######## block 1 ########
### Sequential cells coloured by netlist name, block 1

(4 px per um) Other sequential cells in the stronger grey, the rest of the logic in the fainter grey.
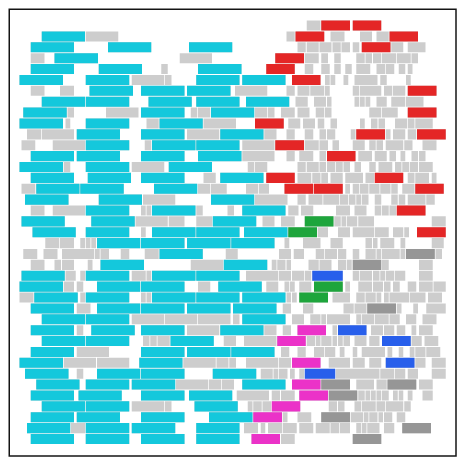

**config.mk**
```make
export PLATFORM = sky130hd
export DESIGN_NAME = uart_msg_streamer
export DESIGN_NICKNAME = d
export VERILOG_FILES = /design/src/rtl/uart_msg_streamer.sv
export SDC_FILE = /design/constraint.sdc
export NUM_CORES = 1
export LEC_CHECK = 0
export ABC_AREA = 0
export CORE_MARGIN = 2
export CORE_UTILIZATION = 67
export CTS_BUF_LIST = sky130_fd_sc_hd__clkbuf_2
export DETAILED_ROUTE_END_ITERATION = 6
export GPL_TIMING_DRIVEN = 0
export PLACE_DENSITY = 0.88
export SETUP_SLACK_MARGIN = 0.5
export SLEW_MARGIN = 40
export SYNTH_ARGS = -nofsm -noshare
export SYNTH_HDL_FRONTEND = slang
export SYNTH_SLANG_ARGS = --single-unit
```
**constraint.sdc**
```tcl
create_clock -name clk -period 4.4 [get_ports clk]
set_clock_uncertainty 0.1 [all_clocks]
set_input_delay 1.32 -clock clk [delete_from_list [all_inputs] [get_ports clk]]
set_output_delay 1.32 -clock clk [all_outputs]
set_load 0.005 [all_outputs]
```
**src/rtl/uart_msg_streamer.sv**
```systemverilog
// Byte-buffered message streamer feeding a UART transmitter: sends msg_len bytes
// from an internal buffer, one-shot or repeating with an idle gap between messages.
module uart_msg_streamer #(
   parameter  int DEPTH       = 16,
   parameter  int GAP_CYCLES  = 2097152,
   parameter  int ACK_TIMEOUT = 16,
   localparam int AW          = $clog2(DEPTH)
) (
   input  logic          clk,
   input  logic          rst_n,
   input  logic          start,
   input  logic          continuous,
   input  logic [AW:0]   msg_len,
   input  logic          wr_en,
   input  logic [AW-1:0] wr_addr,
   input  logic [7:0]    wr_data,
   input  logic          tx_busy,
   output logic          transmit,
   output logic [7:0]    tx_byte,
   output logic          busy,
   output logic          done,
   output logic [AW-1:0] char_idx,
   output logic          retry_err
);

   localparam int GW = $clog2(GAP_CYCLES + 1);
   localparam int TW = $clog2(ACK_TIMEOUT + 1);

   localparam logic [AW:0]   DEPTH_LEN = (AW + 1)'(DEPTH);
   localparam logic [GW-1:0] GAP_LAST  = GW'(GAP_CYCLES - 1);
   localparam logic [TW-1:0] TO_LAST   = TW'(ACK_TIMEOUT - 1);

   typedef enum logic [2:0] {
      S_IDLE,
      S_LOAD,
      S_SEND,
      S_WAIT_ACK,
      S_WAIT_DONE,
      S_GAP
   } state_t;

   state_t        state, state_d;
   logic [AW:0]   len_q, len_d;
   logic [AW-1:0] idx_d;
   logic [7:0]    byte_d;
   logic [TW-1:0] to_cnt, to_d;
   logic [GW-1:0] gap_cnt, gap_d;
   logic          retry_d;
   logic          last_byte;

   logic [7:0] mem [DEPTH];

   // NOTE: the buffer is plain storage with no reset, so it maps onto RAM and
   // keeps its contents across a reset.
   always_ff @(posedge clk) begin
      if (wr_en) mem[wr_addr] <= wr_data;
   end

   assign busy      = (state != S_IDLE);
   assign last_byte = ({1'b0, char_idx} == (len_q - 1'b1));

   // NOTE: every signal gets its default first so no path leaves one unassigned
   // and no latch is inferred.
   always_comb begin
      state_d  = state;
      len_d    = len_q;
      idx_d    = char_idx;
      byte_d   = tx_byte;
      to_d     = to_cnt;
      gap_d    = gap_cnt;
      retry_d  = retry_err;
      transmit = 1'b0;
      done     = 1'b0;
      unique case (state)
         S_IDLE: begin
            if ((start || continuous) && (msg_len != '0)) begin
               len_d   = (msg_len > DEPTH_LEN) ? DEPTH_LEN : msg_len;
               idx_d   = '0;
               state_d = S_LOAD;
            end
         end
         S_LOAD: begin
            byte_d  = mem[char_idx];
            state_d = S_SEND;
         end
         S_SEND: begin
            if (!tx_busy) begin
               transmit = 1'b1;
               to_d     = '0;
               state_d  = S_WAIT_ACK;
            end
         end
         S_WAIT_ACK: begin
            if (tx_busy) begin
               state_d = S_WAIT_DONE;
            end else if (to_cnt == TO_LAST) begin
               // The UART never picked the byte up: resend the same byte.
               retry_d = 1'b1;
               state_d = S_SEND;
            end else begin
               to_d = to_cnt + 1'b1;
            end
         end
         S_WAIT_DONE: begin
            if (!tx_busy) begin
               if (last_byte) begin
                  done    = 1'b1;
                  idx_d   = '0;
                  gap_d   = '0;
                  state_d = continuous ? S_GAP : S_IDLE;
               end else begin
                  idx_d   = char_idx + 1'b1;
                  state_d = S_LOAD;
               end
            end
         end
         S_GAP: begin
            if (gap_cnt == GAP_LAST) begin
               gap_d   = '0;
               state_d = S_IDLE;
            end else begin
               gap_d = gap_cnt + 1'b1;
            end
         end
         default: state_d = S_IDLE;
      endcase
   end

   // NOTE: state registers use non-blocking assignments so every flop samples
   // the pre-edge values computed above.
   always_ff @(posedge clk) begin
      if (!rst_n) begin
         state     <= S_IDLE;
         len_q     <= '0;
         char_idx  <= '0;
         tx_byte   <= '0;
         to_cnt    <= '0;
         gap_cnt   <= '0;
         retry_err <= 1'b0;
      end else begin
         state     <= state_d;
         len_q     <= len_d;
         char_idx  <= idx_d;
         tx_byte   <= byte_d;
         to_cnt    <= to_d;
         gap_cnt   <= gap_d;
         retry_err <= retry_d;
      end
   end

endmodule

```
######## block 2 ########
$ cat config.mk
export PLATFORM = sky130hd
export DESIGN_NAME = dac_spi_arbiter
export DESIGN_NICKNAME = d
export VERILOG_FILES = /design/src/rtl/diod_pkg.sv /design/src/rtl/spi_tx_shifter.sv /design/src/rtl/dac_spi_arbiter.sv
export SDC_FILE = /design/constraint.sdc
export NUM_CORES = 1
export LEC_CHECK = 0
export ABC_CLOCK_PERIOD_IN_PS = 3600
export CAP_MARGIN = 5
export CORE_MARGIN = 4
export CORE_UTILIZATION = 49
export CTS_CLUSTER_DIAMETER = 60
export DETAILED_ROUTE_END_ITERATION = 8
export HOLD_SLACK_MARGIN = 0.1
export PLACE_DENSITY = 0.79
export SYNTH_ARGS = -nofsm -noshare
export SYNTH_HDL_FRONTEND = slang
export SYNTH_HIERARCHICAL = 1
export SYNTH_SLANG_ARGS = --single-unit
$ cat constraint.sdc
create_clock -name clk -period 3.6 [get_ports clk]
set_input_delay 0.36 -clock clk [delete_from_list [all_inputs] [get_ports clk]]
set_output_delay 0.36 -clock clk [all_outputs]
set_load 0.02 [all_outputs]
$ cat src/rtl/diod_pkg.sv
// Shared definitions for the diode-bias DAC path: arbiter states, DAC word
// width, SPI mode-0 constants and the round-robin selection rule.
package diod_pkg;

   typedef enum logic [1:0] {
      ST_IDLE  = 2'd0,
      ST_SHIFT = 2'd1,
      ST_GUARD = 2'd2
   } arb_state_e;

   localparam int   DAC_WORD_W = 8;
   localparam logic SPI_CPOL   = 1'b0;
   localparam logic SPI_CPHA   = 1'b0;

   // Returns the port to grant; on a tie the port not served last wins.
   function automatic logic rr_pick(input logic r0, input logic r1, input logic last_port);
      if (r0 && r1) begin
         return ~last_port;
      end
      return r1;
   endfunction

endpackage

$ cat src/rtl/spi_tx_shifter.sv
// SPI mode-0 transmitter: clock divider, bit counter and MSB-first shift
// register. 'last' flags the final cycle of the last high half-period.
module spi_tx_shifter
   import diod_pkg::*;
#(
   parameter int DATA_W  = DAC_WORD_W,
   parameter int CLK_DIV = 4
) (
   input  logic              clk,
   input  logic              rst_n,
   input  logic              load,
   input  logic              shift_en,
   input  logic [DATA_W-1:0] word,
   output logic              spi_clk,
   output logic              spi_mosi,
   output logic              last
);

   localparam int DIV_W = (CLK_DIV > 1) ? $clog2(CLK_DIV) : 1;
   localparam int BIT_W = (DATA_W > 1) ? $clog2(DATA_W) : 1;
   localparam logic [DIV_W-1:0] DIV_LAST = DIV_W'(CLK_DIV - 1);
   localparam logic [BIT_W-1:0] BIT_LAST = BIT_W'(DATA_W - 1);

   logic [DIV_W-1:0]  div_q;
   logic [BIT_W-1:0]  bit_q;
   logic [DATA_W-1:0] sreg_q;
   logic              clk_q;
   logic              mosi_q;
   logic              half_end;
   logic              fall;

   assign half_end = (div_q == DIV_LAST);
   assign fall     = half_end && (clk_q != SPI_CPOL);
   assign last     = fall && (bit_q == BIT_LAST);

   always_ff @(posedge clk or negedge rst_n) begin
      if (!rst_n) begin
         div_q  <= '0;
         bit_q  <= '0;
         clk_q  <= SPI_CPOL;
         mosi_q <= 1'b0;
      end else if (load) begin
         div_q  <= '0;
         bit_q  <= '0;
         clk_q  <= SPI_CPOL;
         mosi_q <= word[DATA_W-1];
      end else if (shift_en) begin
         if (half_end) begin
            div_q <= '0;
            clk_q <= ~clk_q;
            // Next bit goes out on the falling edge; after the last bit MOSI parks low.
            if (fall) begin
               if (bit_q == BIT_LAST) begin
                  mosi_q <= 1'b0;
               end else begin
                  bit_q  <= bit_q + BIT_W'(1);
                  mosi_q <= sreg_q[DATA_W-2];
               end
            end
         end else begin
            div_q <= div_q + DIV_W'(1);
         end
      end
   end

   always_ff @(posedge clk) begin
      if (load) begin
         sreg_q <= word;
      end else if (shift_en && fall && !last) begin
         sreg_q <= {sreg_q[DATA_W-2:0], 1'b0};
      end
   end

   assign spi_clk  = clk_q;
   assign spi_mosi = mosi_q;

endmodule

$ cat src/rtl/dac_spi_arbiter.sv
// Round-robin arbiter sharing the SPI bias DAC between the sweep path (port 0)
// and the calibration/host path (port 1); one SPI frame per grant.
module dac_spi_arbiter
   import diod_pkg::*;
#(
   parameter int DATA_W  = DAC_WORD_W,
   parameter int CLK_DIV = 4,
   parameter int GUARD   = 2
) (
   input  logic              clk,
   input  logic              reset,
   input  logic              req0,
   input  logic              req1,
   input  logic [DATA_W-1:0] data0,
   input  logic [DATA_W-1:0] data1,
   output logic              gnt0,
   output logic              gnt1,
   output logic              done0,
   output logic              done1,
   output logic              busy,
   output logic              spi_clk,
   output logic              spi_mosi,
   output logic              spi_ss,
   output logic [1:0]        debug_state
);

   localparam int GRD_W = (GUARD > 0) ? $clog2(GUARD + 1) : 1;
   localparam logic [GRD_W-1:0] GRD_LAST = GRD_W'((GUARD > 0) ? GUARD - 1 : 0);

   arb_state_e       state_q, state_d;
   logic             ptr_q, ptr_d;
   logic             gnt0_q, gnt0_d, gnt1_q, gnt1_d;
   logic             done0_q, done0_d, done1_q, done1_d;
   logic             ss_q, ss_d;
   logic             busy_q, busy_d;
   logic [GRD_W-1:0] grd_q, grd_d;
   logic             load;
   logic             shift_en;
   logic             pick;
   logic             last;
   logic [DATA_W-1:0] word_sel;

   always_comb begin
      state_d  = state_q;
      ptr_d    = ptr_q;
      gnt0_d   = gnt0_q;
      gnt1_d   = gnt1_q;
      done0_d  = 1'b0;
      done1_d  = 1'b0;
      ss_d     = ss_q;
      grd_d    = grd_q;
      load     = 1'b0;
      shift_en = 1'b0;
      pick     = rr_pick(req0, req1, ptr_q);
      unique case (state_q)
         ST_IDLE: begin
            if (req0 || req1) begin
               load    = 1'b1;
               gnt0_d  = ~pick;
               gnt1_d  = pick;
               ss_d    = 1'b0;
               ptr_d   = pick;
               state_d = ST_SHIFT;
            end
         end
         ST_SHIFT: begin
            shift_en = 1'b1;
            // Frame end: release the bus and pulse done in the same cycle.
            if (last) begin
               gnt0_d  = 1'b0;
               gnt1_d  = 1'b0;
               done0_d = gnt0_q;
               done1_d = gnt1_q;
               ss_d    = 1'b1;
               grd_d   = '0;
               state_d = (GUARD == 0) ? ST_IDLE : ST_GUARD;
            end
         end
         ST_GUARD: begin
            if (grd_q == GRD_LAST) begin
               state_d = ST_IDLE;
            end else begin
               grd_d = grd_q + GRD_W'(1);
            end
         end
         default: state_d = ST_IDLE;
      endcase
      busy_d = (state_d != ST_IDLE);
   end

   always_ff @(posedge clk or negedge reset) begin
      if (!reset) begin
         state_q <= ST_IDLE;
         ptr_q   <= 1'b1;
         gnt0_q  <= 1'b0;
         gnt1_q  <= 1'b0;
         done0_q <= 1'b0;
         done1_q <= 1'b0;
         ss_q    <= 1'b1;
         busy_q  <= 1'b0;
         grd_q   <= '0;
      end else begin
         state_q <= state_d;
         ptr_q   <= ptr_d;
         gnt0_q  <= gnt0_d;
         gnt1_q  <= gnt1_d;
         done0_q <= done0_d;
         done1_q <= done1_d;
         ss_q    <= ss_d;
         busy_q  <= busy_d;
         grd_q   <= grd_d;
      end
   end

   assign word_sel = pick ? data1 : data0;

   spi_tx_shifter #(
      .DATA_W  (DATA_W),
      .CLK_DIV (CLK_DIV)
   ) u_shifter (
      .clk      (clk),
      .rst_n    (reset),
      .load     (load),
      .shift_en (shift_en),
      .word     (word_sel),
      .spi_clk  (spi_clk),
      .spi_mosi (spi_mosi),
      .last     (last)
   );

   assign gnt0        = gnt0_q;
   assign gnt1        = gnt1_q;
   assign done0       = done0_q;
   assign done1       = done1_q;
   assign busy        = busy_q;
   assign spi_ss      = ss_q;
   assign debug_state = state_q;

endmodule

### Routing congestion, block 1

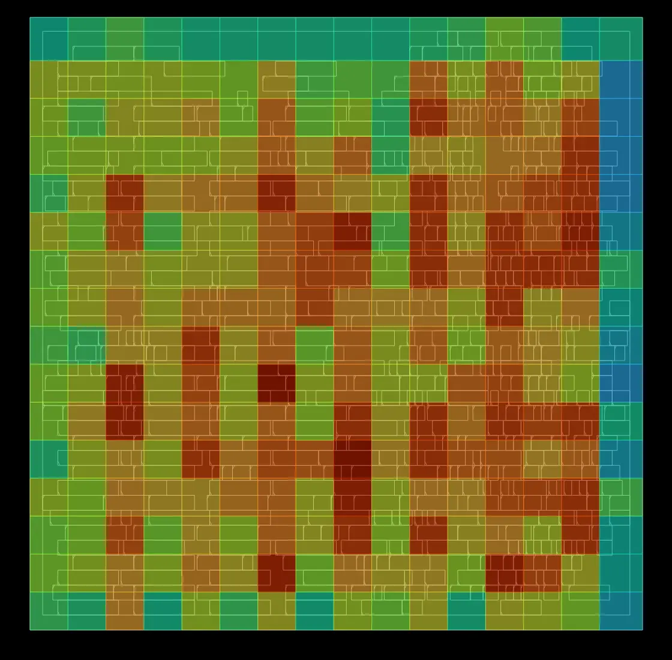
global-route track usage on met1: 0.3609
total global-route track usage: 0.2798

About 'Sequential cells coloured by netlist name' of block 1:
| name in the netlist | colour | flops |
|---|---|---|
| len_q | blue | 5 |
| gap_cnt | red | 22 |
| tx_byte | magenta | 8 |
| char_idx | green | 4 |
| mem | cyan | 128 |
not coloured: 9

==> impl_metrics.json, block 1 <==
{
  "regToRegStartpoint": "char_idx[1]",
  "slowest_delay_ps": 480,
  "pwr_density_cell_nw_per_um2": 382.9,
  "post_synth_mux_area_share": 0.1219,
  "capture_point_of_the_worst_path": "busy",
  "final.clkbuf_count": 18,
  "post_synth_num_cell_types": 61,
  "clock_power_mw": 0.775,
  "run_status": "finished, final reports clean",
  "powerSeq_mw": 1.86,
  "lay_top_cells": "sky130_fd_sc_hd__edfxtp_1 (128), sky130_fd_sc_hd__dfxtp_1 (46), sky130_fd_sc_hd__clkdlybuf4s50_1 (34), sky130_fd_sc_hd__mux4_2 (32), sky130_fd_sc_hd__nor2_1 (27)",
  "non_clock_buffer_count": 76,
  "area.share.sequential": 0.5626,
  "clkSlewWorstSetupHoldPaths_ps": 240,
  "synth_simple_gate_area_share": 0.1308,
  "n_sequential_cell": 176,
  "clock_area_frac": 0.02504,
  "layout.area.top_class": "registers",
  "cts-buffers-inserted": 17,
  "yosysCellCount": 536,
  "crit_path_start_kind": "flop",
  "route.met2.wl_um": 8548,
  "dieWidth_um": 111.3,
  "end_kind": "output pin",
  "top_area_frac": 0.4981,
  "regToRegEndpoint": "tx_byte[6]",
  "ys.warnings.count": 0,
  "ys_top_cells_by_count": "sky130_fd_sc_hd__edfxtp_1 (128), sky130_fd_sc_hd__dfxtp_1 (48), sky130_fd_sc_hd__mux4_2 (32)",
  "worst-endpoint-arrival_ps": 2320,
  "netlist.top_cell.by_area": "sky130_fd_sc_hd__edfxtp_1",
  "worst_path_dominant_cell_family": "buffers and inverters",
  "boundaryPins": 39,
  "cts_tree": "built",
  "num-fill-cells": 689,
  "p_int_mw": 2.357,
  "yosys-dominant-comb-family": "simple AND/OR/NAND/NOR gates",
  "postSynthRegisterBits": 176,
  "pwr.group.combinational_mw": 0.634,
  "setup_total_negative_slack_ps": 0,
  "critical-path-slowest-cell": "sky130_fd_sc_hd__clkdlybuf4s50_1",
  "antenna_violating_nets_post_route": 0,
  "group_with_the_largest_share_of_power": "sequential cells"
}
### Placed cells, one colour a class, block 2

(8 px per um) Fill, decap, tap and diode cells in grey.
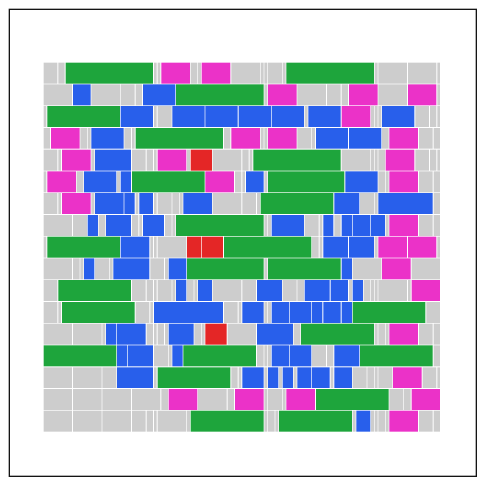
| class | colour | cells | share of their area |
|---|---|---|---|
| sequential cells | green | 25 | 43% |
| clock drivers and dummy loads | red | 4 | 1.8% |
| remaining buffers and delay cells | magenta | 29 | 19% |
| remaining logic cells | blue | 69 | 36% |

### Clock wires, drivers and flops, block 2

(10 px per um)
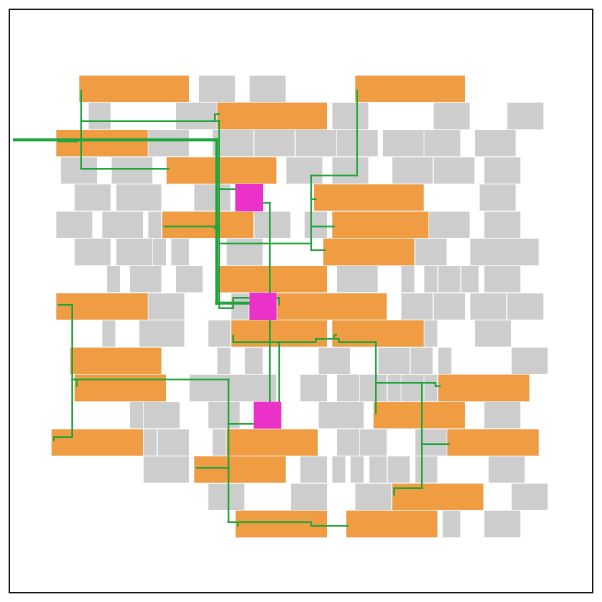
[clock wires] green | length: 290 um
[clock-net drivers] magenta | count: 3
[flip-flops] orange | count: 25
routed clock nets: 4

==> impl_metrics.json, block 2 <==
{
  "run_status": "finished, final reports clean",
  "worstSetupPathDepth": 4,
  "post_synth_xor_area_fraction": 0.02128,
  "regToRegEndpoint": "u_shifter/sreg_q[3]",
  "pwr.group.combinational_mw": 0.370,
  "seq_power_share": 0.480,
  "num-fill-cells": 191,
  "setup_viol_count_final": 0,
  "powerSeq_mw": 0.457,
  "grt_util_met1": 0.1791,
  "place_hpwl_um": 1686,
  "worst-endpoint-arrival_ps": 1850,
  "boundaryPins": 30,
  "final_max_slew_viol_count": 0,
  "crit_path_max_fanout": 18,
  "rrSetupSlack_ps": 1750,
  "cts_tree": "built",
  "routed-wl-met3_um": 127,
  "synthesis.area_sq_um": 1235,
  "setup.worst_path.start": "debug_state[0]",
  "final.clkbuf_count": 3,
  "worst_path_dominant_cell_family": "simple AND/OR/NAND/NOR gates",
  "reg_top3": "u_shifter/sreg_q: 7 flops, u_shifter/bit_q: 3 flops",
  "topRoutingLayerUsed": "met4",
  "capture_point_of_the_worst_path": "u_shifter/sreg_q[3]",
  "cts_root_buf": "sky130_fd_sc_hd__clkbuf_4",
  "grt_antenna_before_repair": 0,
  "layoutNonFillerInstCount": 155,
  "globalRouteMet3Util": 0.02673,
  "die_height_um": 58.20,
  "number_of_global_route_vias_before_repair": 861,
  "leakage_nw": 0.6758,
  "seq_area_sq_um": 663.1,
  "routed-via-count": 825,
  "synth_compound_gate_area_share": 0.08409,
  "clkSlewWorstSetupHoldPaths_ps": 140,
  "regToRegStartpoint": "debug_state[0]",
  "post_synth_fa_ha_maj_area_fraction": 0.04053,
  "power_switching_mw": 0.3219,
  "dieWidth_um": 58.20
}

## Gallery

Supply network.
image #1
(3 px per um) Pins as bars on the die edge.
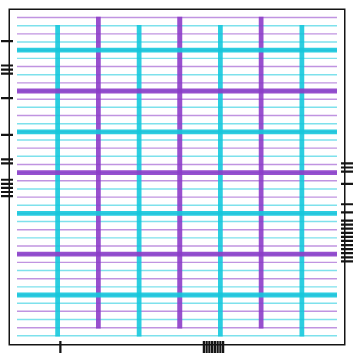
image #2
(6 px per um) Pins as bars on the die edge.
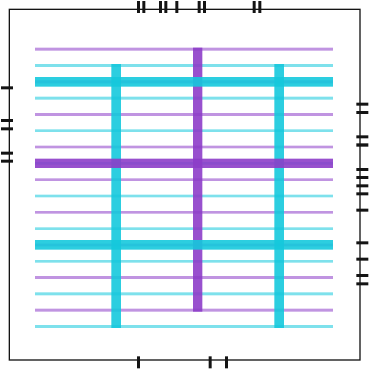
image #2 -> block 2
image #1 -> block 1


######## block 3 ########
`config.mk`:
```
export PLATFORM = sky130hd
export DESIGN_NAME = alu_sequencer_flat
export DESIGN_NICKNAME = d
export VERILOG_FILES = /design/src/rtl/alu_sequencer_if.sv /design/src/rtl/alu_sequencer.sv /design/src/flat_wrapper.sv
export SDC_FILE = /design/constraint.sdc
export NUM_CORES = 1
export LEC_CHECK = 0
export CELL_PAD_IN_SITES_DETAIL_PLACEMENT = 1
export CELL_PAD_IN_SITES_GLOBAL_PLACEMENT = 2
export CORE_ASPECT_RATIO = 0.7
export CORE_UTILIZATION = 46
export CTS_CLUSTER_DIAMETER = 80
export DETAILED_ROUTE_END_ITERATION = 8
export DONT_BUFFER_PORTS = 1
export PLACE_DENSITY = 0.94
export SLEW_MARGIN = 20
export SYNTH_ARGS = -nofsm -noshare
export SYNTH_HDL_FRONTEND = slang
export SYNTH_SLANG_ARGS = --single-unit
```
`constraint.sdc`:
```
create_clock -name clock -period 4.8 [get_ports clock]
set_clock_uncertainty 0.1 [all_clocks]
set_input_delay 0.48 -clock clock [delete_from_list [all_inputs] [get_ports clock]]
set_output_delay 0.48 -clock clock [all_outputs]
set_load 0.005 [all_outputs]
```
`src/rtl/alu_sequencer_if.sv`:
```
// Instruction, ALU and result channels of the ALU sequencer, bundled as one interface.
// The slave modport is the sequencer; the master modport is everything around it
// (instruction source, the ALU itself and the result sink).
interface alu_sequencer_if #(
    parameter int opcode_SIZE = 4,
    parameter int Data_WIDTH  = 8
);
    logic                   instr_valid;
    logic                   instr_ready;
    logic [opcode_SIZE-1:0] instr_op;
    logic [1:0]             instr_rd;
    logic [1:0]             instr_rs1;
    logic [1:0]             instr_rs2;
    logic [Data_WIDTH-1:0]  instr_imm;

    logic [Data_WIDTH-1:0]  alu_A;
    logic [Data_WIDTH-1:0]  alu_B;
    logic                   alu_Cin;
    logic [opcode_SIZE-1:0] alu_select;
    logic                   alu_enable;
    logic [Data_WIDTH-1:0]  alu_answer;
    logic                   alu_Cout;
    logic                   alu_negFlag;
    logic                   alu_overflowFlag;
    logic                   alu_zeroFlag;
    logic                   alu_equalFlag;
    logic                   alu_greaterthanFlag;

    logic                   res_valid;
    logic                   res_ready;
    logic [Data_WIDTH-1:0]  res_data;
    logic [1:0]             res_rd;
    logic                   res_err;
    logic [5:0]             status;
    logic                   busy;

    modport slave (
        input  instr_valid, instr_op, instr_rd, instr_rs1, instr_rs2, instr_imm,
        output instr_ready,
        output alu_A, alu_B, alu_Cin, alu_select, alu_enable,
        input  alu_answer, alu_Cout, alu_negFlag, alu_overflowFlag,
        input  alu_zeroFlag, alu_equalFlag, alu_greaterthanFlag,
        output res_valid, res_data, res_rd, res_err,
        input  res_ready,
        output status, busy
    );

    modport master (
        output instr_valid, instr_op, instr_rd, instr_rs1, instr_rs2, instr_imm,
        input  instr_ready,
        input  alu_A, alu_B, alu_Cin, alu_select, alu_enable,
        output alu_answer, alu_Cout, alu_negFlag, alu_overflowFlag,
        output alu_zeroFlag, alu_equalFlag, alu_greaterthanFlag,
        input  res_valid, res_data, res_rd, res_err,
        output res_ready,
        input  status, busy
    );
endinterface

```
`src/rtl/alu_sequencer.sv`:
```
// ALU sequencer: accepts one instruction at a time, drives an external ALU for a
// fixed settle time, writes the result into a 4-entry register file and returns
// a response. Opcode 0 loads an immediate; opcodes above 12 are rejected.
module alu_sequencer #(
    parameter int opcode_SIZE = 4,
    parameter int Data_WIDTH  = 8,
    parameter int ALU_WAIT    = 2
) (
    input  logic           clock,
    input  logic           reset,
    alu_sequencer_if.slave bus
);
    localparam int                     CNT_W       = (ALU_WAIT > 1) ? $clog2(ALU_WAIT) : 1;
    localparam logic [CNT_W-1:0]       LAST_WAIT   = CNT_W'(ALU_WAIT - 1);
    localparam logic [opcode_SIZE-1:0] OP_LOADI    = '0;
    localparam logic [opcode_SIZE-1:0] OP_LAST_ALU = opcode_SIZE'(12);

    typedef enum logic [1:0] {
        IDLE,
        EXEC,
        WRITE,
        RESP
    } state_t;

    state_t                 state;
    logic [Data_WIDTH-1:0]  regs [4];
    logic [5:0]             status_q;
    logic [Data_WIDTH-1:0]  result_answer;
    logic [5:0]             result_flags;
    logic [opcode_SIZE-1:0] op_q;
    logic [1:0]             rd_q;
    logic [Data_WIDTH-1:0]  imm_q;
    logic [CNT_W-1:0]       wait_cnt;

    logic                   instr_ready_q;
    logic                   busy_q;
    logic                   alu_enable_q;
    logic [Data_WIDTH-1:0]  alu_a_q;
    logic [Data_WIDTH-1:0]  alu_b_q;
    logic [opcode_SIZE-1:0] alu_select_q;
    logic                   res_valid_q;
    logic [Data_WIDTH-1:0]  res_data_q;
    logic [1:0]             res_rd_q;
    logic                   res_err_q;

    logic [5:0]             alu_flags;

    // Flags packed in status order: {gt, equal, zero, overflow, neg, Cout}.
    assign alu_flags = {bus.alu_greaterthanFlag, bus.alu_equalFlag, bus.alu_zeroFlag,
                        bus.alu_overflowFlag, bus.alu_negFlag, bus.alu_Cout};

    assign bus.instr_ready = instr_ready_q;
    assign bus.busy        = busy_q;
    assign bus.alu_enable  = alu_enable_q;
    assign bus.alu_A       = alu_a_q;
    assign bus.alu_B       = alu_b_q;
    assign bus.alu_select  = alu_select_q;
    assign bus.alu_Cin     = status_q[0];
    assign bus.res_valid   = res_valid_q;
    assign bus.res_data    = res_data_q;
    assign bus.res_rd      = res_rd_q;
    assign bus.res_err     = res_err_q;
    assign bus.status      = status_q;

    // Control FSM with all datapath storage and registered outputs.
    always_ff @(posedge clock or negedge reset) begin
        if (!reset) begin
            state         <= IDLE;
            for (int i = 0; i < 4; i++) begin
                regs[i] <= '0;
            end
            status_q      <= '0;
            result_answer <= '0;
            result_flags  <= '0;
            op_q          <= '0;
            rd_q          <= '0;
            imm_q         <= '0;
            wait_cnt      <= '0;
            instr_ready_q <= 1'b1;
            busy_q        <= 1'b0;
            alu_enable_q  <= 1'b0;
            alu_a_q       <= '0;
            alu_b_q       <= '0;
            alu_select_q  <= '0;
            res_valid_q   <= 1'b0;
            res_data_q    <= '0;
            res_rd_q      <= '0;
            res_err_q     <= 1'b0;
        end else begin
            case (state)
                IDLE: begin
                    if (bus.instr_valid) begin
                        op_q          <= bus.instr_op;
                        rd_q          <= bus.instr_rd;
                        imm_q         <= bus.instr_imm;
                        instr_ready_q <= 1'b0;
                        busy_q        <= 1'b1;
                        if (bus.instr_op == OP_LOADI) begin
                            state <= WRITE;
                        end else if (bus.instr_op <= OP_LAST_ALU) begin
                            state        <= EXEC;
                            wait_cnt     <= '0;
                            alu_enable_q <= 1'b1;
                            alu_a_q      <= regs[bus.instr_rs1];
                            alu_b_q      <= regs[bus.instr_rs2];
                            alu_select_q <= bus.instr_op;
                        end else begin
                            state       <= RESP;
                            res_valid_q <= 1'b1;
                            res_err_q   <= 1'b1;
                            res_data_q  <= '0;
                            res_rd_q    <= bus.instr_rd;
                        end
                    end
                end
                EXEC: begin
                    if (wait_cnt == LAST_WAIT) begin
                        result_answer <= bus.alu_answer;
                        result_flags  <= alu_flags;
                        alu_enable_q  <= 1'b0;
                        alu_a_q       <= '0;
                        alu_b_q       <= '0;
                        alu_select_q  <= '0;
                        state         <= WRITE;
                    end else begin
                        wait_cnt <= wait_cnt + 1'b1;
                    end
                end
                WRITE: begin
                    if (op_q == OP_LOADI) begin
                        regs[rd_q] <= imm_q;
                        res_data_q <= imm_q;
                    end else begin
                        regs[rd_q] <= result_answer;
                        res_data_q <= result_answer;
                        status_q   <= result_flags;
                    end
                    res_valid_q <= 1'b1;
                    res_rd_q    <= rd_q;
                    res_err_q   <= 1'b0;
                    state       <= RESP;
                end
                RESP: begin
                    if (bus.res_ready) begin
                        res_valid_q   <= 1'b0;
                        res_data_q    <= '0;
                        res_rd_q      <= '0;
                        res_err_q     <= 1'b0;
                        instr_ready_q <= 1'b1;
                        busy_q        <= 1'b0;
                        state         <= IDLE;
                    end
                end
                default: state <= IDLE;
            endcase
        end
    end
endmodule

```
`src/flat_wrapper.sv`:
```
// flat-port wrapper written by rule: the top's interface ports become plain ports
module alu_sequencer_flat 
#(
    parameter int opcode_SIZE = 4,
    parameter int Data_WIDTH  = 8,
    parameter int ALU_WAIT    = 2
)
  (clock, reset, bus_instr_valid, bus_instr_op, bus_instr_rd, bus_instr_rs1, bus_instr_rs2, bus_instr_imm, bus_instr_ready, bus_alu_A, bus_alu_B, bus_alu_Cin, bus_alu_select, bus_alu_enable, bus_alu_answer, bus_alu_Cout, bus_alu_negFlag, bus_alu_overflowFlag, bus_alu_zeroFlag, bus_alu_equalFlag, bus_alu_greaterthanFlag, bus_res_valid, bus_res_data, bus_res_rd, bus_res_err, bus_res_ready, bus_status, bus_busy);
  alu_sequencer_if #(.opcode_SIZE(opcode_SIZE), .Data_WIDTH(Data_WIDTH)) bus_i ();
  input  logic clock;
  input  logic reset;
  input wire logic [$bits(bus_i.instr_valid)-1:0] bus_instr_valid;
  input wire logic [$bits(bus_i.instr_op)-1:0] bus_instr_op;
  input wire logic [$bits(bus_i.instr_rd)-1:0] bus_instr_rd;
  input wire logic [$bits(bus_i.instr_rs1)-1:0] bus_instr_rs1;
  input wire logic [$bits(bus_i.instr_rs2)-1:0] bus_instr_rs2;
  input wire logic [$bits(bus_i.instr_imm)-1:0] bus_instr_imm;
  output wire logic [$bits(bus_i.instr_ready)-1:0] bus_instr_ready;
  output wire logic [$bits(bus_i.alu_A)-1:0] bus_alu_A;
  output wire logic [$bits(bus_i.alu_B)-1:0] bus_alu_B;
  output wire logic [$bits(bus_i.alu_Cin)-1:0] bus_alu_Cin;
  output wire logic [$bits(bus_i.alu_select)-1:0] bus_alu_select;
  output wire logic [$bits(bus_i.alu_enable)-1:0] bus_alu_enable;
  input wire logic [$bits(bus_i.alu_answer)-1:0] bus_alu_answer;
  input wire logic [$bits(bus_i.alu_Cout)-1:0] bus_alu_Cout;
  input wire logic [$bits(bus_i.alu_negFlag)-1:0] bus_alu_negFlag;
  input wire logic [$bits(bus_i.alu_overflowFlag)-1:0] bus_alu_overflowFlag;
  input wire logic [$bits(bus_i.alu_zeroFlag)-1:0] bus_alu_zeroFlag;
  input wire logic [$bits(bus_i.alu_equalFlag)-1:0] bus_alu_equalFlag;
  input wire logic [$bits(bus_i.alu_greaterthanFlag)-1:0] bus_alu_greaterthanFlag;
  output wire logic [$bits(bus_i.res_valid)-1:0] bus_res_valid;
  output wire logic [$bits(bus_i.res_data)-1:0] bus_res_data;
  output wire logic [$bits(bus_i.res_rd)-1:0] bus_res_rd;
  output wire logic [$bits(bus_i.res_err)-1:0] bus_res_err;
  input wire logic [$bits(bus_i.res_ready)-1:0] bus_res_ready;
  output wire logic [$bits(bus_i.status)-1:0] bus_status;
  output wire logic [$bits(bus_i.busy)-1:0] bus_busy;
  assign bus_i.instr_valid = bus_instr_valid;
  assign bus_i.instr_op = bus_instr_op;
  assign bus_i.instr_rd = bus_instr_rd;
  assign bus_i.instr_rs1 = bus_instr_rs1;
  assign bus_i.instr_rs2 = bus_instr_rs2;
  assign bus_i.instr_imm = bus_instr_imm;
  assign bus_instr_ready = bus_i.instr_ready;
  assign bus_alu_A = bus_i.alu_A;
  assign bus_alu_B = bus_i.alu_B;
  assign bus_alu_Cin = bus_i.alu_Cin;
  assign bus_alu_select = bus_i.alu_select;
  assign bus_alu_enable = bus_i.alu_enable;
  assign bus_i.alu_answer = bus_alu_answer;
  assign bus_i.alu_Cout = bus_alu_Cout;
  assign bus_i.alu_negFlag = bus_alu_negFlag;
  assign bus_i.alu_overflowFlag = bus_alu_overflowFlag;
  assign bus_i.alu_zeroFlag = bus_alu_zeroFlag;
  assign bus_i.alu_equalFlag = bus_alu_equalFlag;
  assign bus_i.alu_greaterthanFlag = bus_alu_greaterthanFlag;
  assign bus_res_valid = bus_i.res_valid;
  assign bus_res_data = bus_i.res_data;
  assign bus_res_rd = bus_i.res_rd;
  assign bus_res_err = bus_i.res_err;
  assign bus_i.res_ready = bus_res_ready;
  assign bus_status = bus_i.status;
  assign bus_busy = bus_i.busy;
  alu_sequencer #(.opcode_SIZE(opcode_SIZE), .Data_WIDTH(Data_WIDTH), .ALU_WAIT(ALU_WAIT)) u_core (.clock(clock), .reset(reset), .bus(bus_i));
endmodule
```
######## block 4 ########
File: src/rtl/matrix_op_defs_pkg.sv
// Shared matrix-operation types: status and mode encodings, memory layout
// constants, and the slot capacity check used by the matrix engines.
package matrix_op_defs_pkg;

    localparam int MATRIX_DATA_WIDTH     = 32;
    localparam int MATRIX_ADDR_WIDTH     = 10;
    localparam int MATRIX_BLOCK_SIZE     = 64;
    localparam int MATRIX_METADATA_WORDS = 3;

    typedef enum logic [2:0] {
        STATUS_IDLE      = 3'd0,
        STATUS_SUCCESS   = 3'd1,
        STATUS_ERR_ID    = 3'd2,
        STATUS_ERR_EMPTY = 3'd3,
        STATUS_ERR_DIM   = 3'd4,
        STATUS_ERR_MODE  = 3'd5
    } matrix_op_status_e;

    typedef enum logic [1:0] {
        MODE_COPY      = 2'd0,
        MODE_TRANSPOSE = 2'd1,
        MODE_SCALE     = 2'd2
    } matrix_unary_mode_e;

    typedef struct packed {
        logic [7:0] rows;
        logic [7:0] cols;
    } matrix_shape_t;

    // Element count must fit in a slot after the metadata words
    function automatic logic is_data_capacity_ok(input matrix_shape_t shape, input int block_size);
        logic [15:0] elems;
        elems = 16'(shape.rows) * 16'(shape.cols);
        return int'(elems) <= (block_size - MATRIX_METADATA_WORDS);
    endfunction

endpackage

File: src/rtl/matrix_index_gen.sv
// Output-order row/column counters for the unary engine, producing the
// source element offset (row-major or transposed) and a last-element flag.
module matrix_index_gen
    import matrix_op_defs_pkg::*;
(
    input  logic        clk,
    input  logic        rst_n,
    input  logic        clear,
    input  logic        advance,
    input  logic        transpose,
    input  logic [7:0]  out_rows,
    input  logic [7:0]  out_cols,
    input  logic [7:0]  src_cols,
    output logic [15:0] src_offset,
    output logic        last
);

    logic [7:0] row_q;
    logic [7:0] col_q;
    logic       col_wrap;

    assign col_wrap = (col_q == out_cols - 8'd1);
    assign last     = col_wrap && (row_q == out_rows - 8'd1);

    always_ff @(posedge clk or negedge rst_n) begin
        if (!rst_n) begin
            row_q <= '0;
            col_q <= '0;
        end else if (clear) begin
            row_q <= '0;
            col_q <= '0;
        end else if (advance) begin
            if (col_wrap) begin
                col_q <= '0;
                row_q <= row_q + 8'd1;
            end else begin
                col_q <= col_q + 8'd1;
            end
        end
    end

    // Output (r,c) of a transpose is source (c,r); source stride is always src_cols
    always_comb begin
        if (transpose)
            src_offset = 16'(col_q) * 16'(src_cols) + 16'(row_q);
        else
            src_offset = 16'(row_q) * 16'(src_cols) + 16'(col_q);
    end

endmodule

File: src/rtl/matrix_op_unary.sv
// Unary matrix engine: reads a source slot, then streams COPY, TRANSPOSE or
// SCALE results to the matrix writer after validating IDs, mode and shape.
module matrix_op_unary
    import matrix_op_defs_pkg::*;
#(
    parameter int DATA_WIDTH = MATRIX_DATA_WIDTH,
    parameter int ADDR_WIDTH = MATRIX_ADDR_WIDTH,
    parameter int BLOCK_SIZE = MATRIX_BLOCK_SIZE
) (
    input  logic                  clk,
    input  logic                  rst_n,
    input  logic                  start,
    input  logic [1:0]            mode,
    input  logic [2:0]            matrix_src_id,
    input  logic [2:0]            matrix_dst_id,
    input  logic [DATA_WIDTH-1:0] scalar,
    output logic                  busy,
    output matrix_op_status_e     status,
    output logic [ADDR_WIDTH-1:0] read_addr,
    input  logic [DATA_WIDTH-1:0] data_out,
    output logic                  write_request,
    input  logic                  write_ready,
    output logic [2:0]            matrix_id,
    output logic [7:0]            actual_rows,
    output logic [7:0]            actual_cols,
    output logic [7:0]            matrix_name [0:7],
    output logic [DATA_WIDTH-1:0] data_in,
    output logic                  data_valid,
    input  logic                  writer_ready,
    input  logic                  write_done
);

    typedef enum logic [3:0] {
        IDLE, CHECK_ID, READ_META, READ_META_WAIT, VALIDATE, WAIT_WRITE_READY,
        ASSERT_WRITE_REQ, WAIT_WRITER_ENABLE, PREPARE_SRC_ADDR, READ_SRC_WAIT,
        WAIT_WRITER_FOR_DATA, UPDATE_INDICES, WAIT_WRITE_DONE, DONE
    } state_e;

    state_e                state_q, state_d;
    logic [1:0]            mode_q;
    logic [2:0]            src_id_q, dst_id_q;
    logic [DATA_WIDTH-1:0] scalar_q;
    logic [1:0]            meta_cnt_q;
    logic [7:0]            rows_q, cols_q;
    matrix_op_status_e     result_q;
    logic                  have_data_q;

    logic                  id_bad, mode_bad, meta_empty, meta_too_big, is_transpose;
    matrix_shape_t         src_shape;
    logic [ADDR_WIDTH-1:0] src_base;
    logic [15:0]           src_offset;
    logic                  idx_last, idx_clear, idx_advance;
    logic [DATA_WIDTH-1:0] scaled, elem_val;

    assign id_bad       = (src_id_q == 3'd0) || (src_id_q == dst_id_q);
    assign mode_bad     = (mode_q == 2'b11);
    assign is_transpose = (mode_q == MODE_TRANSPOSE);
    assign src_shape    = {rows_q, cols_q};
    assign meta_empty   = (rows_q == 8'd0) || (cols_q == 8'd0);
    assign meta_too_big = !is_data_capacity_ok(src_shape, BLOCK_SIZE);
    assign src_base     = ADDR_WIDTH'(32'(src_id_q) * BLOCK_SIZE);
    assign scaled       = $signed(data_out) * $signed(scalar_q);
    assign elem_val     = (mode_q == MODE_SCALE) ? scaled : data_out;

    matrix_index_gen u_index_gen (
        .clk        (clk),
        .rst_n      (rst_n),
        .clear      (idx_clear),
        .advance    (idx_advance),
        .transpose  (is_transpose),
        .out_rows   (actual_rows),
        .out_cols   (actual_cols),
        .src_cols   (cols_q),
        .src_offset (src_offset),
        .last       (idx_last)
    );

    always_ff @(posedge clk or negedge rst_n) begin
        if (!rst_n) state_q <= IDLE;
        else        state_q <= state_d;
    end

    always_comb begin
        state_d       = state_q;
        idx_clear     = 1'b0;
        idx_advance   = 1'b0;
        write_request = 1'b0;
        data_valid    = 1'b0;
        case (state_q)
            IDLE: begin
                idx_clear = 1'b1;
                if (start) state_d = CHECK_ID;
            end
            CHECK_ID:             state_d = (id_bad || mode_bad) ? DONE : READ_META;
            READ_META:            state_d = READ_META_WAIT;
            READ_META_WAIT:       state_d = (meta_cnt_q == 2'd2) ? VALIDATE : READ_META;
            VALIDATE:             state_d = (meta_empty || meta_too_big) ? DONE : WAIT_WRITE_READY;
            WAIT_WRITE_READY:     if (write_ready) state_d = ASSERT_WRITE_REQ;
            ASSERT_WRITE_REQ: begin
                write_request = 1'b1;
                state_d       = WAIT_WRITER_ENABLE;
            end
            WAIT_WRITER_ENABLE:   if (writer_ready) state_d = PREPARE_SRC_ADDR;
            PREPARE_SRC_ADDR:     state_d = READ_SRC_WAIT;
            READ_SRC_WAIT:        state_d = WAIT_WRITER_FOR_DATA;
            WAIT_WRITER_FOR_DATA: begin
                if (have_data_q && writer_ready) begin
                    data_valid = 1'b1;
                    state_d    = UPDATE_INDICES;
                end
            end
            UPDATE_INDICES: begin
                if (idx_last) begin
                    state_d = WAIT_WRITE_DONE;
                end else begin
                    idx_advance = 1'b1;
                    state_d     = PREPARE_SRC_ADDR;
                end
            end
            WAIT_WRITE_DONE:      if (write_done) state_d = DONE;
            DONE:                 state_d = IDLE;
            default:              state_d = IDLE;
        endcase
    end

    // Datapath: element data is captured once on arrival so data_in stays put through writer stalls
    always_ff @(posedge clk or negedge rst_n) begin
        if (!rst_n) begin
            mode_q      <= '0;
            src_id_q    <= '0;
            dst_id_q    <= '0;
            scalar_q    <= '0;
            meta_cnt_q  <= '0;
            rows_q      <= '0;
            cols_q      <= '0;
            result_q    <= STATUS_IDLE;
            have_data_q <= 1'b0;
            busy        <= 1'b0;
            status      <= STATUS_IDLE;
            read_addr   <= '0;
            matrix_id   <= '0;
            actual_rows <= '0;
            actual_cols <= '0;
            data_in     <= '0;
            for (int i = 0; i < 8; i++) matrix_name[i] <= '0;
        end else begin
            case (state_q)
                IDLE: begin
                    if (start) begin
                        mode_q   <= mode;
                        src_id_q <= matrix_src_id;
                        dst_id_q <= matrix_dst_id;
                        scalar_q <= scalar;
                        status   <= STATUS_IDLE;
                        busy     <= 1'b1;
                    end
                end
                CHECK_ID: begin
                    meta_cnt_q <= '0;
                    if (id_bad)        result_q  <= STATUS_ERR_ID;
                    else if (mode_bad) result_q  <= STATUS_ERR_MODE;
                    else               read_addr <= src_base;
                end
                READ_META_WAIT: begin
                    case (meta_cnt_q)
                        2'd0: begin
                            rows_q <= data_out[31:24];
                            cols_q <= data_out[23:16];
                        end
                        2'd1: for (int i = 0; i < 4; i++) matrix_name[i]     <= data_out[31 - 8*i -: 8];
                        default: for (int i = 0; i < 4; i++) matrix_name[i + 4] <= data_out[31 - 8*i -: 8];
                    endcase
                    if (meta_cnt_q != 2'd2) begin
                        meta_cnt_q <= meta_cnt_q + 2'd1;
                        read_addr  <= read_addr + ADDR_WIDTH'(1);
                    end
                end
                VALIDATE: begin
                    if (meta_empty) begin
                        result_q <= STATUS_ERR_EMPTY;
                    end else if (meta_too_big) begin
                        result_q <= STATUS_ERR_DIM;
                    end else begin
                        matrix_id   <= dst_id_q;
                        actual_rows <= is_transpose ? cols_q : rows_q;
                        actual_cols <= is_transpose ? rows_q : cols_q;
                    end
                end
                PREPARE_SRC_ADDR: begin
                    read_addr   <= src_base + ADDR_WIDTH'(MATRIX_METADATA_WORDS) + ADDR_WIDTH'(src_offset);
                    have_data_q <= 1'b0;
                end
                WAIT_WRITER_FOR_DATA: begin
                    if (!have_data_q) begin
                        data_in     <= elem_val;
                        have_data_q <= 1'b1;
                    end
                end
                WAIT_WRITE_DONE: if (write_done) result_q <= STATUS_SUCCESS;
                DONE: begin
                    status <= result_q;
                    busy   <= 1'b0;
                end
                default: ;
            endcase
        end
    end

endmodule

File: config.mk
export PLATFORM = sky130hd
export DESIGN_NAME = matrix_op_unary
export DESIGN_NICKNAME = d
export VERILOG_FILES = /design/src/rtl/matrix_op_defs_pkg.sv /design/src/rtl/matrix_index_gen.sv /design/src/rtl/matrix_op_unary.sv
export SDC_FILE = /design/constraint.sdc
export NUM_CORES = 2
export LEC_CHECK = 0
export ABC_AREA = 1
export CAP_MARGIN = 0
export CORE_UTILIZATION = 45
export CTS_CLUSTER_DIAMETER = 50
export DETAILED_ROUTE_END_ITERATION = 6
export PLACE_DENSITY = 0.67
export SLEW_MARGIN = 20
export SYNTH_ARGS = -nofsm -noshare
export SYNTH_HDL_FRONTEND = slang
export SYNTH_HIERARCHICAL = 1
export SYNTH_SLANG_ARGS = --single-unit
File: constraint.sdc
create_clock -name clk -period 8.9 [get_ports clk]
set_clock_uncertainty 0.2 [all_clocks]
set_input_delay 2.225 -clock clk [delete_from_list [all_inputs] [get_ports clk]]
set_output_delay 2.225 -clock clk [all_outputs]
set_load 0.01 [all_outputs]
######## block 5 ########
--- src/rtl/ex_stage_pm_if.sv ---
// ex_stage_pm_if: bundles the ID/EX operands and controls, the MEM/WB forwarding path
// and the registered EX/MEM outputs of the execute stage.
// Flow control: stall is the only backpressure signal. While stall=1 the upstream
// stages hold the instruction on id_* unchanged. The stage consumes it in the first
// cycle with stall=0. flush=1 squashes whatever is in EX, regardless of stall.
// dbg_state mirrors the mul/div FSM: 0 idle, 1 busy, 2 done (always 0 when the
// mul/div unit is not built).
`timescale 1ns/1ps
interface ex_stage_pm_if #(
    parameter int WIDTH = 32,
    parameter int RW    = 5
);
    logic [WIDTH-1:0] id_rs_data;
    logic [WIDTH-1:0] id_rt_data;
    logic [WIDTH-1:0] id_imm;
    logic [3:0]       id_ex_ctrl;
    logic [RW-1:0]    id_rs;
    logic [RW-1:0]    id_rt;
    logic [RW-1:0]    id_rd;
    logic [1:0]       id_wb;
    logic             id_mem_read;
    logic             id_mem_write;
    logic [WIDTH-1:0] wb_data;
    logic [RW-1:0]    wb_rd;
    logic             wb_reg_write;
    logic             flush;
    logic [1:0]       mem_wb;
    logic             mem_read;
    logic             mem_write;
    logic [WIDTH-1:0] mem_addr;
    logic [WIDTH-1:0] mem_wdata;
    logic [RW-1:0]    mem_rd;
    logic             zero;
    logic             stall;
    logic [1:0]       dbg_state;

    modport master (
        output id_rs_data, id_rt_data, id_imm, id_ex_ctrl, id_rs, id_rt, id_rd,
               id_wb, id_mem_read, id_mem_write, wb_data, wb_rd, wb_reg_write, flush,
        input  mem_wb, mem_read, mem_write, mem_addr, mem_wdata, mem_rd, zero,
               stall, dbg_state
    );

    modport slave (
        input  id_rs_data, id_rt_data, id_imm, id_ex_ctrl, id_rs, id_rt, id_rd,
               id_wb, id_mem_read, id_mem_write, wb_data, wb_rd, wb_reg_write, flush,
        output mem_wb, mem_read, mem_write, mem_addr, mem_wdata, mem_rd, zero,
               stall, dbg_state
    );
endinterface

--- src/rtl/ex_stage_pm.sv ---
// ex_stage_pm: execute stage with operand forwarding, ALU, optional iterative
// multiply/divide unit (compiled in when EX_MULDIV_EN is defined) and the EX/MEM
// pipeline register. Without EX_MULDIV_EN, MULT/DIVU decode as unknown funct.
`timescale 1ns/1ps
module ex_stage_pm #(
    parameter int WIDTH = 32,
    parameter int RW    = 5
) (
    input logic         clk,
    input logic         rst,
    ex_stage_pm_if.slave bus
);
    localparam logic [5:0] F_ADD = 6'h20;
    localparam logic [5:0] F_SUB = 6'h22;
    localparam logic [5:0] F_AND = 6'h24;
    localparam logic [5:0] F_OR  = 6'h25;
    localparam logic [5:0] F_SLT = 6'h2A;

    logic [5:0]       w_funct;
    logic [WIDTH-1:0] w_fwd_a;
    logic [WIDTH-1:0] w_fwd_b;
    logic [WIDTH-1:0] w_op_b;
    logic [WIDTH-1:0] w_alu_res;
    logic [WIDTH-1:0] w_result;
    logic             w_stall;

    logic [1:0]       r_mem_wb;
    logic             r_mem_read;
    logic             r_mem_write;
    logic [WIDTH-1:0] r_mem_addr;
    logic [WIDTH-1:0] r_mem_wdata;
    logic [RW-1:0]    r_mem_rd;
    logic             r_zero;

    assign w_funct = bus.id_imm[5:0];
    assign w_op_b  = bus.id_ex_ctrl[0] ? bus.id_imm : w_fwd_b;

    // Forwarding: the younger EX/MEM result wins over MEM/WB; register 0 never forwards.
    always_comb begin
        w_fwd_a = bus.id_rs_data;
        w_fwd_b = bus.id_rt_data;
        if (r_mem_wb[1] && (r_mem_rd != '0) && (r_mem_rd == bus.id_rs))
            w_fwd_a = r_mem_addr;
        else if (bus.wb_reg_write && (bus.wb_rd != '0) && (bus.wb_rd == bus.id_rs))
            w_fwd_a = bus.wb_data;
        if (r_mem_wb[1] && (r_mem_rd != '0) && (r_mem_rd == bus.id_rt))
            w_fwd_b = r_mem_addr;
        else if (bus.wb_reg_write && (bus.wb_rd != '0) && (bus.wb_rd == bus.id_rt))
            w_fwd_b = bus.wb_data;
    end

    // Single-cycle ALU; MULT/DIVU and unknown funct codes yield 0 here.
    always_comb begin
        w_alu_res = '0;
        case (bus.id_ex_ctrl[2:1])
            2'b00: w_alu_res = w_fwd_a + w_op_b;
            2'b01: w_alu_res = w_fwd_a - w_op_b;
            2'b11: w_alu_res = WIDTH'($signed(w_fwd_a) < $signed(w_op_b));
            default: begin
                case (w_funct)
                    F_ADD:   w_alu_res = w_fwd_a + w_op_b;
                    F_SUB:   w_alu_res = w_fwd_a - w_op_b;
                    F_AND:   w_alu_res = w_fwd_a & w_op_b;
                    F_OR:    w_alu_res = w_fwd_a | w_op_b;
                    F_SLT:   w_alu_res = WIDTH'($signed(w_fwd_a) < $signed(w_op_b));
                    default: w_alu_res = '0;
                endcase
            end
        endcase
    end

`ifdef EX_MULDIV_EN
    localparam logic [5:0] F_MULT = 6'h18;
    localparam logic [5:0] F_DIVU = 6'h1A;
    localparam int         CW     = $clog2(WIDTH);

    typedef enum logic [1:0] {
        S_IDLE = 2'd0,
        S_BUSY = 2'd1,
        S_DONE = 2'd2
    } state_t;

    state_t           r_state;
    logic [CW-1:0]    r_cnt;
    logic             r_div;
    // Multiply: r_acc = product, r_x = shifted multiplicand, r_y = multiplier.
    // Divide:   r_acc = remainder, r_x = divisor, r_y = dividend shifting into quotient.
    logic [WIDTH-1:0] r_acc;
    logic [WIDTH-1:0] r_x;
    logic [WIDTH-1:0] r_y;
    logic             w_is_muldiv;
    logic             w_start;
    logic [WIDTH:0]   w_rem_sh;
    logic [WIDTH:0]   w_diff;

    assign w_is_muldiv = (bus.id_ex_ctrl[2:1] == 2'b10) &&
                         ((w_funct == F_MULT) || (w_funct == F_DIVU));
    // DONE is not IDLE, so the instruction still held in EX cannot restart the unit.
    assign w_start  = (r_state == S_IDLE) && w_is_muldiv && !bus.flush;
    assign w_stall  = rst && !bus.flush && (w_start || (r_state == S_BUSY));
    assign w_rem_sh = {r_acc, r_y[WIDTH-1]};
    // A zero divisor never borrows, so the quotient fills with ones.
    assign w_diff   = w_rem_sh - {1'b0, r_x};
    assign w_result = (r_state == S_DONE) ? (r_div ? r_y : r_acc) : w_alu_res;
    assign bus.dbg_state = r_state;

    // Mul/div sequencer: latch operands at start, one shift-add / restoring step per BUSY cycle.
    always_ff @(posedge clk or negedge rst) begin
        if (!rst) begin
            r_state <= S_IDLE;
            r_cnt   <= '0;
            r_div   <= 1'b0;
            r_acc   <= '0;
            r_x     <= '0;
            r_y     <= '0;
        end else if (bus.flush) begin
            r_state <= S_IDLE;
        end else begin
            case (r_state)
                S_IDLE: begin
                    if (w_start) begin
                        r_state <= S_BUSY;
                        r_cnt   <= '0;
                        r_acc   <= '0;
                        r_div   <= (w_funct == F_DIVU);
                        if (w_funct == F_DIVU) begin
                            r_x <= w_op_b;
                            r_y <= w_fwd_a;
                        end else begin
                            r_x <= w_fwd_a;
                            r_y <= w_op_b;
                        end
                    end
                end
                S_BUSY: begin
                    if (r_div) begin
                        if (!w_diff[WIDTH]) begin
                            r_acc <= w_diff[WIDTH-1:0];
                            r_y   <= {r_y[WIDTH-2:0], 1'b1};
                        end else begin
                            r_acc <= w_rem_sh[WIDTH-1:0];
                            r_y   <= {r_y[WIDTH-2:0], 1'b0};
                        end
                    end else begin
                        if (r_y[0])
                            r_acc <= r_acc + r_x;
                        r_x <= r_x << 1;
                        r_y <= r_y >> 1;
                    end
                    if (r_cnt == CW'(WIDTH - 1))
                        r_state <= S_DONE;
                    else
                        r_cnt <= r_cnt + 1'b1;
                end
                S_DONE:  r_state <= S_IDLE;
                default: r_state <= S_IDLE;
            endcase
        end
    end
`else
    assign w_stall       = 1'b0;
    assign w_result      = w_alu_res;
    assign bus.dbg_state = 2'b00;
`endif

    // EX/MEM register: bubble on flush or stall (data fields held), otherwise capture.
    always_ff @(posedge clk or negedge rst) begin
        if (!rst) begin
            r_mem_wb    <= '0;
            r_mem_read  <= 1'b0;
            r_mem_write <= 1'b0;
            r_mem_addr  <= '0;
            r_mem_wdata <= '0;
            r_mem_rd    <= '0;
            r_zero      <= 1'b0;
        end else if (bus.flush || w_stall) begin
            r_mem_wb    <= '0;
            r_mem_read  <= 1'b0;
            r_mem_write <= 1'b0;
        end else begin
            r_mem_wb    <= bus.id_wb;
            r_mem_read  <= bus.id_mem_read;
            r_mem_write <= bus.id_mem_write;
            r_mem_addr  <= w_result;
            r_mem_wdata <= w_fwd_b;
            r_mem_rd    <= bus.id_ex_ctrl[3] ? bus.id_rd : bus.id_rt;
            r_zero      <= (w_result == '0);
        end
    end

    assign bus.mem_wb    = r_mem_wb;
    assign bus.mem_read  = r_mem_read;
    assign bus.mem_write = r_mem_write;
    assign bus.mem_addr  = r_mem_addr;
    assign bus.mem_wdata = r_mem_wdata;
    assign bus.mem_rd    = r_mem_rd;
    assign bus.zero      = r_zero;
    assign bus.stall     = w_stall;
endmodule

--- src/flat_wrapper.sv ---
// flat-port wrapper written by rule: the top's interface ports become plain ports
module ex_stage_pm_flat 
#(
    parameter int WIDTH = 32,
    parameter int RW    = 5
)
  (clk, rst, bus_id_rs_data, bus_id_rt_data, bus_id_imm, bus_id_ex_ctrl, bus_id_rs, bus_id_rt, bus_id_rd, bus_id_wb, bus_id_mem_read, bus_id_mem_write, bus_wb_data, bus_wb_rd, bus_wb_reg_write, bus_flush, bus_mem_wb, bus_mem_read, bus_mem_write, bus_mem_addr, bus_mem_wdata, bus_mem_rd, bus_zero, bus_stall, bus_dbg_state);
  ex_stage_pm_if #(.WIDTH(WIDTH), .RW(RW)) bus_i ();
  input logic clk;
  input logic rst;
  input wire logic [$bits(bus_i.id_rs_data)-1:0] bus_id_rs_data;
  input wire logic [$bits(bus_i.id_rt_data)-1:0] bus_id_rt_data;
  input wire logic [$bits(bus_i.id_imm)-1:0] bus_id_imm;
  input wire logic [$bits(bus_i.id_ex_ctrl)-1:0] bus_id_ex_ctrl;
  input wire logic [$bits(bus_i.id_rs)-1:0] bus_id_rs;
  input wire logic [$bits(bus_i.id_rt)-1:0] bus_id_rt;
  input wire logic [$bits(bus_i.id_rd)-1:0] bus_id_rd;
  input wire logic [$bits(bus_i.id_wb)-1:0] bus_id_wb;
  input wire logic [$bits(bus_i.id_mem_read)-1:0] bus_id_mem_read;
  input wire logic [$bits(bus_i.id_mem_write)-1:0] bus_id_mem_write;
  input wire logic [$bits(bus_i.wb_data)-1:0] bus_wb_data;
  input wire logic [$bits(bus_i.wb_rd)-1:0] bus_wb_rd;
  input wire logic [$bits(bus_i.wb_reg_write)-1:0] bus_wb_reg_write;
  input wire logic [$bits(bus_i.flush)-1:0] bus_flush;
  output wire logic [$bits(bus_i.mem_wb)-1:0] bus_mem_wb;
  output wire logic [$bits(bus_i.mem_read)-1:0] bus_mem_read;
  output wire logic [$bits(bus_i.mem_write)-1:0] bus_mem_write;
  output wire logic [$bits(bus_i.mem_addr)-1:0] bus_mem_addr;
  output wire logic [$bits(bus_i.mem_wdata)-1:0] bus_mem_wdata;
  output wire logic [$bits(bus_i.mem_rd)-1:0] bus_mem_rd;
  output wire logic [$bits(bus_i.zero)-1:0] bus_zero;
  output wire logic [$bits(bus_i.stall)-1:0] bus_stall;
  output wire logic [$bits(bus_i.dbg_state)-1:0] bus_dbg_state;
  assign bus_i.id_rs_data = bus_id_rs_data;
  assign bus_i.id_rt_data = bus_id_rt_data;
  assign bus_i.id_imm = bus_id_imm;
  assign bus_i.id_ex_ctrl = bus_id_ex_ctrl;
  assign bus_i.id_rs = bus_id_rs;
  assign bus_i.id_rt = bus_id_rt;
  assign bus_i.id_rd = bus_id_rd;
  assign bus_i.id_wb = bus_id_wb;
  assign bus_i.id_mem_read = bus_id_mem_read;
  assign bus_i.id_mem_write = bus_id_mem_write;
  assign bus_i.wb_data = bus_wb_data;
  assign bus_i.wb_rd = bus_wb_rd;
  assign bus_i.wb_reg_write = bus_wb_reg_write;
  assign bus_i.flush = bus_flush;
  assign bus_mem_wb = bus_i.mem_wb;
  assign bus_mem_read = bus_i.mem_read;
  assign bus_mem_write = bus_i.mem_write;
  assign bus_mem_addr = bus_i.mem_addr;
  assign bus_mem_wdata = bus_i.mem_wdata;
  assign bus_mem_rd = bus_i.mem_rd;
  assign bus_zero = bus_i.zero;
  assign bus_stall = bus_i.stall;
  assign bus_dbg_state = bus_i.dbg_state;
  ex_stage_pm #(.WIDTH(WIDTH), .RW(RW)) u_core (.clk(clk), .rst(rst), .bus(bus_i));
endmodule
--- config.mk ---
export PLATFORM = sky130hd
export DESIGN_NAME = ex_stage_pm_flat
export DESIGN_NICKNAME = d
export VERILOG_FILES = /design/src/rtl/ex_stage_pm_if.sv /design/src/rtl/ex_stage_pm.sv /design/src/flat_wrapper.sv
export SDC_FILE = /design/constraint.sdc
export NUM_CORES = 1
export LEC_CHECK = 0
export ABC_AREA = 1
export CORE_ASPECT_RATIO = 1.75
export CORE_MARGIN = 4
export CORE_UTILIZATION = 45
export DETAILED_ROUTE_END_ITERATION = 8
export GPL_ROUTABILITY_DRIVEN = 1
export PLACE_DENSITY = 0.72
export SLEW_MARGIN = 10
export SYNTH_ARGS = -nofsm -noshare
export SYNTH_HDL_FRONTEND = slang
export SYNTH_SLANG_ARGS = --single-unit
--- constraint.sdc ---
create_clock -name clk -period 5.49 [get_ports clk]
set_clock_uncertainty 0.2 [all_clocks]
set_input_delay 1.098 -clock clk [delete_from_list [all_inputs] [get_ports clk]]
set_output_delay 1.098 -clock clk [all_outputs]
set_load 0.01 [all_outputs]
### Sequential cells coloured by netlist name, block 3

(4 px per um) Other sequential cells in the stronger grey, the rest of the logic in the fainter grey.
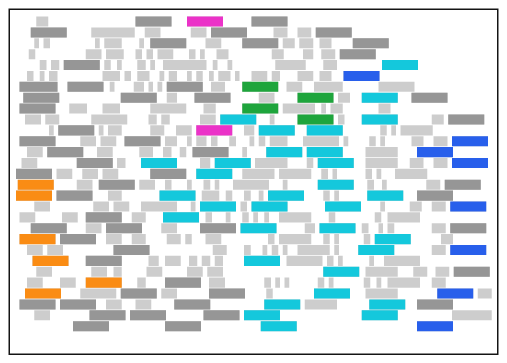
| name in the netlist | colour | flops |
|---|---|---|
| u_core.bus.alu_B | blue | 8 |
| u_core.bus.res_rd | magenta | 2 |
| u_core.regs | cyan | 32 |
| u_core.op_q | green | 4 |
| u_core.result_flags | orange | 6 |

==> impl_metrics.json, block 3 <==
{
  "run_status": "finished, final reports clean",
  "num-fill-cells": 958,
  "routed_wire_length_um": 10050,
  "post_synth_mux_area_share": 0.2183,
  "yosysCellCount": 346,
  "cts.sinks": 104,
  "post_synth_xor_area_fraction": 0,
  "starting_density_of_the_core": 0.4752,
  "dieWidth_um": 121.8,
  "final_core_utilization": 0.5193,
  "worstSetupPathDepth": 6,
  "placed_area_sq_um": 4690,
  "netlist.top_cell.by_instances": "sky130_fd_sc_hd__dfrtp_1",
  "final_cell_area_sq_um": 5049,
  "rsz0062_at_grt": "no",
  "hold_start": "bus_alu_answer[0]",
  "crit_path_start_kind": "flop",
  "setup.worst_path.start": "u_core.state[0]",
  "regToRegStartpoint": "u_core.state[0]",
  "min-delay-path-class": "input port to flop",
  "routabilityCongestion": 0.7207,
  "ys_chip_area_sq_um": 4619,
  "synth_compound_gate_area_share": 0.1018,
  "fin_nets": 382,
  "synthesis.nets": 387,
  "top_area_frac": 0.5580,
  "drt_drc_violations_left": 0,
  "netlist.top_cell.by_area": "sky130_fd_sc_hd__dfrtp_1",
  "seq_area_sq_um": 2604,
  "groute.layer.met2.usage": 0.3380,
  "largest_register": "u_core.regs",
  "netlist_instances": 346,
  "worst_pin_slew_ps": 923.5,
  "route.detailed.wl_per_inst_um": 21.21,
  "rows": 30,
  "log.warning_count": 32,
  "layout_top_cell": "sky130_fd_sc_hd__dfrtp_1",
  "place_hpwl_um": 7114,
  "routed_length_on_met1_um": 4489,
  "end_kind": "flop",
  "cts_post_setup_buffers_inserted": 0,
  "crit_required_ps": 4990,
  "coreArea_sq_um": 9722,
  "chip_area_sq_um": 10450,
  "port_buffers": 0,
  "combinational_gate_count": 217,
  "crit_path_cell_trace": "inv_1 -> ha_1 -> nand2_1 -> or3_1 -> nor2_8 -> a22o_2",
  "nonClockInverterCount": 6,
  "num_antenna_cells": 0,
  "whs_endpoint": "u_core.result_answer[0]",
  "slowest_delay_ps": 670,
  "fin_hold_ws_ps": 176.8,
  "ys_seq_frac": 0.5637,
  "clkLatencyLatePin_ps": 350,
  "non_clock_buffer_count": 3,
  "topRoutingLayerUsed": "met4",
  "gr-usage-all-layers": 0.2178
}
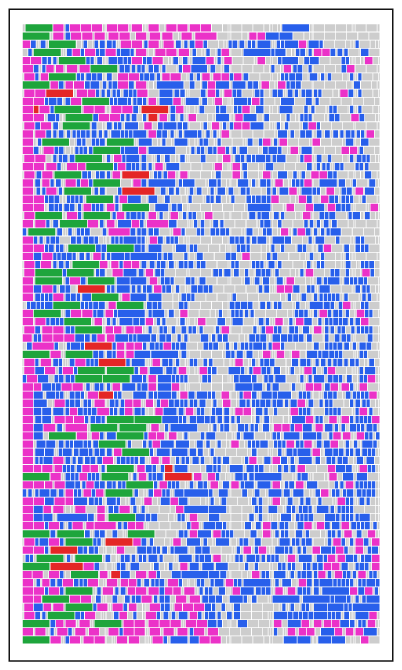
*Placed cells, one colour a class, block 5*
(3 px per um) Fill, decap, tap and diode cells in grey.
| class | colour | cells | share of their area |
|---|---|---|---|
| sequential cells | green | 74 | 11% |
| clock drivers and dummy loads | red | 16 | 2.0% |
| remaining buffers and delay cells | magenta | 564 | 29% |
| remaining logic cells | blue | 1779 | 58% |

==> impl_metrics.json, block 5 <==
{
  "drt_drc_violations_left": 0,
  "layoutNonFillerInstCount": 2745,
  "post_synth_num_cell_types": 47,
  "clkLatencyLatePin_ps": 360,
  "syn_to_final_growth_pct": 52.04,
  "antenna_violating_nets_post_route": 0,
  "ys_seq_frac": 0.1652,
  "routed_wire_length_um": 56120,
  "run_status": "finished, final reports clean",
  "crit_path_start_kind": "input port",
  "final.period_utilization": 0.9767,
  "area_leaders": "sky130_fd_sc_hd__nand2_1 (20%), sky130_fd_sc_hd__dfrtp_1 (17%), sky130_fd_sc_hd__ha_1 (12%)",
  "combinational_gate_count": 1528,
  "final.min_clock_period_ps": 5362,
  "nonClockInverterCount": 251,
  "netlist.top_cell.by_instances": "sky130_fd_sc_hd__nand2_1",
  "routed_length_on_met1_um": 20440,
  "boundaryPins": 237,
  "combGateArea_sq_um": 8635,
  "cts_tree": "built",
  "cts.path.max_buffers": 2,
  "cts.sinks": 74,
  "clock_area_frac": 0.01931,
  "drt-pass1-iter-count": 6,
  "top_area_frac": 0.2023,
  "route.met2.wl_um": 27190,
  "globalRouteMet3Util": 0.05083,
  "tap-cell-count": 312,
  "seq_area_sq_um": 1852,
  "rows": 76,
  "lay_top_cells": "sky130_fd_sc_hd__nand2_1 (592), sky130_fd_sc_hd__buf_4 (325), sky130_fd_sc_hd__nand3_1 (235), sky130_fd_sc_hd__clkdlybuf4s50_1 (228), sky130_fd_sc_hd__inv_1 (223)",
  "grt.overflow.total": 0,
  "starting_density_of_the_core": 0.4551,
  "dieWidth_um": 127.3,
  "maxClockFrequency_ghz": 0.1865,
  "comb_area_frac": 0.5067,
  "post-place-ws_ps": -536.7,
  "whs_endpoint": "u_core.bus.mem_wdata[24]",
  "setup_total_negative_slack_ps": 0,
  "place_hpwl_um": 45960,
  "netlist.top_cell.by_area": "sky130_fd_sc_hd__nand2_1",
  "rrSetupSlack_ps": 640,
  "largest_net_degree_at_the_start_of_global_routing": 95,
  "r2r.worst_path.cells": 28,
  "final_core_utilization": 0.6919,
  "capture_point_of_the_worst_path": "u_core.bus.zero",
  "port_buffers": 233,
  "ys_top_cells_by_count": "sky130_fd_sc_hd__nand2_1 (604), sky130_fd_sc_hd__nand3_1 (251), sky130_fd_sc_hd__inv_1 (228)",
  "worstSetupPathDepth": 31,
  "num-fill-cells": 2104,
  "edf_count": 0,
  "route.detailed.wl_per_inst_um": 20.45,
  "ys_chip_area_sq_um": 11210,
  "placed_cells": 2717,
  "yosys-dominant-comb-family": "simple AND/OR/NAND/NOR gates"
}
### Clock wires, drivers and flops, block 4

(2 px per um)
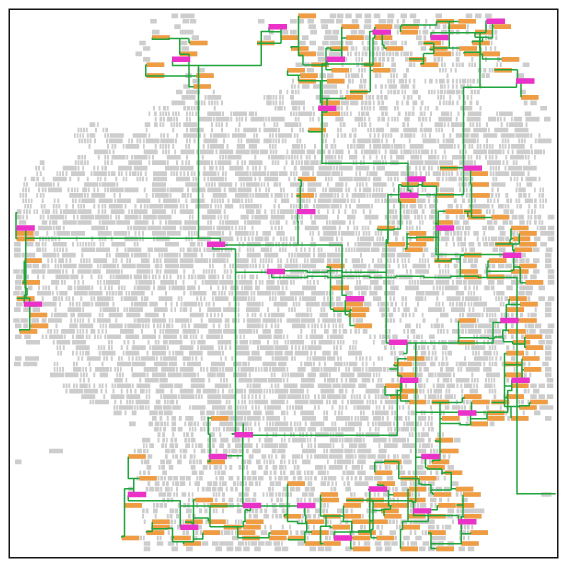
[clock wires] green | length: 3890 um
[clock-net drivers] magenta | count: 35
[flip-flops] orange | count: 211
routed clock nets: 36

==> impl_metrics.json, block 4 <==
{
  "run_status": "finished with violations",
  "failing_checks": "DRC",
  "clkSlewWorstSetupHoldPaths_ps": 50,
  "layout.buffer.nonclock.area_share": 0.09592,
  "worst-setup-path-type": "input port to flop",
  "nonClockInverterCount": 1239,
  "tap-cell-count": 959,
  "lay_top_cells": "sky130_fd_sc_hd__inv_1 (1230), sky130_fd_sc_hd__nand2_1 (1181), sky130_fd_sc_hd__fa_1 (516), sky130_fd_sc_hd__ha_1 (238), sky130_fd_sc_hd__dfrtp_1 (211)",
  "seq_area_sq_um": 5280,
  "route.met2.wl_um": 45380,
  "drt_drc_violations_left": 10,
  "fin_nets": 5397,
  "cts.path.max_buffers": 3,
  "port_buffers": 208,
  "chip_area_sq_um": 74830,
  "layout.area.top_class": "logic gates"
}


==> screenshots <==
Clock wires, drivers and flops.
panel A
(3 px per um)
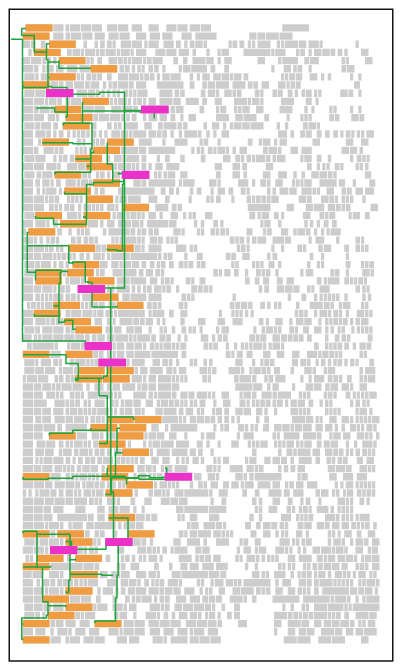
panel B
(4 px per um)
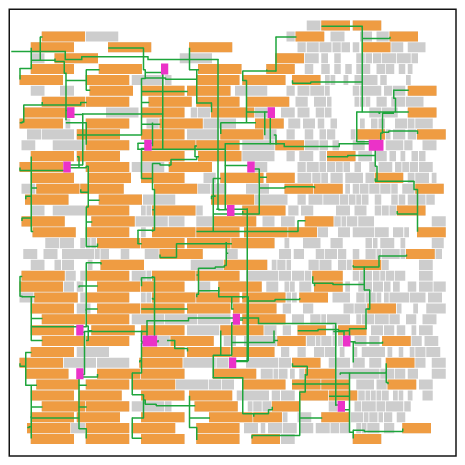
panel C
(4 px per um)
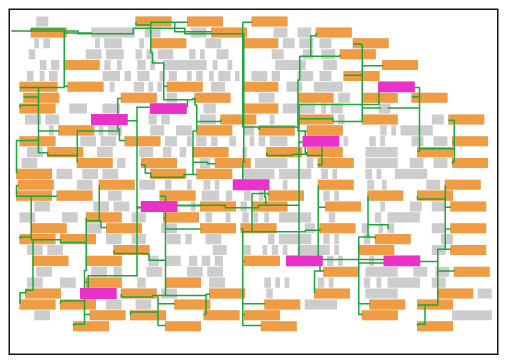
Block 1 is panel B.
Block 5 is panel A.
Block 3 is panel C.

Key to panel B:
[clock wires] green | length: 1690 um
[clock-net drivers] magenta | count: 17
[flip-flops] orange | count: 176
routed clock nets: 18
flops lie: widely spread


==> layout pictures side by side <==
Placed cells, one colour a class.
picture 1
(1.5 px per um) Fill, decap, tap and diode cells in grey.
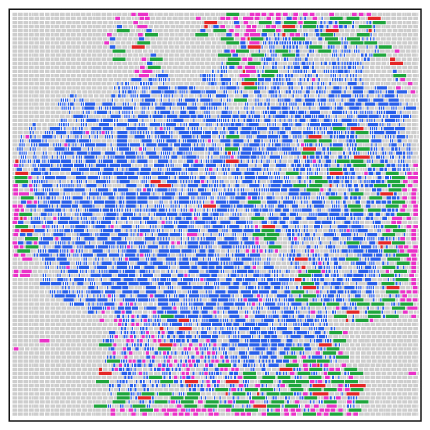
picture 2
(4 px per um) Fill, decap, tap and diode cells in grey.
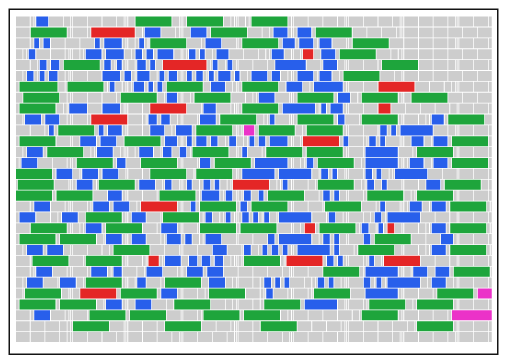
picture 3
(4 px per um) Fill, decap, tap and diode cells in grey.
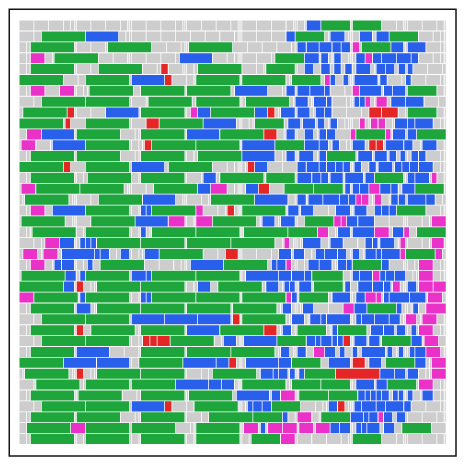
The one with the most cells is picture 1.
The one with the smallest die is picture 2.
Picture 2 comes from block 3.
Picture 3 comes from block 1.
Picture 1 comes from block 4.

Key to picture 3:
| class | colour | cells | share of their area |
|---|---|---|---|
| remaining buffers and delay cells | magenta | 76 | 7.0% |
| remaining logic cells | blue | 324 | 33% |
| sequential cells | green | 176 | 57% |
| clock drivers and dummy loads | red | 31 | 2.6% |

